==================== block 1
### Close-up of the layout, block 1

Region (30, 3) to (70, 43) um. Cells in grey, sequential cells in the stronger grey; small squares are vias.
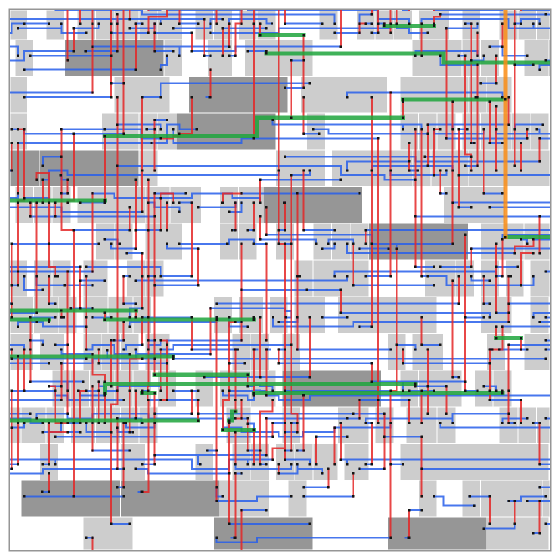
### Clock network drawn from the DEF, block 1

Bar = 20 um.
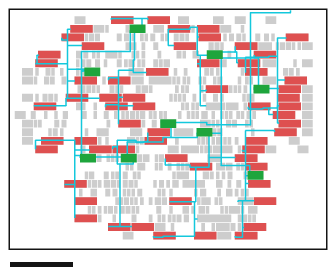
**src/rtl/seven_seg_scan.sv**
```systemverilog
// Time-multiplexed digit scanner with per-slot blanking and a double-buffered display word.
// Optional leading-zero blanking when SEG_SCAN_LZB_EN is defined.
module seven_seg_scan #(
   parameter int unsigned NUM_DIGITS   = 4,
   parameter int unsigned DIGIT_CYCLES = 50000,
   parameter int unsigned BLANK_CYCLES = 16,
   localparam int unsigned IdxW = (NUM_DIGITS > 1) ? $clog2(NUM_DIGITS) : 1,
   localparam int unsigned CntW = (DIGIT_CYCLES > 1) ? $clog2(DIGIT_CYCLES) : 1
) (
   input  logic                    clk,
   input  logic                    rst,
   input  logic [4*NUM_DIGITS-1:0] data_in,
   input  logic                    data_valid,
   input  logic                    enable,
   output logic [3:0]              nibble_out,
   output logic [NUM_DIGITS-1:0]   digit_sel_n,
   output logic [IdxW-1:0]         digit_idx,
   output logic                    frame_done,
   output logic                    pending
);

   logic [CntW-1:0]         r_count, w_cnt_d;
   logic [IdxW-1:0]         r_idx, w_idx_d;
   logic                    r_run, w_run_d;
   logic [4*NUM_DIGITS-1:0] r_display, w_disp_d;
   logic [4*NUM_DIGITS-1:0] r_shadow, w_shadow_d;
   logic                    r_pending, w_pend_d;
   logic [3:0]              r_nibble, w_nibble_d;
   logic [NUM_DIGITS-1:0]   r_sel_n, w_sel_d;
   logic                    r_frame_done, w_frame_d;
   logic                    w_last_cnt, w_last_idx, w_boundary, w_in_blank;
   logic [NUM_DIGITS-1:0]   w_lz;

   assign w_last_cnt = (r_count == CntW'(DIGIT_CYCLES - 1));
   assign w_last_idx = (r_idx == IdxW'(NUM_DIGITS - 1));

   // r_run is low after reset or while dark; the first running edge lands on count 0 of slot 0.
   always_comb begin
      w_cnt_d    = r_count;
      w_idx_d    = r_idx;
      w_run_d    = r_run;
      w_disp_d   = r_display;
      w_shadow_d = r_shadow;
      w_pend_d   = r_pending;
      w_frame_d  = 1'b0;
      w_boundary = 1'b0;
      if (!enable) begin
         w_cnt_d = '0;
         w_idx_d = '0;
         w_run_d = 1'b0;
         if (r_pending) begin
            w_disp_d = r_shadow;
            w_pend_d = 1'b0;
         end
         if (data_valid) begin
            w_disp_d   = data_in;
            w_shadow_d = data_in;
            w_pend_d   = 1'b0;
         end
      end else begin
         w_run_d = 1'b1;
         if (!r_run) begin
            w_cnt_d = '0;
            w_idx_d = '0;
         end else if (w_last_cnt) begin
            w_cnt_d    = '0;
            w_idx_d    = w_last_idx ? '0 : r_idx + 1'b1;
            w_boundary = w_last_idx;
         end else begin
            w_cnt_d = r_count + 1'b1;
         end
         if (w_boundary) begin
            w_frame_d = 1'b1;
            if (r_pending) begin
               w_disp_d = r_shadow;
               w_pend_d = 1'b0;
            end
         end
         if (data_valid) begin
            w_shadow_d = data_in;
            if (w_boundary) begin
               w_disp_d = data_in;
            end else begin
               w_pend_d = 1'b1;
            end
         end
      end
   end

   if (BLANK_CYCLES > 0) begin : g_blank
      assign w_in_blank = (w_cnt_d < CntW'(BLANK_CYCLES));
   end else begin : g_no_blank
      assign w_in_blank = 1'b0;
   end

   always_comb begin
      w_lz = '0;
`ifdef SEG_SCAN_LZB_EN
      begin
         logic w_zero_above;
         w_zero_above = 1'b1;
         for (int k = NUM_DIGITS - 1; k >= 1; k--) begin
            w_zero_above = w_zero_above && (w_disp_d[4*k +: 4] == 4'h0);
            w_lz[k]      = w_zero_above;
         end
      end
`endif
   end

   always_comb begin
      w_nibble_d = '0;
      w_sel_d    = '1;
      for (int k = 0; k < NUM_DIGITS; k++) begin
         if (w_idx_d == IdxW'(k)) begin
            w_nibble_d = w_disp_d[4*k +: 4];
            w_sel_d[k] = ~(w_run_d && !w_in_blank && !w_lz[k]);
         end
      end
   end

   always_ff @(posedge clk) begin
      if (rst) begin
         r_count      <= '0;
         r_idx        <= '0;
         r_run        <= 1'b0;
         r_display    <= '0;
         r_shadow     <= '0;
         r_pending    <= 1'b0;
         r_nibble     <= '0;
         r_sel_n      <= '1;
         r_frame_done <= 1'b0;
      end else begin
         r_count      <= w_cnt_d;
         r_idx        <= w_idx_d;
         r_run        <= w_run_d;
         r_display    <= w_disp_d;
         r_shadow     <= w_shadow_d;
         r_pending    <= w_pend_d;
         r_nibble     <= w_nibble_d;
         r_sel_n      <= w_sel_d;
         r_frame_done <= w_frame_d;
      end
   end

   assign nibble_out  = r_nibble;
   assign digit_sel_n = r_sel_n;
   assign digit_idx   = r_idx;
   assign frame_done  = r_frame_done;
   assign pending     = r_pending;

endmodule

```
**config.mk**
```make
export PLATFORM = sky130hd
export DESIGN_NAME = seven_seg_scan
export DESIGN_NICKNAME = d
export VERILOG_FILES = /design/src/rtl/seven_seg_scan.sv
export SDC_FILE = /design/constraint.sdc
export NUM_CORES = 1
export LEC_CHECK = 0
export ABC_AREA = 1
export CORE_ASPECT_RATIO = 0.75
export CORE_UTILIZATION = 40
export DETAILED_ROUTE_END_ITERATION = 6
export GPL_ROUTABILITY_DRIVEN = 0
export GPL_TIMING_DRIVEN = 0
export PLACE_DENSITY_LB_ADDON = 0.25
export SETUP_SLACK_MARGIN = 0.4
export SLEW_MARGIN = 15
export SYNTH_ARGS = -nofsm -noshare
export SYNTH_HDL_FRONTEND = slang
export SYNTH_SLANG_ARGS = --single-unit
export TNS_END_PERCENT = 20
```
**constraint.sdc**
```tcl
create_clock -name clk -period 2.6 [get_ports clk]
set_input_delay 0.65 -clock clk [delete_from_list [all_inputs] [get_ports clk]]
set_output_delay 0.65 -clock clk [all_outputs]
set_load 0.02 [all_outputs]
```
==> results_dict.tcl <==
# yosys + openroad results
set metrics [dict create \
    nFlopsAndLatches 61 \
    globalRouteTotalUtil_pct 18.3 \
    ys_sh_adder_pct 1.31 \
    openroad.warnings 28 \
    filler_cell_count 710 \
    post_cts_hold_buffer_count 0 \
    worst_setup_path_end_kind "register" \
    post_route_fraction_of_the_period_consumed_by_the_critical_path_pct 81.2 \
    clkSinkCount 61 \
    ys_top_cells_by_count "nand2_1, dfxtp_1, nor2_1" \
    dpl.cell_count 532 \
    comb_pwr_share_pct 8.3 \
    fin_worst_skew_ns 0.00645 \
    r2r.worst_path.cells 13 \
    area.share.combinational_pct 41.9 \
    outcome "finished clean" \
]
About 'Close-up of the layout' of block 1:
- metal 4: orange
- metal 1: blue
- metal 2: red
- metal 3: green
- sequential cells in the window: 11
- netlist names of flops here include: r_count (7), r_display (2)
- cells with their middle in the window: 166
- most frequent: nand2_1 (46), nor2_1 (25), inv_1 (19)

About 'Clock network drawn from the DEF' of block 1:
- clock drivers: green (count 9)
- flip-flops: red (count 61)
- clock wires: cyan (length 804 um)
- flops lie: all over the die
- routed clock nets: 10


==================== block 2
$ cat src/rtl/sort4_seq_ctrl.sv
`default_nettype none
// +--------------------------------------------------------------------------+
// | Module : sort4_seq_ctrl                                                  |
// | Loads four values serially, sorts them with one shared compare-exchange  |
// | unit over six steps, then presents them in parallel. Optional macro:     |
// | SORT4_ASCEND_EN (ascending order instead of descending).                 |
// | Revision: 1.0                                                            |
// +--------------------------------------------------------------------------+
module sort4_seq_ctrl #(
  parameter int WIDTH = 2
) (
  input  logic             clk,
  input  logic             rst,
  input  logic             in_valid,
  output logic             in_ready,
  input  logic [WIDTH-1:0] in_data,
  output logic             out_valid,
  input  logic             out_ready,
  output logic [WIDTH-1:0] out_d0,
  output logic [WIDTH-1:0] out_d1,
  output logic [WIDTH-1:0] out_d2,
  output logic [WIDTH-1:0] out_d3,
  output logic             busy,
  output logic [2:0]       step
);

  typedef enum logic [1:0] {
    S_LOAD = 2'd0,
    S_SORT = 2'd1,
    S_DONE = 2'd2
  } state_t;

  state_t           r_state;
  state_t           w_state_nxt;
  logic [1:0]       r_cnt;
  logic [2:0]       r_step;
  logic [WIDTH-1:0] r_slot [4];
  logic             r_out_valid;

  logic [1:0]       w_a;
  logic [1:0]       w_b;
  logic [WIDTH-1:0] w_va;
  logic [WIDTH-1:0] w_vb;
  logic             w_swap;
  logic             w_load;

  // Pair schedule of the 4-input compare-exchange network.
  always_comb begin
    w_a = 2'd0;
    w_b = 2'd1;
    case (r_step)
      3'd0: begin w_a = 2'd0; w_b = 2'd1; end
      3'd1: begin w_a = 2'd0; w_b = 2'd2; end
      3'd2: begin w_a = 2'd0; w_b = 2'd3; end
      3'd3: begin w_a = 2'd1; w_b = 2'd2; end
      3'd4: begin w_a = 2'd1; w_b = 2'd3; end
      3'd5: begin w_a = 2'd2; w_b = 2'd3; end
      default: begin w_a = 2'd0; w_b = 2'd1; end
    endcase
  end

  assign w_va = r_slot[w_a];
  assign w_vb = r_slot[w_b];

`ifdef SORT4_ASCEND_EN
  assign w_swap = (w_va >= w_vb);
`else
  assign w_swap = (w_va <= w_vb);
`endif

  assign in_ready  = (r_state == S_LOAD) && !rst;
  assign w_load    = in_valid && in_ready;
  assign busy      = (r_state == S_SORT);
  assign step      = r_step;
  assign out_valid = r_out_valid;
  assign out_d0    = r_slot[0];
  assign out_d1    = r_slot[1];
  assign out_d2    = r_slot[2];
  assign out_d3    = r_slot[3];

  always_comb begin
    w_state_nxt = r_state;
    case (r_state)
      S_LOAD:  if (w_load && (r_cnt == 2'd3)) w_state_nxt = S_SORT;
      S_SORT:  if (r_step == 3'd5) w_state_nxt = S_DONE;
      S_DONE:  if (out_ready) w_state_nxt = S_LOAD;
      default: w_state_nxt = S_LOAD;
    endcase
  end

  always_ff @(posedge clk) begin
    if (rst) begin
      r_state     <= S_LOAD;
      r_cnt       <= 2'd0;
      r_step      <= 3'd0;
      r_out_valid <= 1'b0;
      for (int i = 0; i < 4; i++) r_slot[i] <= '0;
    end else begin
      r_state <= w_state_nxt;
      case (r_state)
        S_LOAD: begin
          if (w_load) begin
            r_slot[r_cnt] <= in_data;
            r_cnt         <= r_cnt + 2'd1;
            r_step        <= 3'd0;
          end
        end
        S_SORT: begin
          if (w_swap) begin
            r_slot[w_a] <= w_vb;
            r_slot[w_b] <= w_va;
          end
          if (r_step == 3'd5) begin
            r_step      <= 3'd0;
            r_out_valid <= 1'b1;
          end else begin
            r_step <= r_step + 3'd1;
          end
        end
        S_DONE: begin
          if (out_ready) r_out_valid <= 1'b0;
        end
        default: begin
          r_out_valid <= 1'b0;
        end
      endcase
    end
  end

endmodule
`default_nettype wire
$ cat config.mk
export PLATFORM = sky130hd
export DESIGN_NAME = sort4_seq_ctrl
export DESIGN_NICKNAME = d
export VERILOG_FILES = /design/src/rtl/sort4_seq_ctrl.sv
export SDC_FILE = /design/constraint.sdc
export NUM_CORES = 1
export LEC_CHECK = 0
export CORE_MARGIN = 10
export CORE_UTILIZATION = 48
export DETAILED_ROUTE_END_ITERATION = 12
export PLACE_DENSITY = 0.75
export SLEW_MARGIN = 20
export SYNTH_ARGS = -nofsm -noshare
export SYNTH_HDL_FRONTEND = slang
export SYNTH_SLANG_ARGS = --single-unit
$ cat constraint.sdc
create_clock -name clk -period 2.9 [get_ports clk]
set_input_delay 0.435 -clock clk [delete_from_list [all_inputs] [get_ports clk]]
set_output_delay 0.435 -clock clk [all_outputs]
set_load 0.03 [all_outputs]
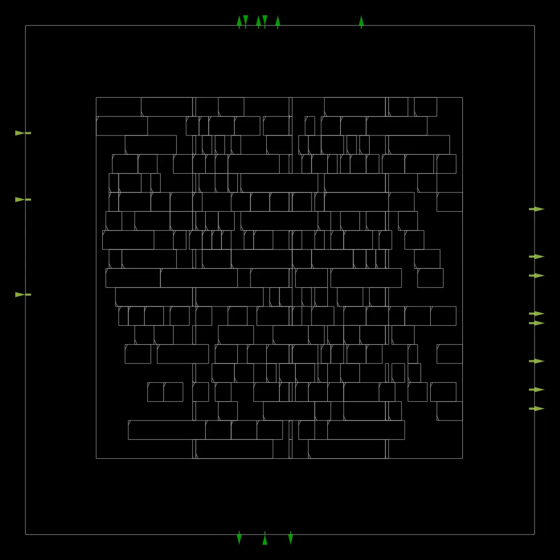
*Placed standard cells, block 2*
final-layout fill cell count: 225
final standard cell utilization of the core: 66.1%
Std-Cell Core Area: 0.00271 sq mm
share of cell area taken by flip-flops and latches: 23.0%

==> results_dict.tcl <==
# yosys + openroad results
set metrics [dict create \
    max_flop_register "r_slot" \
    worstPathCellList "and2_4 -> ha_4 -> nor4b_4 -> a2111oi_4 -> o311ai_2 -> ha_1 -> nor2b_4 -> o21a_4 -> nor2_4 -> o221ai_4 -> o31ai_1" \
    outcome "finished clean" \
    worstSetupStartpoint "step[1]" \
    tritoncts "done" \
    met2_global_route_usage_pct 24.9 \
    tap_cells 31 \
    top_power_group "registers" \
    netlist.top_cell.by_instances "nor2_1" \
    worst_setup_path_end_kind "register" \
    fin_worst_skew_ns 0.00993 \
    detailed_place_hpwl_um 2950 \
    r2r.worst_path.cells 11 \
    setup-tns-final_ns 0 \
    grt_first_pass_wirelength_um 6420 \
    and_or_or_and_share_of_the_synthesized_area_pct 27.4 \
    cp_max_fanout 5 \
    clk_latency_ns 0.31 \
    power.total_mw 0.546 \
    dr_total_vias 1324 \
    enable_flop_cells 8 \
    seq_power_share_pct 47.2 \
    fin_worst_hold_slack_ns 0.463 \
    clock_buffers 4 \
]

==================== block 3
`src/rtl/rv_mc_pkg.sv`:
```
// rv_mc_pkg: shared encodings for the multicycle RV32I control FSM and its ALU decode.
package rv_mc_pkg;

    localparam logic [3:0] ALU_ADD  = 4'b0000;
    localparam logic [3:0] ALU_SUB  = 4'b0001;
    localparam logic [3:0] ALU_AND  = 4'b0100;
    localparam logic [3:0] ALU_OR   = 4'b0101;
    localparam logic [3:0] ALU_JALR = 4'b0110;
    localparam logic [3:0] ALU_XOR  = 4'b0111;
    localparam logic [3:0] ALU_SLL  = 4'b1000;
    localparam logic [3:0] ALU_SRL  = 4'b1001;
    localparam logic [3:0] ALU_SRA  = 4'b1010;
    localparam logic [3:0] ALU_SLTU = 4'b1100;
    localparam logic [3:0] ALU_SLT  = 4'b1111;

    localparam logic [6:0] OP_R     = 7'b0110011;
    localparam logic [6:0] OP_I     = 7'b0010011;
    localparam logic [6:0] OP_LOAD  = 7'b0000011;
    localparam logic [6:0] OP_STORE = 7'b0100011;
    localparam logic [6:0] OP_BR    = 7'b1100011;
    localparam logic [6:0] OP_JAL   = 7'b1101111;
    localparam logic [6:0] OP_JALR  = 7'b1100111;
    localparam logic [6:0] OP_LUI   = 7'b0110111;
    localparam logic [6:0] OP_AUIPC = 7'b0010111;

    // All 16 codes are used, so LUI and AUIPC share S_UIMM and pick a_sel from the latched opcode.
    typedef logic [3:0] state_t;
    localparam state_t S_RST   = 4'd0;
    localparam state_t S_FETCH = 4'd1;
    localparam state_t S_DEC   = 4'd2;
    localparam state_t S_EXR   = 4'd3;
    localparam state_t S_EXI   = 4'd4;
    localparam state_t S_WBA   = 4'd5;
    localparam state_t S_MADR  = 4'd6;
    localparam state_t S_MRD   = 4'd7;
    localparam state_t S_WBM   = 4'd8;
    localparam state_t S_MWR   = 4'd9;
    localparam state_t S_BR    = 4'd10;
    localparam state_t S_JAL   = 4'd11;
    localparam state_t S_JALR  = 4'd12;
    localparam state_t S_JWB   = 4'd13;
    localparam state_t S_UIMM  = 4'd14;
    localparam state_t S_TRAP  = 4'd15;

    localparam logic [1:0] A_RS1   = 2'd0;
    localparam logic [1:0] A_PC    = 2'd1;
    localparam logic [1:0] A_OLDPC = 2'd2;
    localparam logic [1:0] A_ZERO  = 2'd3;

    localparam logic [1:0] B_RS2  = 2'd0;
    localparam logic [1:0] B_IMM  = 2'd1;
    localparam logic [1:0] B_FOUR = 2'd2;

    localparam logic [1:0] WB_ALU = 2'd0;
    localparam logic [1:0] WB_MEM = 2'd1;
    localparam logic [1:0] WB_PC  = 2'd2;

endpackage

```
`src/rtl/rv_alu_dec.sv`:
```
// rv_alu_dec: funct3/funct7b5 to ALU ctrl for register and immediate arithmetic.
module rv_alu_dec
    import rv_mc_pkg::*;
(
    input  logic [2:0] funct3_i,
    input  logic       funct7b5_i,
    input  logic       is_rtype_i,
    output logic [3:0] alu_ctrl_o
);

    always_comb begin
        alu_ctrl_o = ALU_ADD;
        case (funct3_i)
            3'b000: alu_ctrl_o = (is_rtype_i && funct7b5_i) ? ALU_SUB : ALU_ADD;
            3'b001: alu_ctrl_o = ALU_SLL;
            3'b010: alu_ctrl_o = ALU_SLT;
            3'b011: alu_ctrl_o = ALU_SLTU;
            3'b100: alu_ctrl_o = ALU_XOR;
            3'b101: alu_ctrl_o = funct7b5_i ? ALU_SRA : ALU_SRL;
            3'b110: alu_ctrl_o = ALU_OR;
            default: alu_ctrl_o = ALU_AND;
        endcase
    end

endmodule

```
`src/rtl/rv_mc_ctrl.sv`:
```
// rv_mc_ctrl: multicycle RV32I control FSM driving ALU selects, memory handshake and datapath strobes.
module rv_mc_ctrl
    import rv_mc_pkg::*;
#(
    parameter int WAIT_LIMIT = 0,
    parameter int CNT_W      = 8
) (
    input  logic        clk,
    input  logic        rst_n,
    input  logic [31:0] instr,
    input  logic        mem_ready,
    input  logic [3:0]  alu_flags,
    output logic [3:0]  alu_ctrl,
    output logic [1:0]  a_sel,
    output logic [1:0]  b_sel,
    output logic        pc_src,
    output logic        pc_write,
    output logic        ir_write,
    output logic        reg_write,
    output logic [1:0]  wb_sel,
    output logic        mem_req,
    output logic        mem_we,
    output logic        mem_addr_sel,
    output logic        illegal,
    output logic [3:0]  busy_state
);

    localparam bit             TO_EN  = WAIT_LIMIT > 0;
    localparam logic [CNT_W-1:0] LIM_M1 = CNT_W'(WAIT_LIMIT > 0 ? WAIT_LIMIT - 1 : 0);

    state_t           state_q, state_d;
    logic [6:0]       opcode_q;
    logic [2:0]       funct3_q;
    logic             funct7b5_q;
    logic [CNT_W-1:0] cnt_q, cnt_d;
    logic [3:0]       dec_ctrl, br_ctrl;
    logic             mem_st, timeout, br_bad, br_taken;
    logic             unused_bits;

    assign unused_bits = ^{instr[31], instr[29:15], instr[11:7], alu_flags[3:1]};

    rv_alu_dec u_alu_dec (
        .funct3_i   (funct3_q),
        .funct7b5_i (funct7b5_q),
        .is_rtype_i (opcode_q == OP_R),
        .alu_ctrl_o (dec_ctrl)
    );

    // A timeout fires on the WAIT_LIMIT-th consecutive stalled cycle unless mem_ready arrives in it.
    assign mem_st  = state_q inside {S_FETCH, S_MRD, S_MWR};
    assign timeout = TO_EN && mem_st && !mem_ready && (cnt_q >= LIM_M1);
    assign cnt_d   = (mem_st && !mem_ready) ? ((&cnt_q) ? cnt_q : cnt_q + CNT_W'(1)) : '0;

    // Inverting zero for BNE/BLT/BLTU falls out of funct3[2]^funct3[0].
    assign br_bad   = funct3_q[2:1] == 2'b01;
    assign br_ctrl  = !funct3_q[2] ? ALU_SUB : (funct3_q[1] ? ALU_SLTU : ALU_SLT);
    assign br_taken = !br_bad && (alu_flags[0] ^ funct3_q[2] ^ funct3_q[0]);

    always_comb begin
        state_d = state_q;
        case (state_q)
            S_RST:   state_d = S_FETCH;
            S_FETCH: state_d = timeout ? S_TRAP : (mem_ready ? S_DEC : S_FETCH);
            S_DEC: begin
                case (opcode_q)
                    OP_R:              state_d = S_EXR;
                    OP_I:              state_d = S_EXI;
                    OP_LOAD, OP_STORE: state_d = S_MADR;
                    OP_BR:             state_d = S_BR;
                    OP_JAL:            state_d = S_JAL;
                    OP_JALR:           state_d = S_JALR;
                    OP_LUI, OP_AUIPC:  state_d = S_UIMM;
                    default:           state_d = S_TRAP;
                endcase
            end
            S_EXR, S_EXI, S_UIMM:        state_d = S_WBA;
            S_WBA, S_WBM, S_JAL, S_JWB:  state_d = S_FETCH;
            S_MADR:  state_d = (opcode_q == OP_LOAD) ? S_MRD : S_MWR;
            S_MRD:   state_d = timeout ? S_TRAP : (mem_ready ? S_WBM : S_MRD);
            S_MWR:   state_d = timeout ? S_TRAP : (mem_ready ? S_FETCH : S_MWR);
            S_BR:    state_d = br_bad ? S_TRAP : S_FETCH;
            S_JALR:  state_d = S_JWB;
            default: state_d = S_TRAP;
        endcase
    end

    always_comb begin
        alu_ctrl     = ALU_ADD;
        a_sel        = A_RS1;
        b_sel        = B_RS2;
        pc_src       = 1'b0;
        pc_write     = 1'b0;
        ir_write     = 1'b0;
        reg_write    = 1'b0;
        wb_sel       = WB_ALU;
        mem_req      = 1'b0;
        mem_we       = 1'b0;
        mem_addr_sel = 1'b0;
        illegal      = 1'b0;
        case (state_q)
            S_FETCH: begin
                mem_req  = 1'b1;
                a_sel    = A_PC;
                b_sel    = B_FOUR;
                ir_write = mem_ready;
                pc_write = mem_ready;
            end
            S_DEC: begin
                a_sel = A_OLDPC;
                b_sel = B_IMM;
            end
            S_EXR:  alu_ctrl = dec_ctrl;
            S_EXI: begin
                alu_ctrl = dec_ctrl;
                b_sel    = B_IMM;
            end
            S_WBA:  reg_write = 1'b1;
            S_MADR: b_sel = B_IMM;
            S_MRD: begin
                mem_req      = 1'b1;
                mem_addr_sel = 1'b1;
            end
            S_WBM: begin
                reg_write = 1'b1;
                wb_sel    = WB_MEM;
            end
            S_MWR: begin
                mem_req      = 1'b1;
                mem_we       = 1'b1;
                mem_addr_sel = 1'b1;
            end
            S_BR: begin
                alu_ctrl = br_ctrl;
                pc_src   = 1'b1;
                pc_write = br_taken;
            end
            S_JAL, S_JWB: begin
                reg_write = 1'b1;
                wb_sel    = WB_PC;
                pc_write  = 1'b1;
                pc_src    = 1'b1;
            end
            S_JALR: begin
                alu_ctrl = ALU_JALR;
                b_sel    = B_IMM;
            end
            S_UIMM: begin
                a_sel = (opcode_q == OP_LUI) ? A_ZERO : A_OLDPC;
                b_sel = B_IMM;
            end
            S_TRAP: illegal = 1'b1;
            default: ;
        endcase
    end

    assign busy_state = state_q;

    always_ff @(posedge clk or negedge rst_n) begin
        if (!rst_n) begin
            state_q    <= S_RST;
            cnt_q      <= '0;
            opcode_q   <= '0;
            funct3_q   <= '0;
            funct7b5_q <= 1'b0;
        end else begin
            state_q <= state_d;
            cnt_q   <= cnt_d;
            if (ir_write) begin
                opcode_q   <= instr[6:0];
                funct3_q   <= instr[14:12];
                funct7b5_q <= instr[30];
            end
        end
    end

endmodule

```
`config.mk`:
```
export PLATFORM = sky130hd
export DESIGN_NAME = rv_mc_ctrl
export DESIGN_NICKNAME = d
export VERILOG_FILES = /design/src/rtl/rv_mc_pkg.sv /design/src/rtl/rv_alu_dec.sv /design/src/rtl/rv_mc_ctrl.sv
export SDC_FILE = /design/constraint.sdc
export NUM_CORES = 1
export LEC_CHECK = 0
export ABC_AREA = 1
export ABC_CLOCK_PERIOD_IN_PS = 1500
export CORE_MARGIN = 3
export CORE_UTILIZATION = 40
export CTS_CLUSTER_SIZE = 20
export DETAILED_ROUTE_END_ITERATION = 10
export GPL_TIMING_DRIVEN = 0
export PLACE_DENSITY = 0.8
export SLEW_MARGIN = 15
export SYNTH_ARGS = -nofsm -noshare
export SYNTH_HDL_FRONTEND = slang
export SYNTH_HIERARCHICAL = 1
export SYNTH_SLANG_ARGS = --single-unit
```
`constraint.sdc`:
```
create_clock -name clk -period 1.5 [get_ports clk]
set_clock_uncertainty 0.1 [all_clocks]
set_input_delay 0.225 -clock clk [delete_from_list [all_inputs] [get_ports clk]]
set_output_delay 0.225 -clock clk [all_outputs]
set_load 0.05 [all_outputs]
```
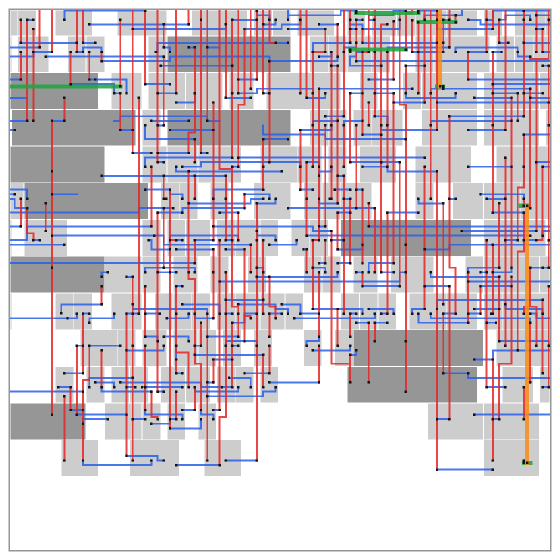
*Close-up of the layout, block 3*
Region (10, 0) to (50, 40) um. Cells in grey, sequential cells in the stronger grey; small squares are vias.
- metal 1: blue
- metal 2: red
- metal 3: green
- metal 4: orange
- cells with their middle in the window: 143
- sequential cells in the window: 11
- most frequent: nand2_1 (36), nor2_1 (17), inv_1 (11)
- netlist names of flops here include: opcode_q (7), busy_state (3)

==> results_dict.tcl <==
# yosys + openroad results
set metrics [dict create \
    die_x_um 61.0 \
    nFlopsAndLatches 15 \
    timing.final.ws_setup_ns -0.458 \
    worstSetupStartpoint "busy_state[1]" \
    post_synthesis_chip_area_from_yosys_sq_mm 0.00121 \
    layout_top_cells "nand2_1, nor2_1, nand2_2, buf_6, inv_1" \
    fin_worst_hold_slack_ns 0.254 \
    slew_viol_final 0 \
    num-nonclk-inverters 30 \
    powerComb_mw 0.0522 \
    filler_cell_count 248 \
    cts_setup_buffers 16 \
    cpPeakStageDelay_ns 0.48 \
    final_hold_viol_count 0 \
    antenna_left 0 \
    violations "setup timing" \
    dpl.cell_count 275 \
    outcome "complete, but fails checks" \
    report.final.setup_viol 31 \
    flow.area_growth_from_synthesis_pct 74.8 \
    critPathSlowestCell "dfrtp_2" \
    synth-simple-area-share_pct 47.7 \
    clkSinkCount 15 \
    antenna_found_initial 0 \
    global_route.peak_usage_layer "met2" \
    worst_setup_path_end_kind "output port" \
]
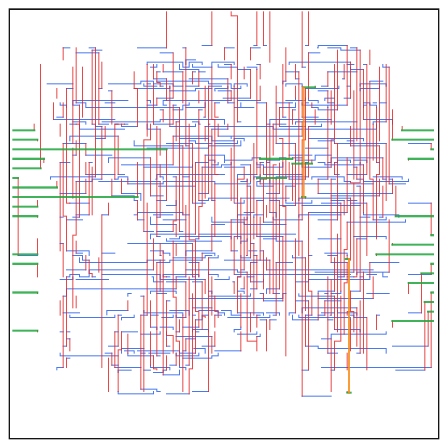
*Wiring by layer, block 3*
- metal 3: green (wire length 142 um)
- metal 1: blue (wire length 1550 um)
- metal 4: orange (wire length 34.7 um)
- metal 2: red (wire length 2050 um)
detailed-route wire length per cell: 12.5 um
overall global routing resource usage: 20.5%
vias after detailed routing: 1538
WL final: 3790 um


==================== block 4
<file path="src/rtl/cpu_pkg.sv">
// Shared CPU definitions: instruction geometry, opcode constants and the
// program-loader state encoding.
package cpu_pkg;

  localparam int unsigned INSTR_W    = 19;
  localparam int unsigned ADDR_W     = 8;
  localparam int unsigned IMEM_DEPTH = 255;

  // Opcodes carried in instr[18:16]
  localparam logic [2:0] LD  = 3'd0;
  localparam logic [2:0] ADD = 3'd1;
  localparam logic [2:0] SUB = 3'd2;
  localparam logic [2:0] JZ  = 3'd3;
  localparam logic [2:0] JNZ = 3'd4;
  localparam logic [2:0] J   = 3'd5;
  localparam logic [2:0] ST  = 3'd6;
  localparam logic [2:0] STR = 3'd7;

  typedef enum logic [2:0] {
    IDLE,
    HDR,
    B0,
    B1,
    B2,
    WR,
    DONE
  } ld_state_t;

endpackage

</file>
<file path="src/rtl/prog_loader_if.sv">
// Loader byte stream (valid/ready) plus instruction-memory write port.
interface prog_loader_if #(
  parameter int unsigned INSTR_W = cpu_pkg::INSTR_W
);
  logic [7:0]                  in_data;
  logic                        in_valid;
  logic                        in_ready;
  logic                        imem_we;
  logic [cpu_pkg::ADDR_W-1:0]  imem_addr;
  logic [INSTR_W-1:0]          imem_wdata;

  modport master (
    output in_data, in_valid,
    input  in_ready, imem_we, imem_addr, imem_wdata
  );

  modport slave (
    input  in_data, in_valid,
    output in_ready, imem_we, imem_addr, imem_wdata
  );
endinterface

</file>
<file path="src/rtl/prog_loader.sv">
// Program loader: parses a header byte N followed by N three-byte
// instructions and writes them to instruction memory at addresses 0..N-1,
// then releases the CPU via cpu_run.
module prog_loader
  import cpu_pkg::*;
#(
  parameter int unsigned INSTR_W    = cpu_pkg::INSTR_W,
  parameter int unsigned IMEM_DEPTH = cpu_pkg::IMEM_DEPTH
) (
  input  logic            clk,
  input  logic            rst,
  prog_loader_if.slave    bus,
  output logic            cpu_run,
  output logic            busy,
  output logic            err
);

  ld_state_t           state_q, state_d;
  logic [ADDR_W-1:0]   addr_q;
  logic [7:0]          count_q;
  logic [INSTR_W-1:0]  instr_q;
  logic                err_q;
  logic                ready;
  logic                accept;
  logic                hdr_bad;

  assign accept  = bus.in_valid & ready;
  // A header equal to the memory depth (0xFF at default) is rejected, so the
  // address counter can never step past the last writable word.
  assign hdr_bad = 32'(bus.in_data) >= IMEM_DEPTH;

  // State register
  always_ff @(posedge clk) begin
    if (rst) state_q <= IDLE;
    else     state_q <= state_d;
  end

  // Next-state and handshake decode
  always_comb begin
    state_d = state_q;
    ready   = 1'b0;
    unique case (state_q)
      IDLE: state_d = HDR;
      HDR: begin
        ready = 1'b1;
        if (accept) begin
          if (bus.in_data == 8'd0) state_d = DONE;
          else if (!hdr_bad)       state_d = B0;
        end
      end
      B0: begin
        ready = 1'b1;
        if (accept) state_d = B1;
      end
      B1: begin
        ready = 1'b1;
        if (accept) state_d = B2;
      end
      B2: begin
        ready = 1'b1;
        if (accept) state_d = WR;
      end
      WR:      state_d = (count_q == 8'd1) ? DONE : B0;
      DONE:    state_d = DONE;
      default: state_d = IDLE;
    endcase
  end

  // Datapath: count/address tracking, instruction assembly, sticky error
  always_ff @(posedge clk) begin
    if (rst) begin
      addr_q  <= '0;
      count_q <= '0;
      instr_q <= '0;
      err_q   <= 1'b0;
    end else begin
      unique case (state_q)
        HDR: if (accept) begin
          if (hdr_bad) begin
            err_q <= 1'b1;
          end else if (bus.in_data != 8'd0) begin
            count_q <= bus.in_data;
            addr_q  <= '0;
          end
        end
        B0: if (accept) begin
          instr_q[18:16] <= bus.in_data[2:0];
          if (|bus.in_data[7:3]) err_q <= 1'b1;
        end
        B1: if (accept) instr_q[15:8] <= bus.in_data;
        B2: if (accept) instr_q[7:0]  <= bus.in_data;
        WR: begin
          addr_q  <= addr_q + ADDR_W'(1);
          count_q <= count_q - 8'd1;
        end
        default: ;
      endcase
    end
  end

  assign bus.in_ready   = ready;
  assign bus.imem_we    = (state_q == WR);
  assign bus.imem_addr  = addr_q;
  assign bus.imem_wdata = instr_q;
  assign cpu_run        = (state_q == DONE);
  assign busy           = (state_q == B0) || (state_q == B1) ||
                          (state_q == B2) || (state_q == WR);
  assign err            = err_q;

endmodule
</file>
<file path="src/flat_wrapper.sv">
// flat-port wrapper written by rule: the top's interface ports become plain ports
module prog_loader_flat import cpu_pkg::*;
#(
  parameter int unsigned INSTR_W    = cpu_pkg::INSTR_W,
  parameter int unsigned IMEM_DEPTH = cpu_pkg::IMEM_DEPTH
)
  (clk, rst, cpu_run, busy, err, bus_in_data, bus_in_valid, bus_in_ready, bus_imem_we, bus_imem_addr, bus_imem_wdata);
  prog_loader_if #(.INSTR_W(INSTR_W)) bus_i ();
  input  logic clk;
  input  logic rst;
  output logic cpu_run;
  output logic busy;
  output logic err;
  input wire logic [$bits(bus_i.in_data)-1:0] bus_in_data;
  input wire logic [$bits(bus_i.in_valid)-1:0] bus_in_valid;
  output wire logic [$bits(bus_i.in_ready)-1:0] bus_in_ready;
  output wire logic [$bits(bus_i.imem_we)-1:0] bus_imem_we;
  output wire logic [$bits(bus_i.imem_addr)-1:0] bus_imem_addr;
  output wire logic [$bits(bus_i.imem_wdata)-1:0] bus_imem_wdata;
  assign bus_i.in_data = bus_in_data;
  assign bus_i.in_valid = bus_in_valid;
  assign bus_in_ready = bus_i.in_ready;
  assign bus_imem_we = bus_i.imem_we;
  assign bus_imem_addr = bus_i.imem_addr;
  assign bus_imem_wdata = bus_i.imem_wdata;
  prog_loader #(.INSTR_W(INSTR_W), .IMEM_DEPTH(IMEM_DEPTH)) u_core (.clk(clk), .rst(rst), .bus(bus_i), .cpu_run(cpu_run), .busy(busy), .err(err));
endmodule
</file>
<file path="config.mk">
export PLATFORM = sky130hd
export DESIGN_NAME = prog_loader_flat
export DESIGN_NICKNAME = d
export VERILOG_FILES = /design/src/rtl/cpu_pkg.sv /design/src/rtl/prog_loader_if.sv /design/src/rtl/prog_loader.sv /design/src/flat_wrapper.sv
export SDC_FILE = /design/constraint.sdc
export NUM_CORES = 1
export LEC_CHECK = 0
export ABC_CLOCK_PERIOD_IN_PS = 2000
export CORE_ASPECT_RATIO = 0.9
export CORE_MARGIN = 3
export CORE_UTILIZATION = 40
export CTS_CLUSTER_SIZE = 40
export DETAILED_ROUTE_END_ITERATION = 12
export MAX_ROUTING_LAYER = met4
export PLACE_DENSITY = 0.66
export RECOVER_POWER = 50
export REMOVE_ABC_BUFFERS = 1
export SYNTH_ARGS = -nofsm -noshare
export SYNTH_HDL_FRONTEND = slang
export SYNTH_SLANG_ARGS = --single-unit
</file>
<file path="constraint.sdc">
create_clock -name clk -period 2 [get_ports clk]
set_input_delay 0.4 -clock clk [delete_from_list [all_inputs] [get_ports clk]]
set_output_delay 0.4 -clock clk [all_outputs]
set_load 0.02 [all_outputs]
</file>
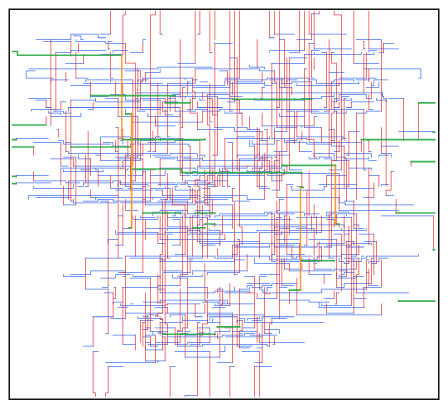
*Wiring by layer, block 4*
- metal 4: orange (wire length 66.6 um)
- metal 1: blue (wire length 2680 um)
- metal 2: red (wire length 2200 um)
- metal 3: green (wire length 211 um)
WL final: 5160 um
vias after detailed routing: 1892
detailed-route wire length per cell: 14.1 um

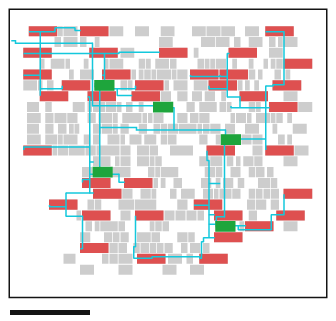
*Clock network drawn from the DEF, block 4*
Bar = 20 um.
- clock wires: cyan (length 513 um)
- clock drivers: green (count 5)
- flip-flops: red (count 39)
- routed clock nets: 6

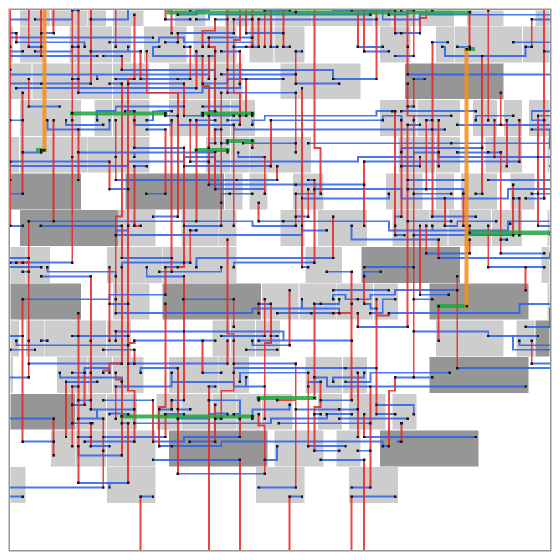
*Close-up of the layout, block 4*
Region (20, 2) to (60, 42) um. Cells in grey, sequential cells in the stronger grey; small squares are vias.
- metal 4: orange
- metal 3: green
- metal 1: blue
- metal 2: red
- netlist names of flops here include: u_core.bus.imem_addr (7), u_core.count_q (5)
- sequential cells in the window: 12
- most frequent: a21oi_1 (12), dfxtp_1 (12)
- cells with their middle in the window: 108

==> results_dict.tcl <==
# yosys + openroad results
set metrics [dict create \
    outcome "finished clean" \
    post-synth-top-area-cell "dfxtp_1" \
    post-route-drc-count 0 \
    layout.buffer.nonclock.area_share_pct 23.5 \
    placement.setup.worst_slack_ns -0.221 \
    finalCoreUtilization_pct 58.4 \
    ys.warnings.count 0 \
    timing_worst_setup_path_type "primary input to register" \
    ys_flop_type "dfxtp_1" \
    met2_global_route_usage_pct 27.3 \
    seq_power_share_pct 38.8 \
    synth-seq-cells 39 \
    antenna_left 0 \
    seq-power_mw 0.926 \
    power_switching_share_pct 36.8 \
    grt_setup_unrepaired "yes" \
    pwr-share-clk_pct 21.7 \
    post_synth_inst_count 234 \
    comb_area_sq_mm 0.00106 \
    routed-wl-met2_um 2200 \
]

==================== block 5
### Close-up of the layout, block 5

Region (35, 13) to (75, 53) um. Cells in grey, sequential cells in the stronger grey; small squares are vias.
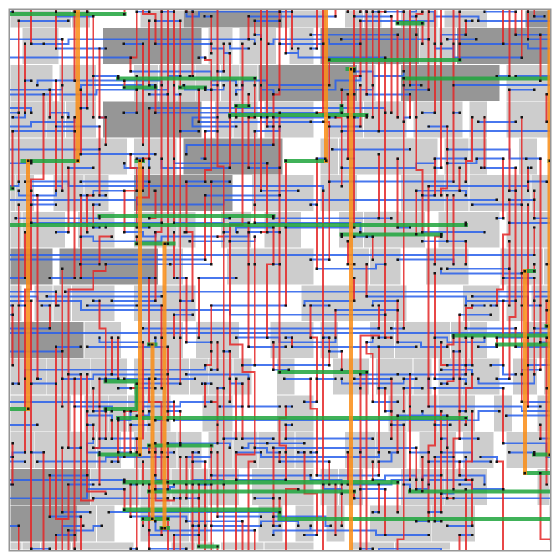
==> src/rtl/divide_restore.sv <==
// Sequential radix-2 restoring divider producing one quotient bit per enabled cycle.
// Define DIVIDE_RESTORE_SIGNED_EN for two's-complement operands (adds one FIX cycle of latency).
module divide_restore #(
  parameter int DW = 32,
  parameter int VW = 16
) (
  input  logic          clk,
  input  logic          SCLR,
  input  logic          CE,
  input  logic [DW-1:0] DIVIDEND,
  input  logic [VW-1:0] DIVISOR,
  input  logic          IN_VALID,
  output logic          IN_READY,
  output logic [DW-1:0] Q,
  output logic [VW-1:0] R,
  output logic          DIV0,
  output logic          OUT_VALID,
  input  logic          OUT_READY
);
  localparam int CW = $clog2(DW) + 1;
  localparam logic [CW-1:0] LAST = CW'(DW - 1);

  typedef enum logic [1:0] {IDLE, RUN, FIX, DONE} state_t;

  state_t        state, state_nxt;
  logic [CW-1:0] count, count_nxt;
  logic [VW-1:0] rem, rem_nxt;
  logic [VW:0]   rem_sh;
  logic [DW-1:0] dvd, dvd_nxt, q_nxt;
  logic [VW-1:0] dsr, dsr_nxt, r_nxt;
  logic          div0_nxt, valid_nxt, ge;
`ifdef DIVIDE_RESTORE_SIGNED_EN
  logic          neg_q, neg_q_nxt, neg_r, neg_r_nxt;
`endif

  assign IN_READY = (state == IDLE) & CE & ~SCLR;

  always_ff @(posedge clk) begin
    if (SCLR) begin
      state     <= IDLE;
      count     <= '0;
      rem       <= '0;
      dvd       <= '0;
      dsr       <= '0;
      Q         <= '0;
      R         <= '0;
      DIV0      <= 1'b0;
      OUT_VALID <= 1'b0;
`ifdef DIVIDE_RESTORE_SIGNED_EN
      neg_q     <= 1'b0;
      neg_r     <= 1'b0;
`endif
    end else if (CE) begin
      state     <= state_nxt;
      count     <= count_nxt;
      rem       <= rem_nxt;
      dvd       <= dvd_nxt;
      dsr       <= dsr_nxt;
      Q         <= q_nxt;
      R         <= r_nxt;
      DIV0      <= div0_nxt;
      OUT_VALID <= valid_nxt;
`ifdef DIVIDE_RESTORE_SIGNED_EN
      neg_q     <= neg_q_nxt;
      neg_r     <= neg_r_nxt;
`endif
    end
  end

  // dvd doubles as the quotient register: dividend bits leave at the top while quotient bits enter at the bottom.
  always_comb begin
    state_nxt = state;
    count_nxt = count;
    rem_nxt   = rem;
    dvd_nxt   = dvd;
    dsr_nxt   = dsr;
    q_nxt     = Q;
    r_nxt     = R;
    div0_nxt  = DIV0;
    valid_nxt = OUT_VALID;
`ifdef DIVIDE_RESTORE_SIGNED_EN
    neg_q_nxt = neg_q;
    neg_r_nxt = neg_r;
`endif
    rem_sh = {rem, dvd[DW-1]};
    ge     = (rem_sh >= {1'b0, dsr});

    case (state)
      IDLE: begin
        if (IN_VALID) begin
          state_nxt = RUN;
          count_nxt = '0;
          rem_nxt   = '0;
`ifdef DIVIDE_RESTORE_SIGNED_EN
          dvd_nxt   = DIVIDEND[DW-1] ? -DIVIDEND : DIVIDEND;
          dsr_nxt   = DIVISOR[VW-1] ? -DIVISOR : DIVISOR;
          neg_r_nxt = DIVIDEND[DW-1];
          neg_q_nxt = DIVIDEND[DW-1] ^ DIVISOR[VW-1];
`else
          dvd_nxt   = DIVIDEND;
          dsr_nxt   = DIVISOR;
`endif
        end
      end
      RUN: begin
        if (dsr == '0) begin
          state_nxt = DONE;
          q_nxt     = '1;
          div0_nxt  = 1'b1;
          valid_nxt = 1'b1;
`ifdef DIVIDE_RESTORE_SIGNED_EN
          r_nxt     = neg_r ? -dvd[VW-1:0] : dvd[VW-1:0];
`else
          r_nxt     = dvd[VW-1:0];
`endif
        end else begin
          // When the trial subtract fails the shifted value is below the divisor, so its top bit is zero.
          rem_nxt   = ge ? VW'(rem_sh - {1'b0, dsr}) : rem_sh[VW-1:0];
          dvd_nxt   = {dvd[DW-2:0], ge};
          count_nxt = count + CW'(1);
          if (count == LAST) begin
`ifdef DIVIDE_RESTORE_SIGNED_EN
            state_nxt = FIX;
`else
            state_nxt = DONE;
            q_nxt     = dvd_nxt;
            r_nxt     = rem_nxt;
            div0_nxt  = 1'b0;
            valid_nxt = 1'b1;
`endif
          end
        end
      end
`ifdef DIVIDE_RESTORE_SIGNED_EN
      FIX: begin
        state_nxt = DONE;
        q_nxt     = neg_q ? -dvd : dvd;
        r_nxt     = neg_r ? -rem : rem;
        div0_nxt  = 1'b0;
        valid_nxt = 1'b1;
      end
`endif
      DONE: begin
        if (OUT_READY) begin
          state_nxt = IDLE;
          valid_nxt = 1'b0;
        end
      end
      default: state_nxt = IDLE;
    endcase
  end
endmodule

==> config.mk <==
export PLATFORM = sky130hd
export DESIGN_NAME = divide_restore
export DESIGN_NICKNAME = d
export VERILOG_FILES = /design/src/rtl/divide_restore.sv
export SDC_FILE = /design/constraint.sdc
export NUM_CORES = 1
export LEC_CHECK = 0
export CAP_MARGIN = 20
export CORE_MARGIN = 2
export CORE_UTILIZATION = 53
export CTS_BUF_LIST = sky130_fd_sc_hd__clkbuf_16
export CTS_CLUSTER_SIZE = 14
export DETAILED_ROUTE_END_ITERATION = 10
export PLACE_DENSITY = 0.82
export SLEW_MARGIN = 0
export SYNTH_ARGS = -nofsm -noshare
export SYNTH_HDL_FRONTEND = slang
export SYNTH_SLANG_ARGS = --single-unit
==> constraint.sdc <==
create_clock -name clk -period 3.2 [get_ports clk]
set_input_delay 0.96 -clock clk [delete_from_list [all_inputs] [get_ports clk]]
set_output_delay 0.96 -clock clk [all_outputs]
set_load 0.01 [all_outputs]
==> results_dict.tcl <==
# yosys + openroad results
set metrics [dict create \
    p_clk_mw 1.78 \
    area_dominant_class "multi-input combinational cells" \
    post_cts_hold_buffer_count 0 \
    postLayoutCellArea_sq_mm 0.00754 \
    die-area_sq_mm 0.0119 \
    layout_top_cells "nand2_1, dfxtp_1, clkdlybuf4s50_1, nor2_1, nor3_1" \
    cts_root_buf "clkbuf_16" \
    diodes 0 \
    r2r.worst_path.cells 11 \
    num-nonclk-inverters 26 \
    layout.cells.most_common "nand2_1" \
    post_synth_inst_count 747 \
    worstPathCellList "clkdlybuf4s50_1 -> inv_1 -> nor4_1 -> dlygate4sd2_1" \
    slew_viol_final 0 \
    largestRegisters "Q: 32 flops, dvd: 32 flops" \
    max-slew-margin-rel_pct 28.2 \
    comb_area_sq_mm 0.00311 \
    clock_area_share_pct 7.32 \
    area.share.combinational_pct 41.2 \
    non_clock_buffer_count 122 \
    report.final.setup_viol 0 \
    antenna_found_initial 0 \
    enable_flop_cells 0 \
    clock_path_buffers 2 \
    design.core.area_sq_mm 0.0108 \
    outcome "finished clean" \
    die-height_um 109 \
    power.switching_mw 1.66 \
    seqAreaFraction_pct 32.4 \
]
About 'Close-up of the layout' of block 5:
- metal 1: blue
- metal 2: red
- metal 4: orange
- metal 3: green
- sequential cells in the window: 12
- most frequent: nor2_1 (16), inv_1 (14), a21oi_1 (14)
- cells with their middle in the window: 148
- netlist names of flops here include: rem (8), dsr (2)


==================== block 6
### Clock network drawn from the DEF, block 6

Bar = 20 um.
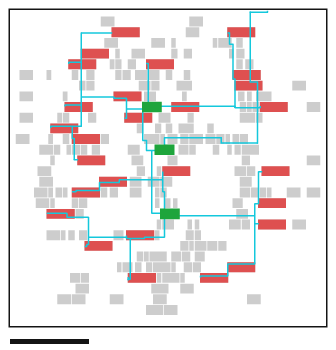
### Placed standard cells, block 6

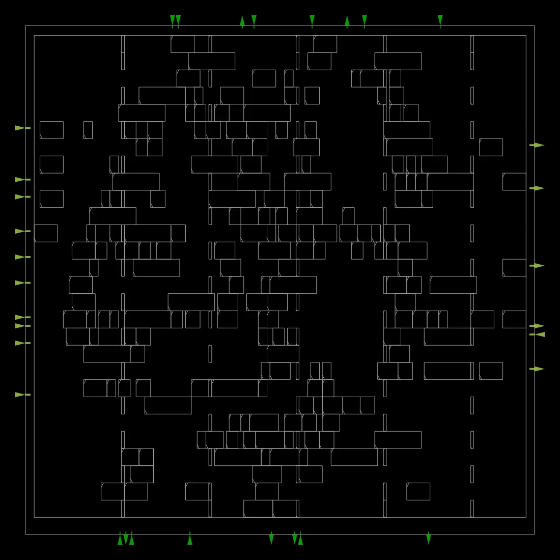
**src/rtl/tff_seq_pkg.sv**
```systemverilog
// tff_seq_pkg: shared state encodings and direction constants for the TFF count sequencer.
package tff_seq_pkg;
  typedef enum logic [1:0] {
    IDLE = 2'd0,
    LOAD = 2'd1,
    RUN  = 2'd2,
    DONE = 2'd3
  } state_e;
  localparam logic DIR_UP   = 1'b1;
  localparam logic DIR_DOWN = 1'b0;
endpackage

```
**src/rtl/tff_count_sequencer_if.sv**
```systemverilog
// tff_count_sequencer_if: command handshake and status bundle between controller and sequencer.
interface tff_count_sequencer_if #(parameter int WIDTH = 8);
  logic             cmd_valid;
  logic             cmd_ready;
  logic             cmd_dir;
  logic [WIDTH-1:0] cmd_load;
  logic [WIDTH-1:0] cmd_limit;
  logic             abort;
  logic [WIDTH-1:0] count;
  logic             busy;
  logic             done;
  modport master (output cmd_valid, cmd_dir, cmd_load, cmd_limit, abort,
                  input  cmd_ready, count, busy, done);
  modport slave  (input  cmd_valid, cmd_dir, cmd_load, cmd_limit, abort,
                  output cmd_ready, count, busy, done);
endinterface

```
**src/rtl/tff.sv**
```systemverilog
// tff: single T flip-flop built from a DFF with t^q feedback.
module tff (
  input  logic clk,
  input  logic reset,
  input  logic t_i,
  output logic q_o
);
  always_ff @(posedge clk)
    if (reset) q_o <= 1'b0;
    else       q_o <= q_o ^ t_i;
endmodule

```
**src/rtl/tff_bank.sv**
```systemverilog
// tff_bank: WIDTH parallel T flip-flops driven by a per-bit toggle vector.
module tff_bank #(parameter int WIDTH = 8) (
  input  logic             clk,
  input  logic             reset,
  input  logic [WIDTH-1:0] t_vec_i,
  output logic [WIDTH-1:0] q_o
);
  for (genvar i = 0; i < WIDTH; i++) begin : g_tff
    tff u_tff (.clk(clk), .reset(reset), .t_i(t_vec_i[i]), .q_o(q_o[i]));
  end
endmodule

```
**src/rtl/tff_count_sequencer.sv**
```systemverilog
// tff_count_sequencer: loads a start value into a TFF bank and counts up/down to a limit, pulsing done.
// Build option TFF_SEQ_AUTORELOAD_EN: reload and repeat at the limit until abort or reset.
module tff_count_sequencer
  import tff_seq_pkg::*;
#(parameter int WIDTH = 8) (
  input  logic clk,
  input  logic reset,
  tff_count_sequencer_if.slave bus
);
  state_e           state_q, state_d;
  logic             dir_q;
  logic [WIDTH-1:0] load_q, limit_q;
  logic [WIDTH-1:0] count, t_vec, up_t, dn_t;
  logic             accept, match;
  assign bus.cmd_ready = (state_q == IDLE) & ~reset;
  assign accept        = bus.cmd_valid & bus.cmd_ready;
  assign match         = count == limit_q;
  assign bus.count     = count;
  assign bus.busy      = (state_q == LOAD) | (state_q == RUN);
  assign up_t[0] = 1'b1;
  assign dn_t[0] = 1'b1;
  // Bit i toggles when all lower bits are 1 (carry) or all 0 (borrow)
  for (genvar i = 1; i < WIDTH; i++) begin : g_chain
    assign up_t[i] = &count[i-1:0];
    assign dn_t[i] = &(~count[i-1:0]);
  end
  always_ff @(posedge clk)
    if (reset) begin
      state_q <= IDLE;
      dir_q   <= 1'b0;
      load_q  <= '0;
      limit_q <= '0;
    end else begin
      state_q <= state_d;
      if (accept) begin
        dir_q   <= bus.cmd_dir;
        load_q  <= bus.cmd_load;
        limit_q <= bus.cmd_limit;
      end
    end
  always_comb begin
    state_d  = state_q;
    t_vec    = '0;
    bus.done = 1'b0;
    unique case (state_q)
      IDLE: state_d = accept ? LOAD : IDLE;
      LOAD: begin
        state_d = bus.abort ? IDLE : RUN;
        t_vec   = bus.abort ? '0 : count ^ load_q;
      end
      RUN: begin
        if (bus.abort) state_d = IDLE;
        else if (match) begin
`ifdef TFF_SEQ_AUTORELOAD_EN
          state_d  = LOAD;
          bus.done = 1'b1;
`else
          state_d  = DONE;
`endif
        end else t_vec = (dir_q == DIR_UP) ? up_t : dn_t;
      end
      DONE: begin
        state_d  = IDLE;
        bus.done = 1'b1;
      end
      default: state_d = IDLE;
    endcase
  end
  tff_bank #(.WIDTH(WIDTH)) u_bank (
    .clk(clk), .reset(reset), .t_vec_i(t_vec), .q_o(count)
  );
endmodule

```
**src/flat_wrapper.sv**
```systemverilog
// flat-port wrapper written by rule: the top's interface ports become plain ports
module tff_count_sequencer_flat import tff_seq_pkg::*;
#(parameter int WIDTH = 8)
  (clk, reset, bus_cmd_valid, bus_cmd_dir, bus_cmd_load, bus_cmd_limit, bus_abort, bus_cmd_ready, bus_count, bus_busy, bus_done);
  tff_count_sequencer_if #(.WIDTH(WIDTH)) bus_i ();
  input  logic clk;
  input  logic reset;
  input wire logic [$bits(bus_i.cmd_valid)-1:0] bus_cmd_valid;
  input wire logic [$bits(bus_i.cmd_dir)-1:0] bus_cmd_dir;
  input wire logic [$bits(bus_i.cmd_load)-1:0] bus_cmd_load;
  input wire logic [$bits(bus_i.cmd_limit)-1:0] bus_cmd_limit;
  input wire logic [$bits(bus_i.abort)-1:0] bus_abort;
  output wire logic [$bits(bus_i.cmd_ready)-1:0] bus_cmd_ready;
  output wire logic [$bits(bus_i.count)-1:0] bus_count;
  output wire logic [$bits(bus_i.busy)-1:0] bus_busy;
  output wire logic [$bits(bus_i.done)-1:0] bus_done;
  assign bus_i.cmd_valid = bus_cmd_valid;
  assign bus_i.cmd_dir = bus_cmd_dir;
  assign bus_i.cmd_load = bus_cmd_load;
  assign bus_i.cmd_limit = bus_cmd_limit;
  assign bus_i.abort = bus_abort;
  assign bus_cmd_ready = bus_i.cmd_ready;
  assign bus_count = bus_i.count;
  assign bus_busy = bus_i.busy;
  assign bus_done = bus_i.done;
  tff_count_sequencer #(.WIDTH(WIDTH)) u_core (.clk(clk), .reset(reset), .bus(bus_i));
endmodule
```
**config.mk**
```make
export PLATFORM = sky130hd
export DESIGN_NAME = tff_count_sequencer_flat
export DESIGN_NICKNAME = d
export VERILOG_FILES = /design/src/rtl/tff_seq_pkg.sv /design/src/rtl/tff_count_sequencer_if.sv /design/src/rtl/tff.sv /design/src/rtl/tff_bank.sv /design/src/rtl/tff_count_sequencer.sv /design/src/flat_wrapper.sv
export SDC_FILE = /design/constraint.sdc
export NUM_CORES = 1
export LEC_CHECK = 0
export CAP_MARGIN = 20
export CORE_UTILIZATION = 25
export CTS_CLUSTER_DIAMETER = 80
export CTS_CLUSTER_SIZE = 10
export DETAILED_ROUTE_END_ITERATION = 6
export HOLD_SLACK_MARGIN = 0.03
export PLACE_DENSITY = 0.41
export SLEW_MARGIN = 20
export SYNTH_ARGS = -nofsm -noshare
export SYNTH_HDL_FRONTEND = slang
export SYNTH_SLANG_ARGS = --single-unit
```
**constraint.sdc**
```tcl
create_clock -name clk -period 5.45 [get_ports clk]
set_clock_uncertainty 0.1 [all_clocks]
set_input_delay 1.09 -clock clk [delete_from_list [all_inputs] [get_ports clk]]
set_output_delay 1.09 -clock clk [all_outputs]
set_load 0.01 [all_outputs]
```
==> results_dict.tcl <==
# yosys + openroad results
set metrics [dict create \
    slew_viol_final 0 \
    r2r.worst_path.cells 6 \
    cts_root_buf "clkbuf_8" \
    die_x_um 80.5 \
    topCellsByArea "dfxtp_1, nand2b_1, o21ai_0" \
    ys_sh_adder_pct 4.07 \
    ys_top_cells_by_count "dfxtp_1, nand2_1, o21ai_0" \
    antenna_left 0 \
    timing_worst_slew_pin_value_ns 0.894 \
    internal-power_mw 0.288 \
    power.total_mw 0.388 \
    place_congestion 0.763 \
    post_synth_instance_area_sq_mm 0.00154 \
    port_buffers 31 \
    placement.cell_area_sq_mm 0.00183 \
    outcome "finished clean" \
    worstPathCellList "clkdlybuf4s50_1 -> nor2b_1 -> clkdlybuf4s50_1" \
]
About 'Clock network drawn from the DEF' of block 6:
- clock drivers: green (count 3)
- clock wires: cyan (length 411 um)
- flip-flops: red (count 27)
- routed clock nets: 4

About 'Placed standard cells' of block 6:
flop count: 27
final-layout fill cell count: 637


==================== block 7
### Placed standard cells, block 7

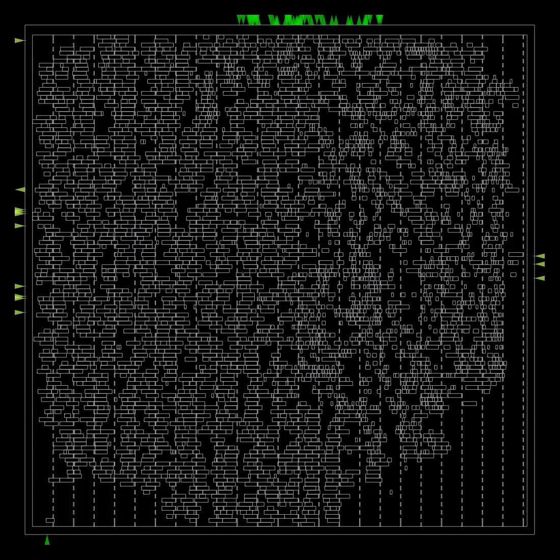
### Clock network drawn from the DEF, block 7

Bar = 100 um.
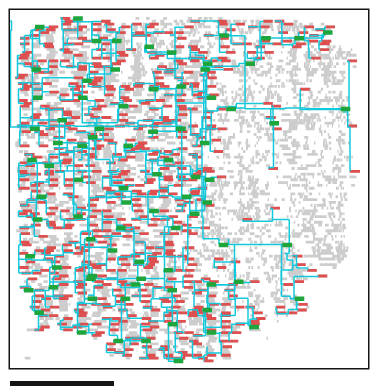
### config.mk
export PLATFORM = sky130hd
export DESIGN_NAME = sisc_core
export DESIGN_NICKNAME = d
export VERILOG_FILES = /design/src/rtl/sisc_pkg.sv /design/src/rtl/sisc_rf.sv /design/src/rtl/sisc_core.sv
export SDC_FILE = /design/constraint.sdc
export NUM_CORES = 2
export LEC_CHECK = 0
export CORE_MARGIN = 5
export CORE_UTILIZATION = 38
export CTS_CLUSTER_SIZE = 16
export DETAILED_ROUTE_END_ITERATION = 8
export HOLD_SLACK_MARGIN = 0.05
export PLACE_DENSITY_LB_ADDON = 0.12
export SETUP_SLACK_MARGIN = 0.4
export SYNTH_ARGS = -nofsm -noshare
export SYNTH_HDL_FRONTEND = slang
export SYNTH_SLANG_ARGS = --single-unit
### constraint.sdc
create_clock -name clk -period 5.68 [get_ports clk]
set_input_delay 0.852 -clock clk [delete_from_list [all_inputs] [get_ports clk]]
set_output_delay 0.852 -clock clk [all_outputs]
set_load 0.01 [all_outputs]
### src/rtl/sisc_pkg.sv
// Shared constants for the SISC core: opcodes, ALU operation codes,
// FSM state encoding and status-register bit positions.
package sisc_pkg;

    localparam logic [3:0] OP_NOP   = 4'h0;
    localparam logic [3:0] OP_ALU_R = 4'h1;
    localparam logic [3:0] OP_ALU_I = 4'h2;
    localparam logic [3:0] OP_BRA   = 4'h4;
    localparam logic [3:0] OP_HALT  = 4'hF;

    typedef enum logic [2:0] {
        ALU_ADD = 3'd0,
        ALU_SUB = 3'd1,
        ALU_AND = 3'd2,
        ALU_OR  = 3'd3,
        ALU_XOR = 3'd4,
        ALU_NOT = 3'd5,
        ALU_SHL = 3'd6,
        ALU_SHR = 3'd7
    } alu_op_t;

    typedef enum logic [2:0] {
        ST_START     = 3'd0,
        ST_FETCH     = 3'd1,
        ST_DECODE    = 3'd2,
        ST_EXECUTE   = 3'd3,
        ST_WRITEBACK = 3'd4,
        ST_HALT      = 3'd5
    } state_t;

    // Status register layout is {C,V,N,Z}
    localparam int unsigned STAT_Z = 0;
    localparam int unsigned STAT_N = 1;
    localparam int unsigned STAT_V = 2;
    localparam int unsigned STAT_C = 3;

endpackage

### src/rtl/sisc_rf.sv
// Register file: two asynchronous read ports, one synchronous write port.
// Register 0 is hard-wired to zero and ignores writes.
module sisc_rf #(
    parameter int DATA_W = 32,
    parameter int RF_AW  = 4
) (
    input  logic              clk,
    input  logic              rst_f,
    input  logic [RF_AW-1:0]  rd_addr_a,
    output logic [DATA_W-1:0] rd_data_a,
    input  logic [RF_AW-1:0]  rd_addr_b,
    output logic [DATA_W-1:0] rd_data_b,
    input  logic              wr_en,
    input  logic [RF_AW-1:0]  wr_addr,
    input  logic [DATA_W-1:0] wr_data
);

    localparam int unsigned DEPTH = 1 << RF_AW;

    logic [DATA_W-1:0] regs [DEPTH];

    always_ff @(posedge clk or negedge rst_f) begin
        if (!rst_f) begin
            for (int unsigned i = 0; i < DEPTH; i++) begin
                regs[i] <= '0;
            end
        end else if (wr_en && (wr_addr != '0)) begin
            regs[wr_addr] <= wr_data;
        end
    end

    // Reads see the pre-edge contents, so a same-cycle write returns the old value
    assign rd_data_a = (rd_addr_a == '0) ? '0 : regs[rd_addr_a];
    assign rd_data_b = (rd_addr_b == '0) ? '0 : regs[rd_addr_b];

endmodule

### src/rtl/sisc_core.sv
// Multi-cycle SISC core: START/FETCH/DECODE/EXECUTE/WRITEBACK/HALT sequencer,
// ALU, status register and program counter around the sisc_rf register file.
module sisc_core
    import sisc_pkg::*;
#(
    parameter int DATA_W = 32,
    parameter int RF_AW  = 4,
    parameter int PC_W   = 16
) (
    input  logic            clk,
    input  logic            rst_f,
    input  logic [31:0]     ir_in,
    input  logic            ir_valid,
    output logic            fetch_req,
    output logic [PC_W-1:0] pc_out,
    output logic [3:0]      stat_out,
    output logic            halted
);

    localparam int MSB = DATA_W - 1;
    localparam logic [DATA_W-1:0] SH_LIM = DATA_W'(DATA_W);

    state_t            state;
    logic [31:0]       ir;
    logic [PC_W-1:0]   pc;
    logic [3:0]        stat;
    logic [DATA_W-1:0] op_a;
    logic [DATA_W-1:0] op_b;
    logic [DATA_W-1:0] result;

    logic [3:0]        opcode;
    logic [3:0]        mm;
    logic [RF_AW-1:0]  rs_addr;
    logic [RF_AW-1:0]  rt_addr;
    logic [RF_AW-1:0]  rd_addr;
    logic [DATA_W-1:0] rs_data;
    logic [DATA_W-1:0] rt_data;
    logic              wr_en;
    logic [RF_AW-1:0]  wr_addr;

    alu_op_t           alu_op;
    logic [DATA_W:0]   sum;
    logic [DATA_W:0]   diff;
    logic [DATA_W-1:0] alu_res;
    logic              alu_c;
    logic              alu_v;
    logic [3:0]        stat_alu;

    assign opcode  = ir[31:28];
    assign mm      = ir[27:24];
    assign rs_addr = ir[20 +: RF_AW];
    assign rt_addr = ir[16 +: RF_AW];
    assign rd_addr = ir[12 +: RF_AW];
    assign alu_op  = alu_op_t'(mm[2:0]);

    assign wr_en   = (state == ST_WRITEBACK);
    assign wr_addr = (opcode == OP_ALU_R) ? rd_addr : rt_addr;

    assign pc_out   = pc;
    assign stat_out = stat;

    sisc_rf #(
        .DATA_W(DATA_W),
        .RF_AW (RF_AW)
    ) u_rf (
        .clk      (clk),
        .rst_f    (rst_f),
        .rd_addr_a(rs_addr),
        .rd_data_a(rs_data),
        .rd_addr_b(rt_addr),
        .rd_data_b(rt_data),
        .wr_en    (wr_en),
        .wr_addr  (wr_addr),
        .wr_data  (result)
    );

    // SUB is a + ~b + 1, so the carry-out is the no-borrow flag directly
    always_comb begin
        alu_res = '0;
        alu_c   = 1'b0;
        alu_v   = 1'b0;
        sum     = {1'b0, op_a} + {1'b0, op_b};
        diff    = {1'b0, op_a} + {1'b0, ~op_b} + (DATA_W+1)'(1);
        case (alu_op)
            ALU_ADD: begin
                alu_res = sum[MSB:0];
                alu_c   = sum[DATA_W];
                alu_v   = (op_a[MSB] == op_b[MSB]) && (sum[MSB] != op_a[MSB]);
            end
            ALU_SUB: begin
                alu_res = diff[MSB:0];
                alu_c   = diff[DATA_W];
                alu_v   = (op_a[MSB] != op_b[MSB]) && (diff[MSB] != op_a[MSB]);
            end
            ALU_AND: alu_res = op_a & op_b;
            ALU_OR:  alu_res = op_a | op_b;
            ALU_XOR: alu_res = op_a ^ op_b;
            ALU_NOT: alu_res = ~op_a;
            ALU_SHL: alu_res = (op_b >= SH_LIM) ? '0 : (op_a << op_b);
            ALU_SHR: alu_res = (op_b >= SH_LIM) ? '0 : (op_a >> op_b);
            default: alu_res = '0;
        endcase
        stat_alu         = '0;
        stat_alu[STAT_C] = alu_c;
        stat_alu[STAT_V] = alu_v;
        stat_alu[STAT_N] = alu_res[MSB];
        stat_alu[STAT_Z] = (alu_res == '0);
    end

    always_ff @(posedge clk or negedge rst_f) begin
        if (!rst_f) begin
            state     <= ST_START;
            ir        <= '0;
            pc        <= '0;
            stat      <= '0;
            op_a      <= '0;
            op_b      <= '0;
            result    <= '0;
            fetch_req <= 1'b0;
            halted    <= 1'b0;
        end else begin
            case (state)
                ST_START: begin
                    state     <= ST_FETCH;
                    fetch_req <= 1'b1;
                end
                ST_FETCH: begin
                    if (ir_valid) begin
                        ir        <= ir_in;
                        pc        <= pc + PC_W'(1);
                        fetch_req <= 1'b0;
                        state     <= ST_DECODE;
                    end
                end
                ST_DECODE: begin
                    op_a  <= rs_data;
                    op_b  <= (opcode == OP_ALU_I) ? DATA_W'(ir[15:0]) : rt_data;
                    state <= ST_EXECUTE;
                end
                ST_EXECUTE: begin
                    case (opcode)
                        OP_ALU_R, OP_ALU_I: begin
                            result <= alu_res;
                            stat   <= stat_alu;
                            state  <= ST_WRITEBACK;
                        end
                        OP_BRA: begin
                            if ((stat & mm) != 4'b0000) begin
                                pc <= PC_W'(ir[15:0]);
                            end
                            fetch_req <= 1'b1;
                            state     <= ST_FETCH;
                        end
                        OP_HALT: begin
                            halted <= 1'b1;
                            state  <= ST_HALT;
                        end
                        default: begin
                            fetch_req <= 1'b1;
                            state     <= ST_FETCH;
                        end
                    endcase
                end
                ST_WRITEBACK: begin
                    fetch_req <= 1'b1;
                    state     <= ST_FETCH;
                end
                ST_HALT: begin
                    state <= ST_HALT;
                end
                default: begin
                    fetch_req <= 1'b0;
                    state     <= ST_START;
                end
            endcase
        end
    end

endmodule

==> results_dict.tcl <==
# yosys + openroad results
set metrics [dict create \
    critical_path_buf_inv_count 1 \
    fin_nets 3543 \
    power.switching_mw 10.1 \
    die_x_um 344 \
    clock_area_share_pct 5.93 \
    route.met3.wl_um 9970 \
    syn-mean-instance-area_sq_um 12.0 \
    cp_max_fanout 12 \
    synth-simple-area-share_pct 6.33 \
    post_synthesis_chip_area_from_yosys_sq_mm 0.0424 \
    groute.layer.met3.usage_pct 4.89 \
    worst_r2r_startpoint "op_a[6]" \
    post_route_cells_drive_above_1_share_pct 34.7 \
    tap_cells 1488 \
    fmax_mhz 202 \
    timing.critical_path.max_delay_family "AND-OR/OR-AND gates" \
    critical_path_required_ns 6.26 \
    timing.hold.worst.class "primary input to asynchronous set/reset pin" \
    outcome "finished clean" \
    htree_levels 3 \
    post-route-drc-count 0 \
    place_congestion 0.932 \
    comb_pwr_share_pct 46.7 \
    top_cell_area_share_pct 39.2 \
    power_per_cell_area_mw_per_mm2 476 \
    synthXorXnorAreaFrac_pct 0.537 \
    dr.first_iter.drc_count 2927 \
    internal-power_mw 12.4 \
    pwr-share-clk_pct 24.1 \
]
Notes on 'Placed standard cells' of block 7 above:
Std-Cell Core Area: 0.111 sq mm
floorplan row count: 122
count of placed standard cells in the final layout, fillers left out: 4958
final standard cell utilization of the core: 42.6%
share of cell area taken by flip-flops and latches: 35.3%

Notes on 'Clock network drawn from the DEF' of block 7 above:
- clock wires: cyan (length 10100 um)
- clock drivers: green (count 82)
- flip-flops: red (count 664)
- routed clock nets: 83
source-to-sink clock delay at the later pin of the worst-skew pair: 0.67 ns
total clock network power: 5.41 mW


==================== block 8
## src/rtl/sevenseg_pkg.sv

```systemverilog
// Shared constants, state type and the hex glyph table for the 7-segment scan driver.
// Latency: n/a (types, constants and a pure function only).
// Backpressure: n/a.
package sevenseg_pkg;

    // All segments off (active-low pins).
    localparam logic [6:0] SEG_BLANK = 7'b1111111;

    // Glyph table, segments a..g with a as the MSB, active-low; entry k sits at index k.
    localparam logic [15:0][6:0] SEG_TABLE = {
        7'b0111000,  // F
        7'b0110000,  // E
        7'b1000010,  // d
        7'b0110001,  // C
        7'b1100000,  // b
        7'b0001000,  // A
        7'b0000100,  // 9
        7'b0000000,  // 8
        7'b0001111,  // 7
        7'b0100000,  // 6
        7'b0100100,  // 5
        7'b1001100,  // 4
        7'b0000110,  // 3
        7'b0010010,  // 2
        7'b1001111,  // 1
        7'b0000001   // 0
    };

    // ST_START is the single cycle after reset release that opens the first frame.
    typedef enum logic {
        ST_START = 1'b0,
        ST_SCAN  = 1'b1
    } scan_state_t;

    function automatic logic [6:0] hex_to_seg(input logic [3:0] nibble);
        return SEG_TABLE[nibble];
    endfunction

endpackage

```

## src/rtl/sevenseg_scan_driver_if.sv

```systemverilog
// Bundle between the bus monitor (source buses, display settings) and the display pins.
// Latency: n/a (wires only).
// Backpressure: none; the display side samples whatever is presented at frame start.
interface sevenseg_scan_driver_if #(
    parameter int NUM_DIGITS  = 4,
    parameter int NUM_SOURCES = 3,
    parameter int SEL_W       = 2
);
    import sevenseg_pkg::*;

    logic [32*NUM_SOURCES-1:0] src_data;
    logic [SEL_W-1:0]          src_sel;
    logic                      blank_lz;
    logic [NUM_DIGITS-1:0]     dp_mask;
    logic [3:0]                brightness;
    logic [NUM_DIGITS-1:0]     enable;
    logic [6:0]                LED_out;
    logic                      dp_out;
    logic                      frame_tick;

    // Bus-monitor side: supplies the values and settings, observes the frame pulse.
    modport master (
        output src_data, src_sel, blank_lz, dp_mask, brightness,
        input  enable, LED_out, dp_out, frame_tick
    );

    // Display driver side.
    modport slave (
        input  src_data, src_sel, blank_lz, dp_mask, brightness,
        output enable, LED_out, dp_out, frame_tick
    );

endinterface

```

## src/rtl/sevenseg_decoder.sv

```systemverilog
// Combinational hex nibble to active-low 7-segment glyph.
// Latency: 0 cycles (pure combinational).
// Backpressure: none.
module sevenseg_decoder
    import sevenseg_pkg::*;
(
    input  logic [3:0] nibble,
    output logic [6:0] seg
);

    assign seg = hex_to_seg(nibble);

endmodule

```

## src/rtl/sevenseg_scan_driver.sv

```systemverilog
// Multiplexed hex display driver: frame snapshot, digit scan, leading-zero blanking, DP, PWM.
// Latency: pins are registered, 1 cycle after the prescaler/index state that produces them.
// Backpressure: none; inputs are sampled only at frame start, changes mid-frame are ignored.
module sevenseg_scan_driver
    import sevenseg_pkg::*;
#(
    parameter int NUM_DIGITS  = 4,
    parameter int NUM_SOURCES = 3,
    parameter int SEL_W       = 2,
    parameter int REFRESH_DIV = 400000,
    parameter int CNT_W       = 21
) (
    input  logic                  clk,
    input  logic                  rst_n,
    sevenseg_scan_driver_if.slave bus
);

    localparam int IDX_W  = (NUM_DIGITS > 1) ? $clog2(NUM_DIGITS) : 1;
    localparam int SNAP_W = 4 * NUM_DIGITS;
    localparam int PROD_W = CNT_W + 4;
    localparam logic [CNT_W-1:0] CNT_LAST = CNT_W'(REFRESH_DIV - 1);
    localparam logic [IDX_W-1:0] IDX_LAST = IDX_W'(NUM_DIGITS - 1);

    scan_state_t state_q, state_d;

    logic [CNT_W-1:0]      cnt_q;
    logic [IDX_W-1:0]      idx_q;
    logic [SNAP_W-1:0]     snap_q;
    logic                  blank_lz_q;
    logic [NUM_DIGITS-1:0] dp_mask_q;
    logic [CNT_W-1:0]      on_len_q;

    logic                  slot_end;
    logic                  frame_start;
    logic [SNAP_W-1:0]     sel_bits;
    logic                  sel_ok;
    logic [PROD_W-1:0]     on_prod;
    logic [NUM_DIGITS-1:0] lz_mask;
    logic                  zero_run;
    logic [3:0]            cur_nib;
    logic                  cur_blank;
    logic                  cur_dp;
    logic [NUM_DIGITS-1:0] cur_en;
    logic [6:0]            cur_seg;

    logic [NUM_DIGITS-1:0] enable_q;
    logic [6:0]            led_q;
    logic                  dp_q;
    logic                  tick_q;

    assign slot_end = (state_q == ST_SCAN) && (cnt_q == CNT_LAST);

    // State register: ST_START lasts exactly one cycle after reset release.
    always_ff @(posedge clk or negedge rst_n) begin
        if (!rst_n) begin
            state_q <= ST_START;
        end else begin
            state_q <= state_d;
        end
    end

    // Next state and frame-start decode: first cycle after reset, or the slot end that wraps the index.
    always_comb begin
        state_d     = state_q;
        frame_start = 1'b0;
        case (state_q)
            ST_START: begin
                state_d     = ST_SCAN;
                frame_start = 1'b1;
            end
            ST_SCAN: begin
                frame_start = slot_end && (idx_q == IDX_LAST);
            end
            default: begin
                state_d = ST_START;
            end
        endcase
    end

    // Prescaler and digit index; both hold at zero during the start cycle so digit 0 gets a full slot.
    always_ff @(posedge clk or negedge rst_n) begin
        if (!rst_n) begin
            cnt_q <= '0;
            idx_q <= '0;
        end else if (state_q == ST_SCAN) begin
            if (slot_end) begin
                cnt_q <= '0;
                idx_q <= (idx_q == IDX_LAST) ? '0 : idx_q + IDX_W'(1);
            end else begin
                cnt_q <= cnt_q + CNT_W'(1);
            end
        end
    end

    // Source mux; an out-of-range select is flagged so the snapshot keeps its old value.
    always_comb begin
        sel_bits = '0;
        sel_ok   = 1'b0;
        for (int k = 0; k < NUM_SOURCES; k++) begin
            if (bus.src_sel == SEL_W'(k)) begin
                sel_bits = bus.src_data[32*k +: SNAP_W];
                sel_ok   = 1'b1;
            end
        end
        on_prod = (PROD_W'(bus.brightness) + PROD_W'(1)) * PROD_W'(REFRESH_DIV);
    end

    // Frame-coherent capture of the value and all display settings.
    always_ff @(posedge clk or negedge rst_n) begin
        if (!rst_n) begin
            snap_q     <= '0;
            blank_lz_q <= 1'b0;
            dp_mask_q  <= '0;
            on_len_q   <= '0;
        end else if (frame_start) begin
            if (sel_ok) begin
                snap_q <= sel_bits;
            end
            blank_lz_q <= bus.blank_lz;
            dp_mask_q  <= bus.dp_mask;
            on_len_q   <= CNT_W'(on_prod >> 4);
        end
    end

    // Leading-zero mask: digit i blanks when it and every higher nibble are zero; digit 0 never blanks.
    always_comb begin
        lz_mask  = '0;
        zero_run = blank_lz_q;
        for (int i = NUM_DIGITS - 1; i >= 1; i--) begin
            zero_run   = zero_run && (snap_q[4*i +: 4] == 4'h0);
            lz_mask[i] = zero_run;
        end
    end

    // Per-slot selection of nibble, blank flag, DP and the PWM-gated anode pattern.
    always_comb begin
        cur_nib   = '0;
        cur_blank = 1'b0;
        cur_dp    = 1'b0;
        cur_en    = '1;
        for (int i = 0; i < NUM_DIGITS; i++) begin
            if (idx_q == IDX_W'(i)) begin
                cur_nib   = snap_q[4*i +: 4];
                cur_blank = lz_mask[i];
                cur_dp    = dp_mask_q[i];
                cur_en[i] = !(cnt_q < on_len_q);
            end
        end
    end

    sevenseg_decoder u_decoder (
        .nibble (cur_nib),
        .seg    (cur_seg)
    );

    // Registered pins; dark during the start cycle and for blanked digits.
    always_ff @(posedge clk or negedge rst_n) begin
        if (!rst_n) begin
            enable_q <= '1;
            led_q    <= SEG_BLANK;
            dp_q     <= 1'b1;
            tick_q   <= 1'b0;
        end else begin
            tick_q <= frame_start;
            if ((state_q == ST_START) || cur_blank) begin
                enable_q <= '1;
                led_q    <= SEG_BLANK;
                dp_q     <= 1'b1;
            end else begin
                enable_q <= cur_en;
                led_q    <= cur_seg;
                dp_q     <= ~cur_dp;
            end
        end
    end

    assign bus.enable     = enable_q;
    assign bus.LED_out    = led_q;
    assign bus.dp_out     = dp_q;
    assign bus.frame_tick = tick_q;

endmodule

```

## src/flat_wrapper.sv

```systemverilog
// flat-port wrapper written by rule: the top's interface ports become plain ports
module sevenseg_scan_driver_flat import sevenseg_pkg::*;
#(
    parameter int NUM_DIGITS  = 4,
    parameter int NUM_SOURCES = 3,
    parameter int SEL_W       = 2,
    parameter int REFRESH_DIV = 400000,
    parameter int CNT_W       = 21
)
  (clk, rst_n, bus_src_data, bus_src_sel, bus_blank_lz, bus_dp_mask, bus_brightness, bus_enable, bus_LED_out, bus_dp_out, bus_frame_tick);
  sevenseg_scan_driver_if #(.NUM_DIGITS(NUM_DIGITS), .NUM_SOURCES(NUM_SOURCES), .SEL_W(SEL_W)) bus_i ();
  input  logic clk;
  input  logic rst_n;
  input wire logic [$bits(bus_i.src_data)-1:0] bus_src_data;
  input wire logic [$bits(bus_i.src_sel)-1:0] bus_src_sel;
  input wire logic [$bits(bus_i.blank_lz)-1:0] bus_blank_lz;
  input wire logic [$bits(bus_i.dp_mask)-1:0] bus_dp_mask;
  input wire logic [$bits(bus_i.brightness)-1:0] bus_brightness;
  output wire logic [$bits(bus_i.enable)-1:0] bus_enable;
  output wire logic [$bits(bus_i.LED_out)-1:0] bus_LED_out;
  output wire logic [$bits(bus_i.dp_out)-1:0] bus_dp_out;
  output wire logic [$bits(bus_i.frame_tick)-1:0] bus_frame_tick;
  assign bus_i.src_data = bus_src_data;
  assign bus_i.src_sel = bus_src_sel;
  assign bus_i.blank_lz = bus_blank_lz;
  assign bus_i.dp_mask = bus_dp_mask;
  assign bus_i.brightness = bus_brightness;
  assign bus_enable = bus_i.enable;
  assign bus_LED_out = bus_i.LED_out;
  assign bus_dp_out = bus_i.dp_out;
  assign bus_frame_tick = bus_i.frame_tick;
  sevenseg_scan_driver #(.NUM_DIGITS(NUM_DIGITS), .NUM_SOURCES(NUM_SOURCES), .SEL_W(SEL_W), .REFRESH_DIV(REFRESH_DIV), .CNT_W(CNT_W)) u_core (.clk(clk), .rst_n(rst_n), .bus(bus_i));
endmodule
```

## config.mk

```make
export PLATFORM = sky130hd
export DESIGN_NAME = sevenseg_scan_driver_flat
export DESIGN_NICKNAME = d
export VERILOG_FILES = /design/src/rtl/sevenseg_pkg.sv /design/src/rtl/sevenseg_scan_driver_if.sv /design/src/rtl/sevenseg_decoder.sv /design/src/rtl/sevenseg_scan_driver.sv /design/src/flat_wrapper.sv
export SDC_FILE = /design/constraint.sdc
export NUM_CORES = 1
export LEC_CHECK = 0
export CORE_MARGIN = 3
export CORE_UTILIZATION = 50
export DETAILED_ROUTE_END_ITERATION = 12
export PLACE_DENSITY = 0.81
export SETUP_SLACK_MARGIN = 0.5
export SLEW_MARGIN = 20
export SYNTH_ARGS = -nofsm -noshare
export SYNTH_HDL_FRONTEND = slang
export SYNTH_SLANG_ARGS = --single-unit
```

## constraint.sdc

```tcl
create_clock -name clk -period 2.9 [get_ports clk]
set_input_delay 0.725 -clock clk [delete_from_list [all_inputs] [get_ports clk]]
set_output_delay 0.725 -clock clk [all_outputs]
set_load 0.03 [all_outputs]
```

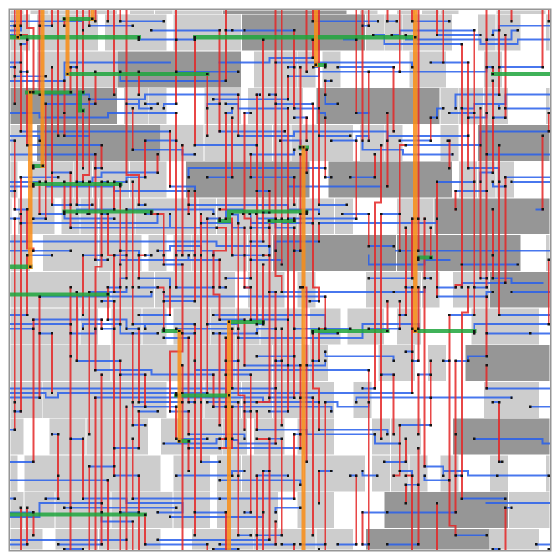
*Close-up of the layout, block 8*
Region (33, 12) to (73, 52) um. Cells in grey, sequential cells in the stronger grey; small squares are vias.
- metal 3: green
- metal 2: red
- metal 4: orange
- metal 1: blue
- sequential cells in the window: 15
- most frequent: nand2_1 (19), buf_4 (18), dfrtp_1 (15)
- netlist names of flops here include: u_core.on_len_q (9), u_core.dp_mask_q (3), u_core.snap_q (3)
- cells with their middle in the window: 135

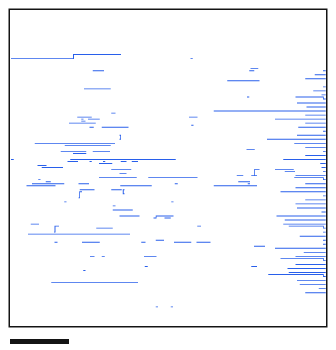
*The metal 3 layer, block 8*
Bar = 20 um.
- longest straight run: 37.5 um
- share of all routed wire: 6.6%
WL final: 14300 um
vias after detailed routing: 4602

==> results_dict.tcl <==
# yosys + openroad results
set metrics [dict create \
    outcome "complete, but fails checks" \
    max_flop_register "u_core.cnt_q" \
    top_cell_area_share_pct 31.7 \
    setup-tns-final_ns -1.64 \
    violations "setup timing" \
    dr.first_iter.drc_count 258 \
    ys.warnings.count 0 \
    routed-wl-met2_um 6970 \
    placement.cell_area_sq_mm 0.00640 \
    post-synth-top-area-cell "dfrtp_1" \
    io_pins 122 \
    max-slew-margin-rel_pct 42.4 \
    non_clock_buffer_count 132 \
    timing.critical_path.from_type "primary input" \
    place_congestion 0.899 \
    worst_r2r_startpoint "u_core.cnt_q[14]" \
    nFlopsAndLatches 76 \
    fin_worst_hold_slack_ns 0.342 \
    cts.reportedPaths.clkPinSlew_ns 0.08 \
    route.met3.wl_um 937 \
    largestRegisters "u_core.cnt_q: 21 flops, u_core.on_len_q: 18 flops, u_core.snap_q: 16 flops" \
    dpl.cell_count 753 \
    n_multi_input_combinational_cell 391 \
    die-height_um 106 \
    report.final.setup_viol 8 \
    timing.final.ws_setup_ns -0.260 \
    cts_buf_count 9 \
    antenna_left 0 \
    row_count 36 \
]

==================== block 9
### Close-up of the layout, block 9

Region (72, 76) to (112, 116) um. Cells in grey, sequential cells in the stronger grey; small squares are vias.
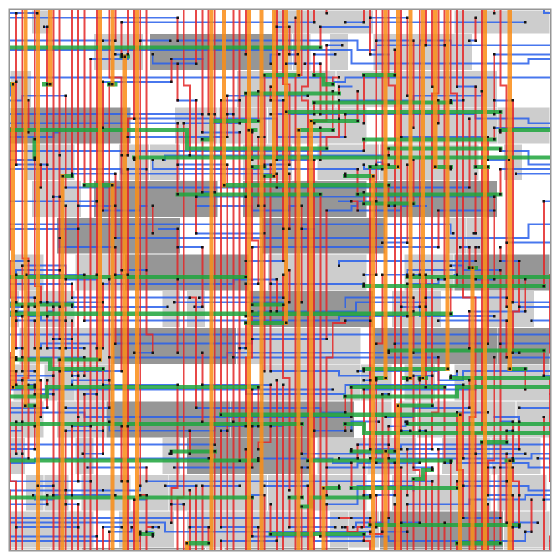
### Clock network drawn from the DEF, block 9

Bar = 50 um.
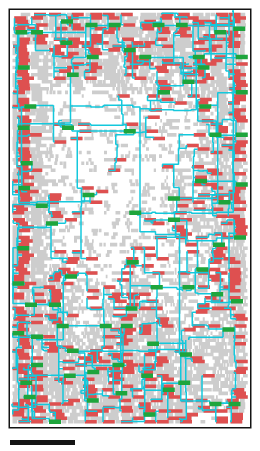
### The metal 3 layer, block 9

Bar = 50 um.
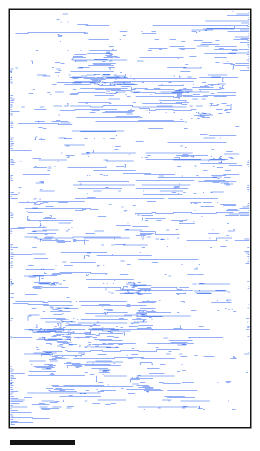
<file path="config.mk">
export PLATFORM = sky130hd
export DESIGN_NAME = adc_thermometer_decoder
export DESIGN_NICKNAME = d
export VERILOG_FILES = /design/src/rtl/adc_thermometer_decoder.sv
export SDC_FILE = /design/constraint.sdc
export NUM_CORES = 2
export LEC_CHECK = 0
export CAP_MARGIN = 10
export CORE_ASPECT_RATIO = 1.75
export CORE_MARGIN = 1.5
export CORE_UTILIZATION = 59
export CTS_CLUSTER_SIZE = 8
export DETAILED_ROUTE_END_ITERATION = 16
export GPL_TIMING_DRIVEN = 0
export PLACE_DENSITY = 0.8
export REMOVE_ABC_BUFFERS = 1
export SYNTH_ARGS = -nofsm -noshare
export SYNTH_HDL_FRONTEND = slang
export SYNTH_SLANG_ARGS = --single-unit
</file>
<file path="constraint.sdc">
create_clock -name clk_i -period 20.6 [get_ports clk_i]
set_input_delay 4.12 -clock clk_i [delete_from_list [all_inputs] [get_ports clk_i]]
set_output_delay 4.12 -clock clk_i [all_outputs]
set_load 0.02 [all_outputs]
</file>
<file path="src/rtl/adc_thermometer_decoder.sv">
// adc_thermometer_decoder: derotates, bubble-corrects and popcounts a thermometer word into a binary sample
module adc_thermometer_decoder #(
  parameter int OUTPUT_WIDTH      = 10,
  parameter int THERMOMETER_WIDTH = 8
) (
  input  logic                                      clk_i,
  input  logic                                      rst_i,
  input  logic                                      valid_i,
  input  logic                                      derotate_en_i,
  input  logic [1:0]                                rotation_i,
  input  logic [2**THERMOMETER_WIDTH-1:0]           input_thermometer_i,
  input  logic [OUTPUT_WIDTH-THERMOMETER_WIDTH-1:0] input_binary_i,
  input  logic                                      err_clear_i,
  output logic                                      valid_o,
  output logic [OUTPUT_WIDTH-1:0]                   output_binary_o,
  output logic                                      bubble_o,
  output logic                                      overrange_o,
  output logic [7:0]                                err_count_o
);
  localparam int TW = THERMOMETER_WIDTH;
  localparam int L  = 2**TW;
  localparam int Q  = L/4;
  localparam int BW = OUTPUT_WIDTH-TW;
  logic [L-1:0]  t1, rot, up, dn, fix, t2;
  logic [BW-1:0] b1, b2;
  logic [1:0]    r1;
  logic          v1, v2, bub2;
  logic [TW:0]   n;
  // S1: capture the raw sample; rotation is zeroed when derotation is disabled
  always_ff @(posedge clk_i or posedge rst_i)
    if (rst_i) begin
      t1 <= '0;
      b1 <= '0;
      r1 <= '0;
      v1 <= 1'b0;
    end else begin
      t1 <= input_thermometer_i;
      b1 <= input_binary_i;
      r1 <= derotate_en_i ? rotation_i : 2'd0;
      v1 <= valid_i;
    end
  // rotate right by r quarter-segments, then 3-input majority with 1 below bit 0 and 0 above the top
  always_comb begin
    rot = r1 == 2'd0 ? t1 :
          r1 == 2'd1 ? {t1[Q-1:0], t1[L-1:Q]} :
          r1 == 2'd2 ? {t1[2*Q-1:0], t1[L-1:2*Q]} :
                       {t1[3*Q-1:0], t1[L-1:3*Q]};
    up  = {rot[L-2:0], 1'b1};
    dn  = {1'b0, rot[L-1:1]};
    fix = (up & rot) | (up & dn) | (rot & dn);
  end
  // S2: register the corrected word and whether correction touched it
  always_ff @(posedge clk_i or posedge rst_i)
    if (rst_i) begin
      t2   <= '0;
      b2   <= '0;
      bub2 <= 1'b0;
      v2   <= 1'b0;
    end else begin
      t2   <= fix;
      b2   <= b1;
      bub2 <= fix != rot;
      v2   <= v1;
    end
  // count ones of the corrected word; top bit set means every line was on
  always_comb begin
    n = '0;
    for (int i = 0; i < L; i++) n = n + (TW+1)'(t2[i]);
  end
  // S3: saturate a full-scale count and publish; data holds between valid samples
  always_ff @(posedge clk_i or posedge rst_i)
    if (rst_i) begin
      valid_o         <= 1'b0;
      bubble_o        <= 1'b0;
      overrange_o     <= 1'b0;
      output_binary_o <= '0;
    end else begin
      valid_o     <= v2;
      bubble_o    <= v2 & bub2;
      overrange_o <= v2 & n[TW];
      if (v2) output_binary_o <= {n[TW] ? {TW{1'b1}} : n[TW-1:0], b2};
    end
  // saturating error counter; clear wins over a simultaneous event
  always_ff @(posedge clk_i or posedge rst_i)
    if (rst_i) err_count_o <= '0;
    else if (err_clear_i) err_count_o <= '0;
    else if (valid_o & (bubble_o | overrange_o) & ~&err_count_o) err_count_o <= err_count_o + 8'd1;
endmodule
</file>
==> results_dict.tcl <==
# yosys + openroad results
set metrics [dict create \
    outcome "finished clean" \
    die-height_um 320 \
    ys_flop_type "dfrtp_1" \
    post-route-drc-count 0 \
    finalCriticalPeriod_ns 8.69 \
    gr-usage-met1_pct 49.3 \
    critical_path_buf_inv_count 6 \
    design.core.area_sq_mm 0.0570 \
    worstSetupStartpoint "t2[155]" \
    setup-tns-final_ns 0 \
    globalRouteTotalUtil_pct 45.6 \
    filler_cell_count 3779 \
    timing_worst_slew_pin_value_ns 1.10 \
    critical_path_required_ns 21.07 \
    r2r-end "output_binary_o[8]" \
    route.met3.wl_um 9440 \
    groute.layer.met3.usage_pct 8.28 \
    worst_ep_arrival_time_ns 9.16 \
    routed-wl-met2_um 64400 \
    non_clock_buffer_count 297 \
]
## Picture notes: 'Close-up of the layout' of block 9
- metal 2: red
- metal 4: orange
- metal 3: green
- metal 1: blue
- most frequent: maj3_1 (18), dfrtp_1 (16)
- sequential cells in the window: 16
- netlist names of flops here include: t2 (16)
- cells with their middle in the window: 86

## Picture notes: 'Clock network drawn from the DEF' of block 9
- clock wires: cyan (length 7510 um)
- flip-flops: red (count 542)
- clock drivers: green (count 77)
- flops lie: all over the die
largest clock skew in the final design: 0.0272 ns
source-to-sink clock delay at the later pin of the worst-skew pair: 0.66 ns

## Picture notes: 'The metal 3 layer' of block 9
- longest straight run: 90.2 um
- nets with wire on the layer: 744
- wire length on this layer: 9440 um


==================== block 10
### Placed standard cells, block 10

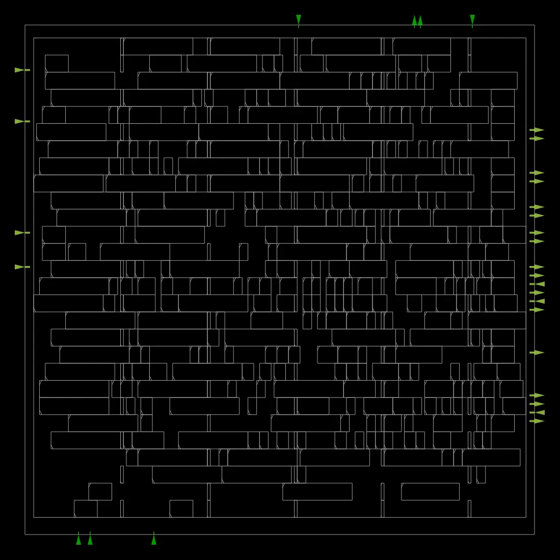
[src/rtl/operand_stack.sv]
// -----------------------------------------------------------------------------
// operand_stack
//
// LIFO operand store for the push/add stack calculator. It sits directly
// downstream of the calculator controller: the controller raises a push and/or
// pop request level, the stack acts on it in its IDLE state and answers with
// one-cycle completion pulses that advance the controller FSM.
//
// Handshake: a request is evaluated on every rising edge while the FSM is in
// IDLE. Any evaluated request, accepted or rejected, moves the FSM to ACK for
// exactly one cycle. The completion pulses (o_pushed / o_poped) are high during
// that ACK cycle only when the operation actually took place. Requests are
// ignored in ACK. A request still held in the IDLE cycle after ACK is evaluated
// again, so the controller must drop its request when it sees the pulse.
//
// Ports
//   clk            in   1      system clock, all state on rising edge
//   rst_n          in   1      asynchronous active-low reset
//   din            in   WIDTH  data to push, sampled on the accepting edge
//   i_push         in   1      push request (level)
//   i_pop          in   1      pop request (level)
//   dout           out  WIDTH  last popped value, held until next good pop
//   o_pushed       out  1      one-cycle pulse: push completed
//   o_poped        out  1      one-cycle pulse: pop completed, dout valid
//   o_full         out  1      stack_pointer == DEPTH
//   o_empty        out  1      stack_pointer == 0
//   o_error        out  1      sticky overflow/underflow flag, reset clears
//   stack_pointer  out  SP_W   number of valid entries
//   o_fsm_state    out  1      debug view of the FSM (0 = IDLE, 1 = ACK)
// -----------------------------------------------------------------------------
module operand_stack #(
    parameter int WIDTH = 8,
    parameter int DEPTH = 8,
    parameter int SP_W  = $clog2(DEPTH + 1)
) (
    input  logic             clk,
    input  logic             rst_n,
    input  logic [WIDTH-1:0] din,
    input  logic             i_push,
    input  logic             i_pop,
    output logic [WIDTH-1:0] dout,
    output logic             o_pushed,
    output logic             o_poped,
    output logic             o_full,
    output logic             o_empty,
    output logic             o_error,
    output logic [SP_W-1:0]  stack_pointer,
    output logic             o_fsm_state
);

    // Address width of the storage array; DEPTH is a power of two.
    localparam int AW = (DEPTH > 1) ? $clog2(DEPTH) : 1;

    localparam logic [SP_W-1:0] SP_FULL  = SP_W'(DEPTH);
    localparam logic [SP_W-1:0] SP_EMPTY = '0;

    typedef enum logic {
        IDLE = 1'b0,
        ACK  = 1'b1
    } state_t;

    // -------------------------------------------------------------------------
    // Registers
    // -------------------------------------------------------------------------
    state_t             r_state;
    logic [SP_W-1:0]    r_sp;
    logic [WIDTH-1:0]   r_dout;
    logic               r_pushed;
    logic               r_poped;
    logic               r_error;
    logic [WIDTH-1:0]   r_mem [DEPTH];

    // -------------------------------------------------------------------------
    // Combinational decode
    // -------------------------------------------------------------------------
    state_t             w_next_state;
    logic               w_full;
    logic               w_empty;
    logic               w_do_push;   // write at sp, sp+1
    logic               w_do_pop;    // read at sp-1, sp-1
    logic               w_do_swap;   // read and overwrite at sp-1, sp unchanged
    logic               w_set_error;
    logic [AW-1:0]      w_sp_addr;   // slot just above the top entry
    logic [AW-1:0]      w_top_addr;  // current top entry

    assign w_full  = (r_sp == SP_FULL);
    assign w_empty = (r_sp == SP_EMPTY);

    // When the stack is full the low bits of sp wrap to 0, and 0 - 1 lands on
    // the last slot, which is exactly the top entry. A push is never performed
    // while full, so w_sp_addr is only used when it is in range.
    assign w_sp_addr  = r_sp[AW-1:0];
    assign w_top_addr = w_sp_addr - AW'(1);

    always_comb begin
        w_next_state = r_state;
        w_do_push    = 1'b0;
        w_do_pop     = 1'b0;
        w_do_swap    = 1'b0;
        w_set_error  = 1'b0;

        case (r_state)
            IDLE: begin
                if (i_push && i_pop) begin
                    w_next_state = ACK;
                    // Swap on an empty stack degenerates to a plain push;
                    // there is nothing to return, and it is not an error.
                    if (w_empty) begin
                        w_do_push = 1'b1;
                    end else begin
                        w_do_swap = 1'b1;
                    end
                end else if (i_push) begin
                    w_next_state = ACK;
                    if (w_full) begin
                        w_set_error = 1'b1;
                    end else begin
                        w_do_push = 1'b1;
                    end
                end else if (i_pop) begin
                    w_next_state = ACK;
                    if (w_empty) begin
                        w_set_error = 1'b1;
                    end else begin
                        w_do_pop = 1'b1;
                    end
                end
            end
            ACK: begin
                w_next_state = IDLE;
            end
            default: begin
                w_next_state = IDLE;
            end
        endcase
    end

    // -------------------------------------------------------------------------
    // Control and status registers
    // -------------------------------------------------------------------------
    always_ff @(posedge clk or negedge rst_n) begin
        if (!rst_n) begin
            r_state  <= IDLE;
            r_sp     <= '0;
            r_dout   <= '0;
            r_pushed <= 1'b0;
            r_poped  <= 1'b0;
            r_error  <= 1'b0;
        end else begin
            r_state <= w_next_state;

            // Pulses are rewritten every edge, so they last exactly the one
            // ACK cycle following the accepting edge.
            r_pushed <= w_do_push | w_do_swap;
            r_poped  <= w_do_pop  | w_do_swap;

            if (w_do_push) begin
                r_sp <= r_sp + SP_W'(1);
            end else if (w_do_pop) begin
                r_sp <= r_sp - SP_W'(1);
            end

            if (w_do_pop || w_do_swap) begin
                r_dout <= r_mem[w_top_addr];
            end

            if (w_set_error) begin
                r_error <= 1'b1;
            end
        end
    end

    // -------------------------------------------------------------------------
    // Storage array. Contents are don't-care after reset, so no reset here.
    // On a swap the read above sees the old top value because both updates
    // happen on the same edge.
    // -------------------------------------------------------------------------
    always_ff @(posedge clk) begin
        if (w_do_push) begin
            r_mem[w_sp_addr] <= din;
        end else if (w_do_swap) begin
            r_mem[w_top_addr] <= din;
        end
    end

    // -------------------------------------------------------------------------
    // Outputs
    // -------------------------------------------------------------------------
    assign dout          = r_dout;
    assign o_pushed      = r_pushed;
    assign o_poped       = r_poped;
    assign o_full        = w_full;
    assign o_empty       = w_empty;
    assign o_error       = r_error;
    assign stack_pointer = r_sp;
    assign o_fsm_state   = r_state;

endmodule
[config.mk]
export PLATFORM = sky130hd
export DESIGN_NAME = operand_stack
export DESIGN_NICKNAME = d
export VERILOG_FILES = /design/src/rtl/operand_stack.sv
export SDC_FILE = /design/constraint.sdc
export NUM_CORES = 1
export LEC_CHECK = 0
export ABC_AREA = 1
export CAP_MARGIN = 30
export CORE_UTILIZATION = 55
export DETAILED_ROUTE_END_ITERATION = 7
export HOLD_SLACK_MARGIN = 0.02
export PLACE_DENSITY = 0.77
export SYNTH_ARGS = -nofsm -noshare
export SYNTH_HDL_FRONTEND = slang
export SYNTH_SLANG_ARGS = --single-unit
[constraint.sdc]
create_clock -name clk -period 3.5 [get_ports clk]
set_input_delay 0.525 -clock clk [delete_from_list [all_inputs] [get_ports clk]]
set_output_delay 0.525 -clock clk [all_outputs]
set_load 0.01 [all_outputs]
==> results_dict.tcl <==
# yosys + openroad results
set metrics [dict create \
    comb_area_sq_um 997 \
    netlist.top_cell.by_instances "nor2_1" \
    layout.cells.most_common "nor2_1" \
    synth-seq-cells 80 \
    cp_max_fanout 5 \
    post-route-drc-count 0 \
    outcome "finished clean" \
    fin_nets 357 \
    openroad.warnings 26 \
    post_cts_hold_buffer_count 0 \
    synthXorXnorAreaFrac_pct 1.79 \
    grt_max_degree 39 \
    yosysUniqueCellTypes 26 \
    critPathMostFrequentCell "inv_1" \
    synth_sequential_area_ratio_pct 67.8 \
    design.core.area_sq_mm 0.00596 \
    critPathCapture "o_full" \
    clock_area_share_pct 4.90 \
    num-nonclk-inverters 14 \
    p_clk_mw 0.686 \
    dr.first_iter.drc_count 220 \
]
About 'Placed standard cells' of block 10:
floorplan row count: 28
count of placed standard cells in the final layout, fillers left out: 421


==================== block 11
### config.mk
export PLATFORM = sky130hd
export DESIGN_NAME = sram_burst_reader
export DESIGN_NICKNAME = d
export VERILOG_FILES = /design/src/rtl/sram_burst_reader.sv
export SDC_FILE = /design/constraint.sdc
export NUM_CORES = 1
export LEC_CHECK = 0
export ABC_CLOCK_PERIOD_IN_PS = 11400
export CORE_ASPECT_RATIO = 1.2
export CORE_UTILIZATION = 40
export DETAILED_ROUTE_END_ITERATION = 12
export DONT_BUFFER_PORTS = 1
export GPL_ROUTABILITY_DRIVEN = 0
export PLACE_DENSITY_LB_ADDON = 0.05
export SYNTH_ARGS = -nofsm -noshare
export SYNTH_HDL_FRONTEND = slang
export SYNTH_SLANG_ARGS = --single-unit
### constraint.sdc
create_clock -name clk -period 11.4 [get_ports clk]
set_input_delay 2.28 -clock clk [delete_from_list [all_inputs] [get_ports clk]]
set_output_delay 2.28 -clock clk [all_outputs]
set_load 0.02 [all_outputs]
### src/rtl/sram_burst_reader.sv
// Burst read front end for the feature-map SRAM: issues sequential reads, tags in-flight words and
// streams them out through a 3-entry skid FIFO. Optional SRAM_RD_STRIDE_EN adds a per-burst address stride.
module sram_burst_reader #(
  parameter int unsigned WORD_AMOUNT = 50176,
  parameter int unsigned DATA_W      = 73,
  parameter int unsigned ADDR_W      = 16,
  parameter int unsigned LEN_W       = 16
) (
  input  logic              clk,
  input  logic              rst,
  input  logic              start,
  input  logic [ADDR_W-1:0] base_addr,
  input  logic [LEN_W-1:0]  length,
  output logic              busy,
  output logic              done,
  output logic [ADDR_W-1:0] sram_addr,
  output logic              sram_we,
  input  logic [DATA_W-1:0] sram_dout,
  output logic              m_valid,
  input  logic              m_ready,
  output logic [DATA_W-1:0] m_data
`ifdef SRAM_RD_STRIDE_EN
  ,
  input  logic [ADDR_W-1:0] stride
`endif
);

  typedef enum logic [1:0] {IDLE, RUN, DRAIN} state_t;

  localparam logic [ADDR_W:0] WA = WORD_AMOUNT[ADDR_W:0];

  state_t            state_q;
  logic              busy_q, done_q;
  logic [ADDR_W-1:0] addr_q, step_q;
  logic [LEN_W-1:0]  len_q, issued_q, handed_q;
  logic              tag0_q, tag1_q;
  logic [DATA_W-1:0] fifo_q [3];
  logic [DATA_W-1:0] fifo_d [3];
  logic [1:0]        cnt_q, cnt_d;

  logic              pop, room;
  logic [2:0]        occ;
  logic [ADDR_W:0]   sum_w, next_w;
  logic [ADDR_W-1:0] addr_next, step_in;

`ifdef SRAM_RD_STRIDE_EN
  assign step_in = stride;
`else
  assign step_in = {{(ADDR_W-1){1'b0}}, 1'b1};
`endif

  assign pop  = (cnt_q != 2'd0) && m_ready;
  // FIFO slots plus words already requested from the SRAM must never exceed the FIFO depth
  assign occ  = 3'(cnt_q) + 3'(tag0_q) + 3'(tag1_q);
  assign room = (occ < 3'd3) || ((occ == 3'd3) && pop);

  assign sum_w     = {1'b0, addr_q} + {1'b0, step_q};
  assign next_w    = (sum_w >= WA) ? (sum_w - WA) : sum_w;
  assign addr_next = next_w[ADDR_W-1:0];

  always_comb begin
    for (int unsigned i = 0; i < 3; i++) fifo_d[i] = fifo_q[i];
    cnt_d = cnt_q;
    if (pop) begin
      fifo_d[0] = fifo_q[1];
      fifo_d[1] = fifo_q[2];
      cnt_d     = cnt_q - 2'd1;
    end
    if (tag1_q) begin
      for (int unsigned i = 0; i < 3; i++)
        if (2'(i) == cnt_d) fifo_d[i] = sram_dout;
      cnt_d = cnt_d + 2'd1;
    end
  end

  always_ff @(posedge clk or posedge rst) begin
    if (rst) begin
      state_q  <= IDLE;
      busy_q   <= 1'b0;
      done_q   <= 1'b0;
      addr_q   <= '0;
      step_q   <= '0;
      len_q    <= '0;
      issued_q <= '0;
      handed_q <= '0;
      tag0_q   <= 1'b0;
      tag1_q   <= 1'b0;
      cnt_q    <= '0;
      for (int unsigned i = 0; i < 3; i++) fifo_q[i] <= '0;
    end else begin
      done_q <= 1'b0;
      tag0_q <= 1'b0;
      tag1_q <= tag0_q;
      cnt_q  <= cnt_d;
      for (int unsigned i = 0; i < 3; i++) fifo_q[i] <= fifo_d[i];

      case (state_q)
        IDLE: begin
          if (start) begin
            if (length == '0) begin
              done_q <= 1'b1;
            end else begin
              len_q    <= length;
              step_q   <= step_in;
              addr_q   <= base_addr;
              tag0_q   <= 1'b1;
              issued_q <= LEN_W'(1);
              handed_q <= '0;
              busy_q   <= 1'b1;
              state_q  <= (length == LEN_W'(1)) ? DRAIN : RUN;
            end
          end
        end
        RUN: begin
          if (room) begin
            addr_q   <= addr_next;
            tag0_q   <= 1'b1;
            issued_q <= issued_q + LEN_W'(1);
            if (issued_q + LEN_W'(1) == len_q) state_q <= DRAIN;
          end
        end
        default: ;
      endcase

      if (pop && busy_q) begin
        handed_q <= handed_q + LEN_W'(1);
        if (state_q == DRAIN && handed_q + LEN_W'(1) == len_q) begin
          state_q <= IDLE;
          busy_q  <= 1'b0;
          done_q  <= 1'b1;
        end
      end
    end
  end

  assign busy      = busy_q;
  assign done      = done_q;
  assign sram_addr = addr_q;
  assign sram_we   = 1'b0;
  assign m_valid   = (cnt_q != 2'd0);
  assign m_data    = fifo_q[0];

endmodule

==> results_dict.tcl <==
# yosys + openroad results
set metrics [dict create \
    clock_path_buffers 3 \
    fmax_mhz 202 \
    outcome "finished clean" \
    comb_area_sq_mm 0.00656 \
    p_clk_mw 1.10 \
    comb_pwr_share_pct 33.4 \
    synth_sequential_area_ratio_pct 49.3 \
    worst_r2r_startpoint "cnt_q[0]" \
    cts_root_buf "clkbuf_16" \
    power_switching_share_pct 39.5 \
    post_synthesis_chip_area_from_yosys_sq_mm 0.0148 \
    gr-usage-met1_pct 23.2 \
    worstSetupPathDepth 8 \
    synth.area.mux_share_pct 17.1 \
    highest_layer "met4" \
    post_route_cells_drive_above_1_share_pct 13.2 \
    grt_max_degree 160 \
    synthXorXnorAreaFrac_pct 3.48 \
    filler_cell_count 3458 \
    fin_nets 1444 \
    synth_nets 1558 \
    synthArstFlopShare_pct 100 \
    worst_setup_path_end_kind "register" \
    layout.cells.most_common "dfrtp_1" \
    postLayoutCellArea_sq_mm 0.0158 \
]
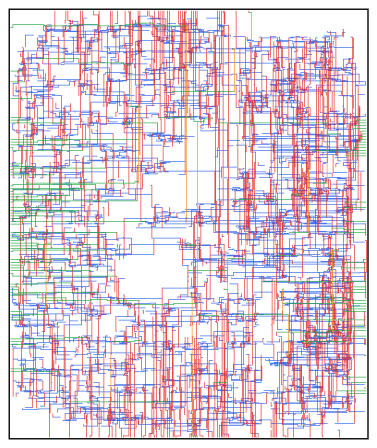
*Wiring by layer, block 11*
- metal 3: green (wire length 2560 um)
- metal 1: blue (wire length 14800 um)
- metal 2: red (wire length 16800 um)
- metal 4: orange (wire length 715 um)
detailed-route wire length per cell: 19.3 um
overall global routing resource usage: 18.7%
WL final: 34900 um
vias after detailed routing: 9645


==================== block 12
### Wiring by layer, block 12

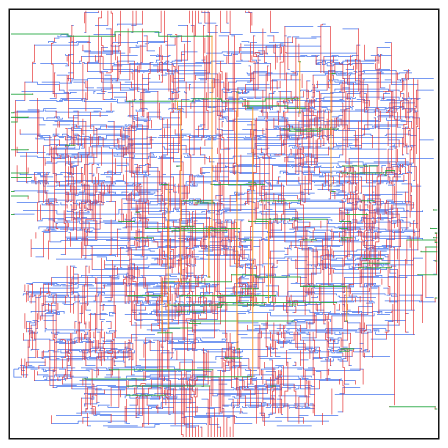
### Clock network drawn from the DEF, block 12

Bar = 50 um.
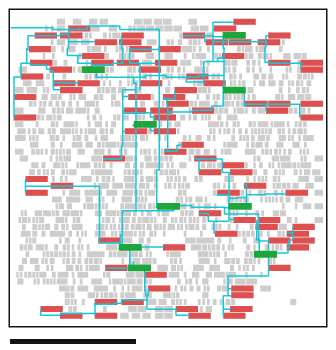
### src/rtl/term_writer.sv
// term_writer: turns a byte stream into VRAM writes for a character terminal.
// It handles printable characters, CR, LF, BS, TAB and FF (clear screen).
// When the cursor passes the bottom row it either scrolls the screen in
// hardware by moving the top-of-screen row pointer, or wraps to row 0.
//
// Ports
//   clk         sole clock, rising edge
//   reset_n     asynchronous active-low reset
//   rx_data     incoming character byte
//   rx_valid    rx_data valid
//   rx_ready    byte accepted this cycle (only in IDLE)
//   vram_we     VRAM write strobe, one cycle per write
//   vram_addr   physical VRAM address
//   vram_data   byte to write
//   cursor_col  logical cursor column
//   cursor_row  logical cursor row (0 = top of visible screen)
//   scroll_row  physical row shown at the top of the screen
//   busy        high whenever the FSM is not in IDLE
module term_writer #(
  parameter int COLS      = 80,
  parameter int ROWS      = 30,
  parameter int TAB_W     = 8,
  parameter int SCROLL_EN = 1,
  parameter int ADDR_W    = 16
) (
  input  logic              clk,
  input  logic              reset_n,
  input  logic [7:0]        rx_data,
  input  logic              rx_valid,
  output logic              rx_ready,
  output logic              vram_we,
  output logic [ADDR_W-1:0] vram_addr,
  output logic [7:0]        vram_data,
  output logic [7:0]        cursor_col,
  output logic [7:0]        cursor_row,
  output logic [7:0]        scroll_row,
  output logic              busy
);

  typedef enum logic [1:0] {
    IDLE  = 2'd0,
    EXEC  = 2'd1,
    CLEAR = 2'd2
  } state_t;

  localparam logic [7:0]        COL_MAX   = 8'(COLS - 1);
  localparam logic [7:0]        ROW_MAX   = 8'(ROWS - 1);
  localparam logic [8:0]        TAB_MASK  = ~(9'(TAB_W - 1));
  localparam logic [ADDR_W-1:0] LINE_LAST = ADDR_W'(COLS - 1);
  localparam logic [ADDR_W-1:0] CELL_LAST = ADDR_W'(ROWS * COLS - 1);

  state_t            state;
  logic [7:0]        cmd;
  logic [ADDR_W-1:0] clr_base;
  logic [ADDR_W-1:0] clr_last;
  logic [ADDR_W-1:0] clr_cnt;
  // A printable at the end of the bottom row shows its own write first,
  // then the line clear follows; this flag marks that pending clear.
  logic              clr_pend;

  // Newline outcome, evaluated from the current cursor.
  logic [7:0]        nl_row;
  logic [7:0]        nl_scroll;
  logic              nl_clear;

  // Result of executing the latched byte.
  logic [7:0]        ex_col;
  logic [7:0]        ex_row;
  logic [7:0]        ex_scroll;
  logic              ex_we;
  logic [7:0]        ex_data;
  logic [ADDR_W-1:0] ex_addr;
  logic              ex_clear;
  logic [ADDR_W-1:0] ex_base;
  logic [ADDR_W-1:0] ex_last;
  logic [8:0]        tab_pos;

  // Logical (row, col) to physical address; row+scroll is below 2*ROWS so a
  // single conditional subtract implements the modulo.
  function automatic logic [ADDR_W-1:0] phys_addr(input logic [7:0] r,
                                                  input logic [7:0] s,
                                                  input logic [7:0] c);
    logic [8:0] sum;
    logic [8:0] prow;
    sum  = {1'b0, r} + {1'b0, s};
    prow = (sum >= 9'(ROWS)) ? (sum - 9'(ROWS)) : sum;
    return (ADDR_W'(prow) * ADDR_W'(COLS)) + ADDR_W'(c);
  endfunction

  // Newline: step down, scroll with a bottom-line clear, or wrap to the top.
  always_comb begin
    nl_row    = cursor_row;
    nl_scroll = scroll_row;
    nl_clear  = 1'b0;
    if (cursor_row != ROW_MAX) begin
      nl_row = cursor_row + 8'd1;
    end else if (SCROLL_EN != 0) begin
      nl_scroll = (scroll_row == ROW_MAX) ? 8'd0 : (scroll_row + 8'd1);
      nl_clear  = 1'b1;
    end else begin
      nl_row = 8'd0;
    end
  end

  // Decode the latched byte into the next cursor, write and clear request.
  always_comb begin
    ex_col    = cursor_col;
    ex_row    = cursor_row;
    ex_scroll = scroll_row;
    ex_we     = 1'b0;
    ex_data   = 8'h20;
    ex_addr   = phys_addr(cursor_row, scroll_row, cursor_col);
    ex_clear  = 1'b0;
    // The new bottom line lives in the physical row that was on top before.
    ex_base   = ADDR_W'(scroll_row) * ADDR_W'(COLS);
    ex_last   = LINE_LAST;
    tab_pos   = ({1'b0, cursor_col} & TAB_MASK) + 9'(TAB_W);
    case (cmd)
      8'h0D: begin
        ex_col = 8'd0;
      end
      8'h0A: begin
        ex_row    = nl_row;
        ex_scroll = nl_scroll;
        ex_clear  = nl_clear;
      end
      8'h08: begin
        if (cursor_col != 8'd0) begin
          ex_col  = cursor_col - 8'd1;
          ex_we   = 1'b1;
          ex_addr = phys_addr(cursor_row, scroll_row, cursor_col - 8'd1);
        end else begin
          ex_we = 1'b0;
        end
      end
      8'h09: begin
        if (tab_pos > {1'b0, COL_MAX}) begin
          ex_col = COL_MAX;
        end else begin
          ex_col = tab_pos[7:0];
        end
      end
      8'h0C: begin
        ex_col    = 8'd0;
        ex_row    = 8'd0;
        ex_scroll = 8'd0;
        ex_clear  = 1'b1;
        ex_base   = '0;
        ex_last   = CELL_LAST;
      end
      default: begin
        if ((cmd >= 8'h20) && (cmd <= 8'h7E)) begin
          ex_we   = 1'b1;
          ex_data = cmd;
          if (cursor_col == COL_MAX) begin
            ex_col    = 8'd0;
            ex_row    = nl_row;
            ex_scroll = nl_scroll;
            ex_clear  = nl_clear;
          end else begin
            ex_col = cursor_col + 8'd1;
          end
        end else begin
          ex_we = 1'b0;
        end
      end
    endcase
  end

  // Control FSM with all outputs registered.
  always_ff @(posedge clk or negedge reset_n) begin
    if (!reset_n) begin
      state      <= IDLE;
      cmd        <= 8'h00;
      clr_base   <= '0;
      clr_last   <= '0;
      clr_cnt    <= '0;
      clr_pend   <= 1'b0;
      cursor_col <= 8'd0;
      cursor_row <= 8'd0;
      scroll_row <= 8'd0;
      vram_we    <= 1'b0;
      vram_addr  <= '0;
      vram_data  <= 8'h00;
      rx_ready   <= 1'b0;
      busy       <= 1'b0;
    end else begin
      case (state)
        IDLE: begin
          vram_we <= 1'b0;
          if (rx_valid && rx_ready) begin
            cmd      <= rx_data;
            state    <= EXEC;
            rx_ready <= 1'b0;
            busy     <= 1'b1;
          end else begin
            rx_ready <= 1'b1;
            busy     <= 1'b0;
          end
        end
        EXEC: begin
          cursor_col <= ex_col;
          cursor_row <= ex_row;
          scroll_row <= ex_scroll;
          clr_base   <= ex_base;
          clr_last   <= ex_last;
          clr_cnt    <= '0;
          if (ex_clear) begin
            state   <= CLEAR;
            vram_we <= 1'b1;
            if (ex_we) begin
              clr_pend  <= 1'b1;
              vram_addr <= ex_addr;
              vram_data <= ex_data;
            end else begin
              clr_pend  <= 1'b0;
              vram_addr <= ex_base;
              vram_data <= 8'h20;
            end
          end else begin
            state    <= IDLE;
            rx_ready <= 1'b1;
            busy     <= 1'b0;
            clr_pend <= 1'b0;
            vram_we  <= ex_we;
            if (ex_we) begin
              vram_addr <= ex_addr;
              vram_data <= ex_data;
            end else begin
              vram_addr <= vram_addr;
              vram_data <= vram_data;
            end
          end
        end
        CLEAR: begin
          vram_data <= 8'h20;
          if (clr_pend) begin
            clr_pend  <= 1'b0;
            clr_cnt   <= '0;
            vram_we   <= 1'b1;
            vram_addr <= clr_base;
          end else if (clr_cnt == clr_last) begin
            state    <= IDLE;
            vram_we  <= 1'b0;
            rx_ready <= 1'b1;
            busy     <= 1'b0;
          end else begin
            clr_cnt   <= clr_cnt + ADDR_W'(1);
            vram_we   <= 1'b1;
            vram_addr <= clr_base + clr_cnt + ADDR_W'(1);
          end
        end
        default: begin
          state    <= IDLE;
          vram_we  <= 1'b0;
          rx_ready <= 1'b0;
          busy     <= 1'b0;
          clr_pend <= 1'b0;
        end
      endcase
    end
  end

endmodule

### config.mk
export PLATFORM = sky130hd
export DESIGN_NAME = term_writer
export DESIGN_NICKNAME = d
export VERILOG_FILES = /design/src/rtl/term_writer.sv
export SDC_FILE = /design/constraint.sdc
export NUM_CORES = 1
export LEC_CHECK = 0
export ABC_AREA = 1
export CORE_UTILIZATION = 50
export CTS_BUF_LIST = sky130_fd_sc_hd__clkbuf_8 sky130_fd_sc_hd__clkbuf_16
export DETAILED_ROUTE_END_ITERATION = 7
export HOLD_SLACK_MARGIN = 0.06
export PLACE_DENSITY = 0.7
export SYNTH_ARGS = -nofsm -noshare
export SYNTH_HDL_FRONTEND = slang
export SYNTH_SLANG_ARGS = --single-unit
### constraint.sdc
create_clock -name clk -period 8.8 [get_ports clk]
set_input_delay 1.76 -clock clk [delete_from_list [all_inputs] [get_ports clk]]
set_output_delay 1.76 -clock clk [all_outputs]
set_load 0.005 [all_outputs]
==> results_dict.tcl <==
# yosys + openroad results
set metrics [dict create \
    outcome "finished clean" \
    synthXorXnorAreaFrac_pct 4.56 \
    worst_setup_path_end_kind "register" \
    topCellsByArea "dfrtp_1, nand2_1, ha_1" \
    post_synthesis_chip_area_from_yosys_sq_mm 0.00765 \
    post_synth_instance_area_sq_mm 0.00765 \
    port_buffers 61 \
    seq_power_share_pct 35.4 \
    layout_top_cells "nand2_1, inv_1, nor2_1, dfrtp_1, o21ai_0" \
    globalRouteTotalUtil_pct 26.1 \
    final_hold_viol_count 0 \
    power_per_cell_area_mw_per_mm2 192 \
    leakagePower_nw 4.16 \
    drt-met1-wl_um 9910 \
    critical_path_required_ns 9.09 \
]
About 'Wiring by layer' of block 12:
- metal 1: blue (wire length 9910 um)
- metal 3: green (wire length 778 um)
- metal 4: orange (wire length 423 um)
- metal 2: red (wire length 8650 um)

About 'Clock network drawn from the DEF' of block 12:
- clock drivers: green (count 9)
- flip-flops: red (count 91)
- clock wires: cyan (length 1270 um)
- routed clock nets: 10
- flops lie: all over the die


==================== block 13
File: config.mk
export PLATFORM = sky130hd
export DESIGN_NAME = led_sequencer
export DESIGN_NICKNAME = d
export VERILOG_FILES = /design/src/rtl/led_sequencer.sv
export SDC_FILE = /design/constraint.sdc
export NUM_CORES = 1
export LEC_CHECK = 0
export CAP_MARGIN = 20
export CORE_ASPECT_RATIO = 0.8
export CORE_MARGIN = 2
export CORE_UTILIZATION = 59
export CTS_BUF_LIST = sky130_fd_sc_hd__clkbuf_4
export CTS_CLUSTER_SIZE = 25
export DETAILED_ROUTE_END_ITERATION = 7
export PLACE_DENSITY = 0.82
export SYNTH_ARGS = -nofsm -noshare
export SYNTH_HDL_FRONTEND = slang
export SYNTH_SLANG_ARGS = --single-unit
File: constraint.sdc
create_clock -name CLK -period 3.4 [get_ports CLK]
set_input_delay 0.34 -clock CLK [delete_from_list [all_inputs] [get_ports CLK]]
set_output_delay 0.34 -clock CLK [all_outputs]
set_load 0.05 [all_outputs]
File: src/rtl/led_sequencer.sv
// LED pattern sequencer: debounced start/clear buttons drive a run/pause/idle FSM,
// a prescaler paces steps of a four-mode pattern that is masked onto the LED bank.
module led_sequencer #(
   parameter int unsigned WIDTH         = 24,
   parameter int unsigned PRESCALE      = 50000000,
   parameter int unsigned DEBOUNCE_BITS = 17
) (
   input  logic             CLK,
   input  logic             RST_N,
   input  logic             start,
   input  logic             clear,
   input  logic [1:0]       mode,
   input  logic [WIDTH-1:0] SEL,
   output logic [WIDTH-1:0] LED,
   output logic             running,
   output logic             wrap
);
   localparam int unsigned      PW   = $clog2(PRESCALE);
   localparam int unsigned      DW   = DEBOUNCE_BITS;
   localparam logic [WIDTH-1:0] SEED = WIDTH'(1);
   localparam logic [PW-1:0]    LAST = PW'(PRESCALE - 1);

   typedef enum logic [1:0] {S_IDLE, S_RUN, S_PAUSE} state_t;

   state_t           state, state_n;
   logic [WIDTH-1:0] pattern, pattern_n, step_pat;
   logic             dir, dir_n, step_dir;
   logic [PW-1:0]    presc, presc_n;
   logic             wrap_n;
   logic             tick;

   logic [1:0]       btn_s1, btn_s2, btn_db;
   logic [DW-1:0]    btn_cnt [2];
   logic             start_press_c, clear_press_c;

   logic [1:0]       mode_s1, mode_s2, mode_q;
   logic             mode_chg;

   // Button debouncers: index 0 is start, index 1 is clear
   always_ff @(posedge CLK or negedge RST_N) begin
      if (!RST_N) begin
         btn_s1     <= '0;
         btn_s2     <= '0;
         btn_db     <= '0;
         btn_cnt[0] <= '0;
         btn_cnt[1] <= '0;
      end else begin
         btn_s1 <= {clear, start};
         btn_s2 <= btn_s1;
         for (int i = 0; i < 2; i++) begin
            if (btn_s2[i] == btn_db[i]) begin
               btn_cnt[i] <= '0;
            end else if (&btn_cnt[i]) begin
               btn_db[i]  <= ~btn_db[i];
               btn_cnt[i] <= '0;
            end else begin
               btn_cnt[i] <= btn_cnt[i] + DW'(1);
            end
         end
      end
   end

   assign start_press_c = btn_s2[0] & ~btn_db[0] & (&btn_cnt[0]);
   assign clear_press_c = btn_s2[1] & ~btn_db[1] & (&btn_cnt[1]);

   // Mode switch synchroniser and change detector
   always_ff @(posedge CLK or negedge RST_N) begin
      if (!RST_N) begin
         mode_s1 <= 2'b00;
         mode_s2 <= 2'b00;
         mode_q  <= 2'b00;
      end else begin
         mode_s1 <= mode;
         mode_s2 <= mode_s1;
         mode_q  <= mode_s2;
      end
   end

   assign mode_chg = (mode_s2 != mode_q);
   assign tick     = (state == S_RUN) && (presc == LAST);

   // One step of the current mode; dir=1 means moving right in bounce mode
   always_comb begin
      step_pat = pattern;
      step_dir = dir;
      case (mode_q)
         2'b00: step_pat = {pattern[WIDTH-2:0], pattern[WIDTH-1]};
         2'b01: step_pat = {pattern[0], pattern[WIDTH-1:1]};
         2'b10: begin
            if (!dir) begin
               step_pat = pattern << 1;
               if (step_pat[WIDTH-1]) step_dir = 1'b1;
            end else begin
               step_pat = pattern >> 1;
               if (step_pat[0]) step_dir = 1'b0;
            end
         end
         default: step_pat = (&pattern) ? SEED : {pattern[WIDTH-2:0], 1'b1};
      endcase
   end

   // Next state and datapath; clear overrides everything, reseed overrides a step
   always_comb begin
      state_n   = state;
      pattern_n = pattern;
      dir_n     = dir;
      presc_n   = presc;
      wrap_n    = 1'b0;
      case (state)
         S_IDLE: begin
            presc_n   = '0;
            pattern_n = SEED;
            dir_n     = 1'b0;
            if (start_press_c) state_n = S_RUN;
         end
         S_RUN: begin
            presc_n = tick ? '0 : presc + PW'(1);
            if (start_press_c) state_n = S_PAUSE;
         end
         S_PAUSE: begin
            if (start_press_c) state_n = S_RUN;
         end
         default: state_n = S_IDLE;
      endcase
      if (mode_chg) begin
         pattern_n = SEED;
         dir_n     = 1'b0;
      end else if (tick) begin
         pattern_n = step_pat;
         dir_n     = step_dir;
         wrap_n    = (step_pat == SEED);
      end
      if (clear_press_c) begin
         state_n   = S_IDLE;
         pattern_n = SEED;
         dir_n     = 1'b0;
         presc_n   = '0;
         wrap_n    = 1'b0;
      end
   end

   always_ff @(posedge CLK or negedge RST_N) begin
      if (!RST_N) begin
         state   <= S_IDLE;
         pattern <= SEED;
         dir     <= 1'b0;
         presc   <= '0;
         wrap    <= 1'b0;
         LED     <= '0;
         running <= 1'b0;
      end else begin
         state   <= state_n;
         pattern <= pattern_n;
         dir     <= dir_n;
         presc   <= presc_n;
         wrap    <= wrap_n;
         LED     <= SEL & pattern;
         running <= (state_n == S_RUN);
      end
   end

endmodule
==> results_dict.tcl <==
# yosys + openroad results
set metrics [dict create \
    outcome "finished clean" \
    post_synth_inst_count 570 \
    antenna_left 0 \
    worstSetupStartpoint "btn_cnt[0]" \
    timing.critical_path.from_type "register" \
    detailed_place_hpwl_um 8470 \
    cp_max_fanout 9 \
    yosysUniqueCellTypes 63 \
    placement.cell_area_sq_mm 0.00656 \
    clkSinkCount 125 \
    global_route.peak_usage_layer "met2" \
    syn-mean-instance-area_sq_um 10.5 \
    synth-seq-cells 125 \
    fin_nets 660 \
    detail_route.first_pass.iterations 5 \
    power_per_cell_area_mw_per_mm2 392 \
    worst_setup_path_end_kind "register" \
    dpl.cell_count 739 \
    cts_repair_resizes 0 \
]
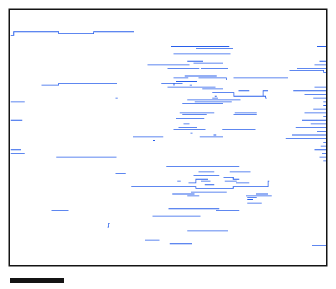
*The metal 3 layer, block 13*
Bar = 20 um.
- wire length on this layer: 897 um
- share of all routed wire: 7.3%
- main direction: horizontal
- longest straight run: 26.7 um
vias after detailed routing: 4591
met3 global-route usage: 6.39%
WL final: 12300 um



==> layout pictures side by side <==
The metal 3 layer.
(a)
Bar = 20 um.
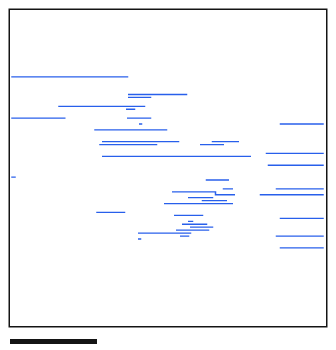
(b)
Bar = 20 um.
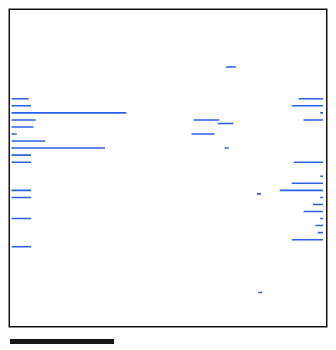
(c)
Bar = 20 um.
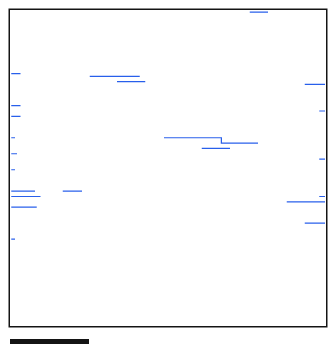
(d)
Bar = 50 um.
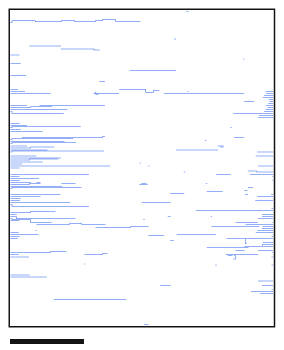
(e)
Bar = 50 um.
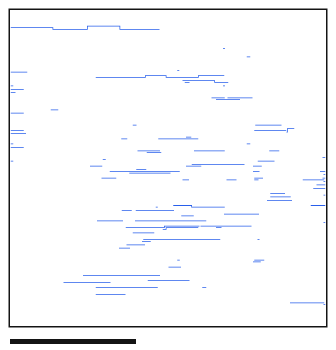
(f)
Bar = 20 um.
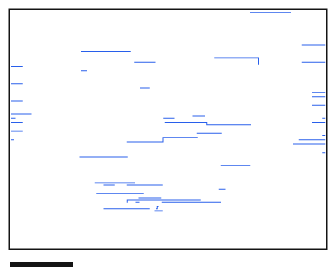
- largest die: (d)
(f): block 1
(d): block 11
(a): block 2
(b): block 3
(c): block 6
(e): block 12


==> layout pictures side by side <==
Close-up of the layout.
Plate I
Region (38, 8) to (78, 48) um. Cells in grey, sequential cells in the stronger grey; small squares are vias.
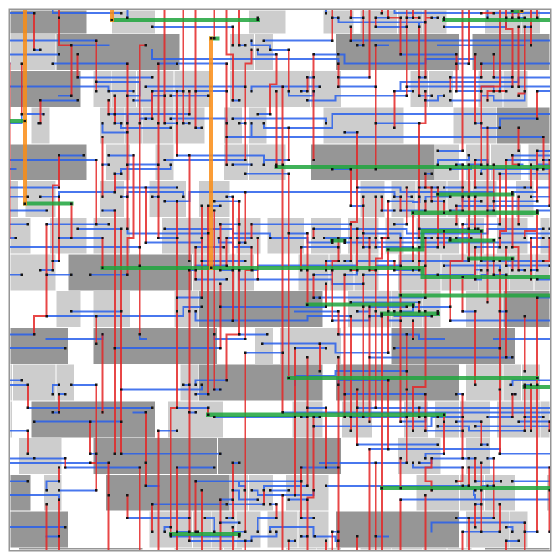
Plate II
Region (20, 4) to (60, 44) um. Cells in grey, sequential cells in the stronger grey; small squares are vias.
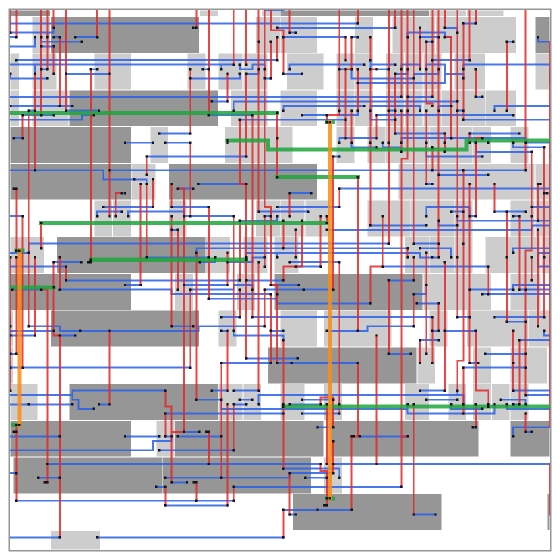
Plate III
Region (20, 4) to (60, 44) um. Cells in grey, sequential cells in the stronger grey; small squares are vias.
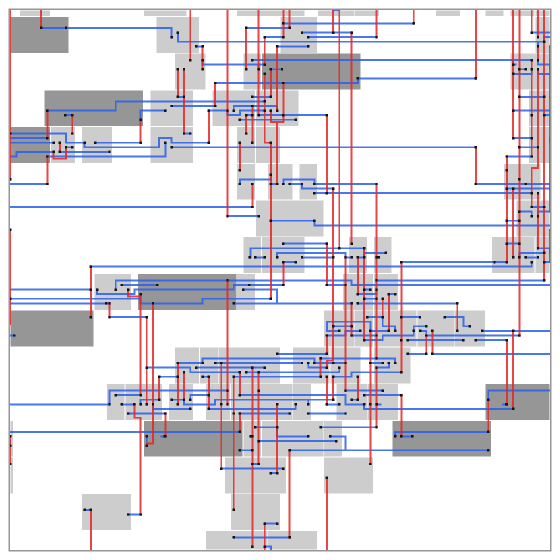
Plate IV
Region (16, 2) to (56, 42) um. Cells in grey, sequential cells in the stronger grey; small squares are vias.
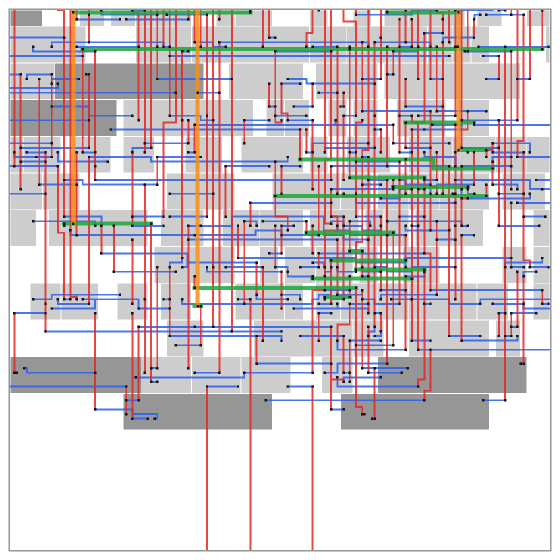
Plate V
Region (69, 44) to (109, 84) um. Cells in grey, sequential cells in the stronger grey; small squares are vias.
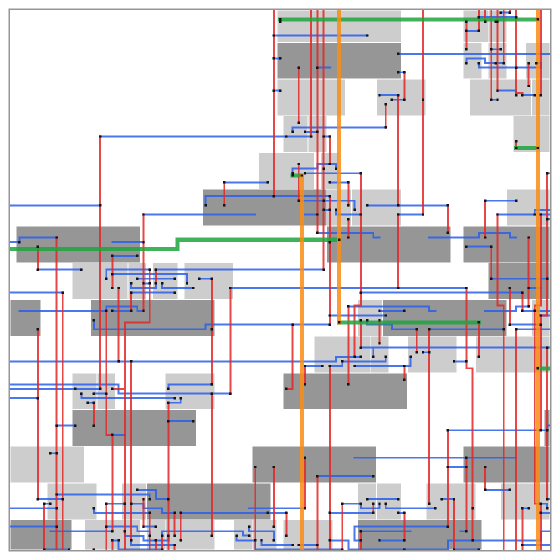
Plate VI
Region (152, 83) to (192, 123) um. Cells in grey, sequential cells in the stronger grey; small squares are vias.
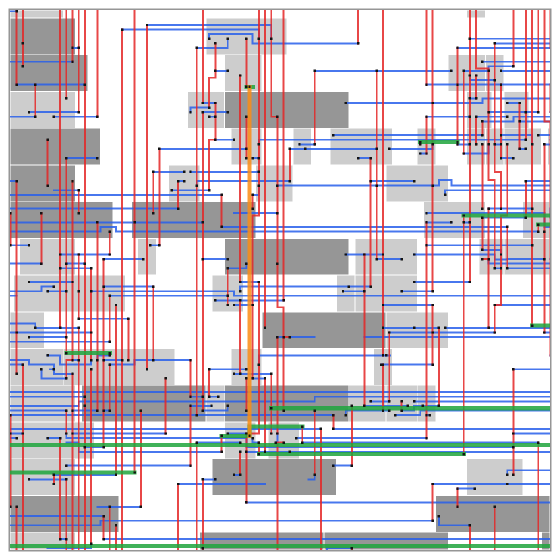
- Plate V = block 11
- Plate I = block 13
- Plate II = block 10
- Plate VI = block 7
- Plate IV = block 2
- Plate III = block 6

Key to Plate V:
- metal 1: blue
- metal 3: green
- metal 4: orange
- metal 2: red
- most frequent: dfrtp_1 (14), mux2i_1 (9)
- sequential cells in the window: 14
- netlist names of flops here include: fifo_q (9), m_data (5)
- cells with their middle in the window: 55

No activity file was given, so power comes from the tool's default toggle rates.
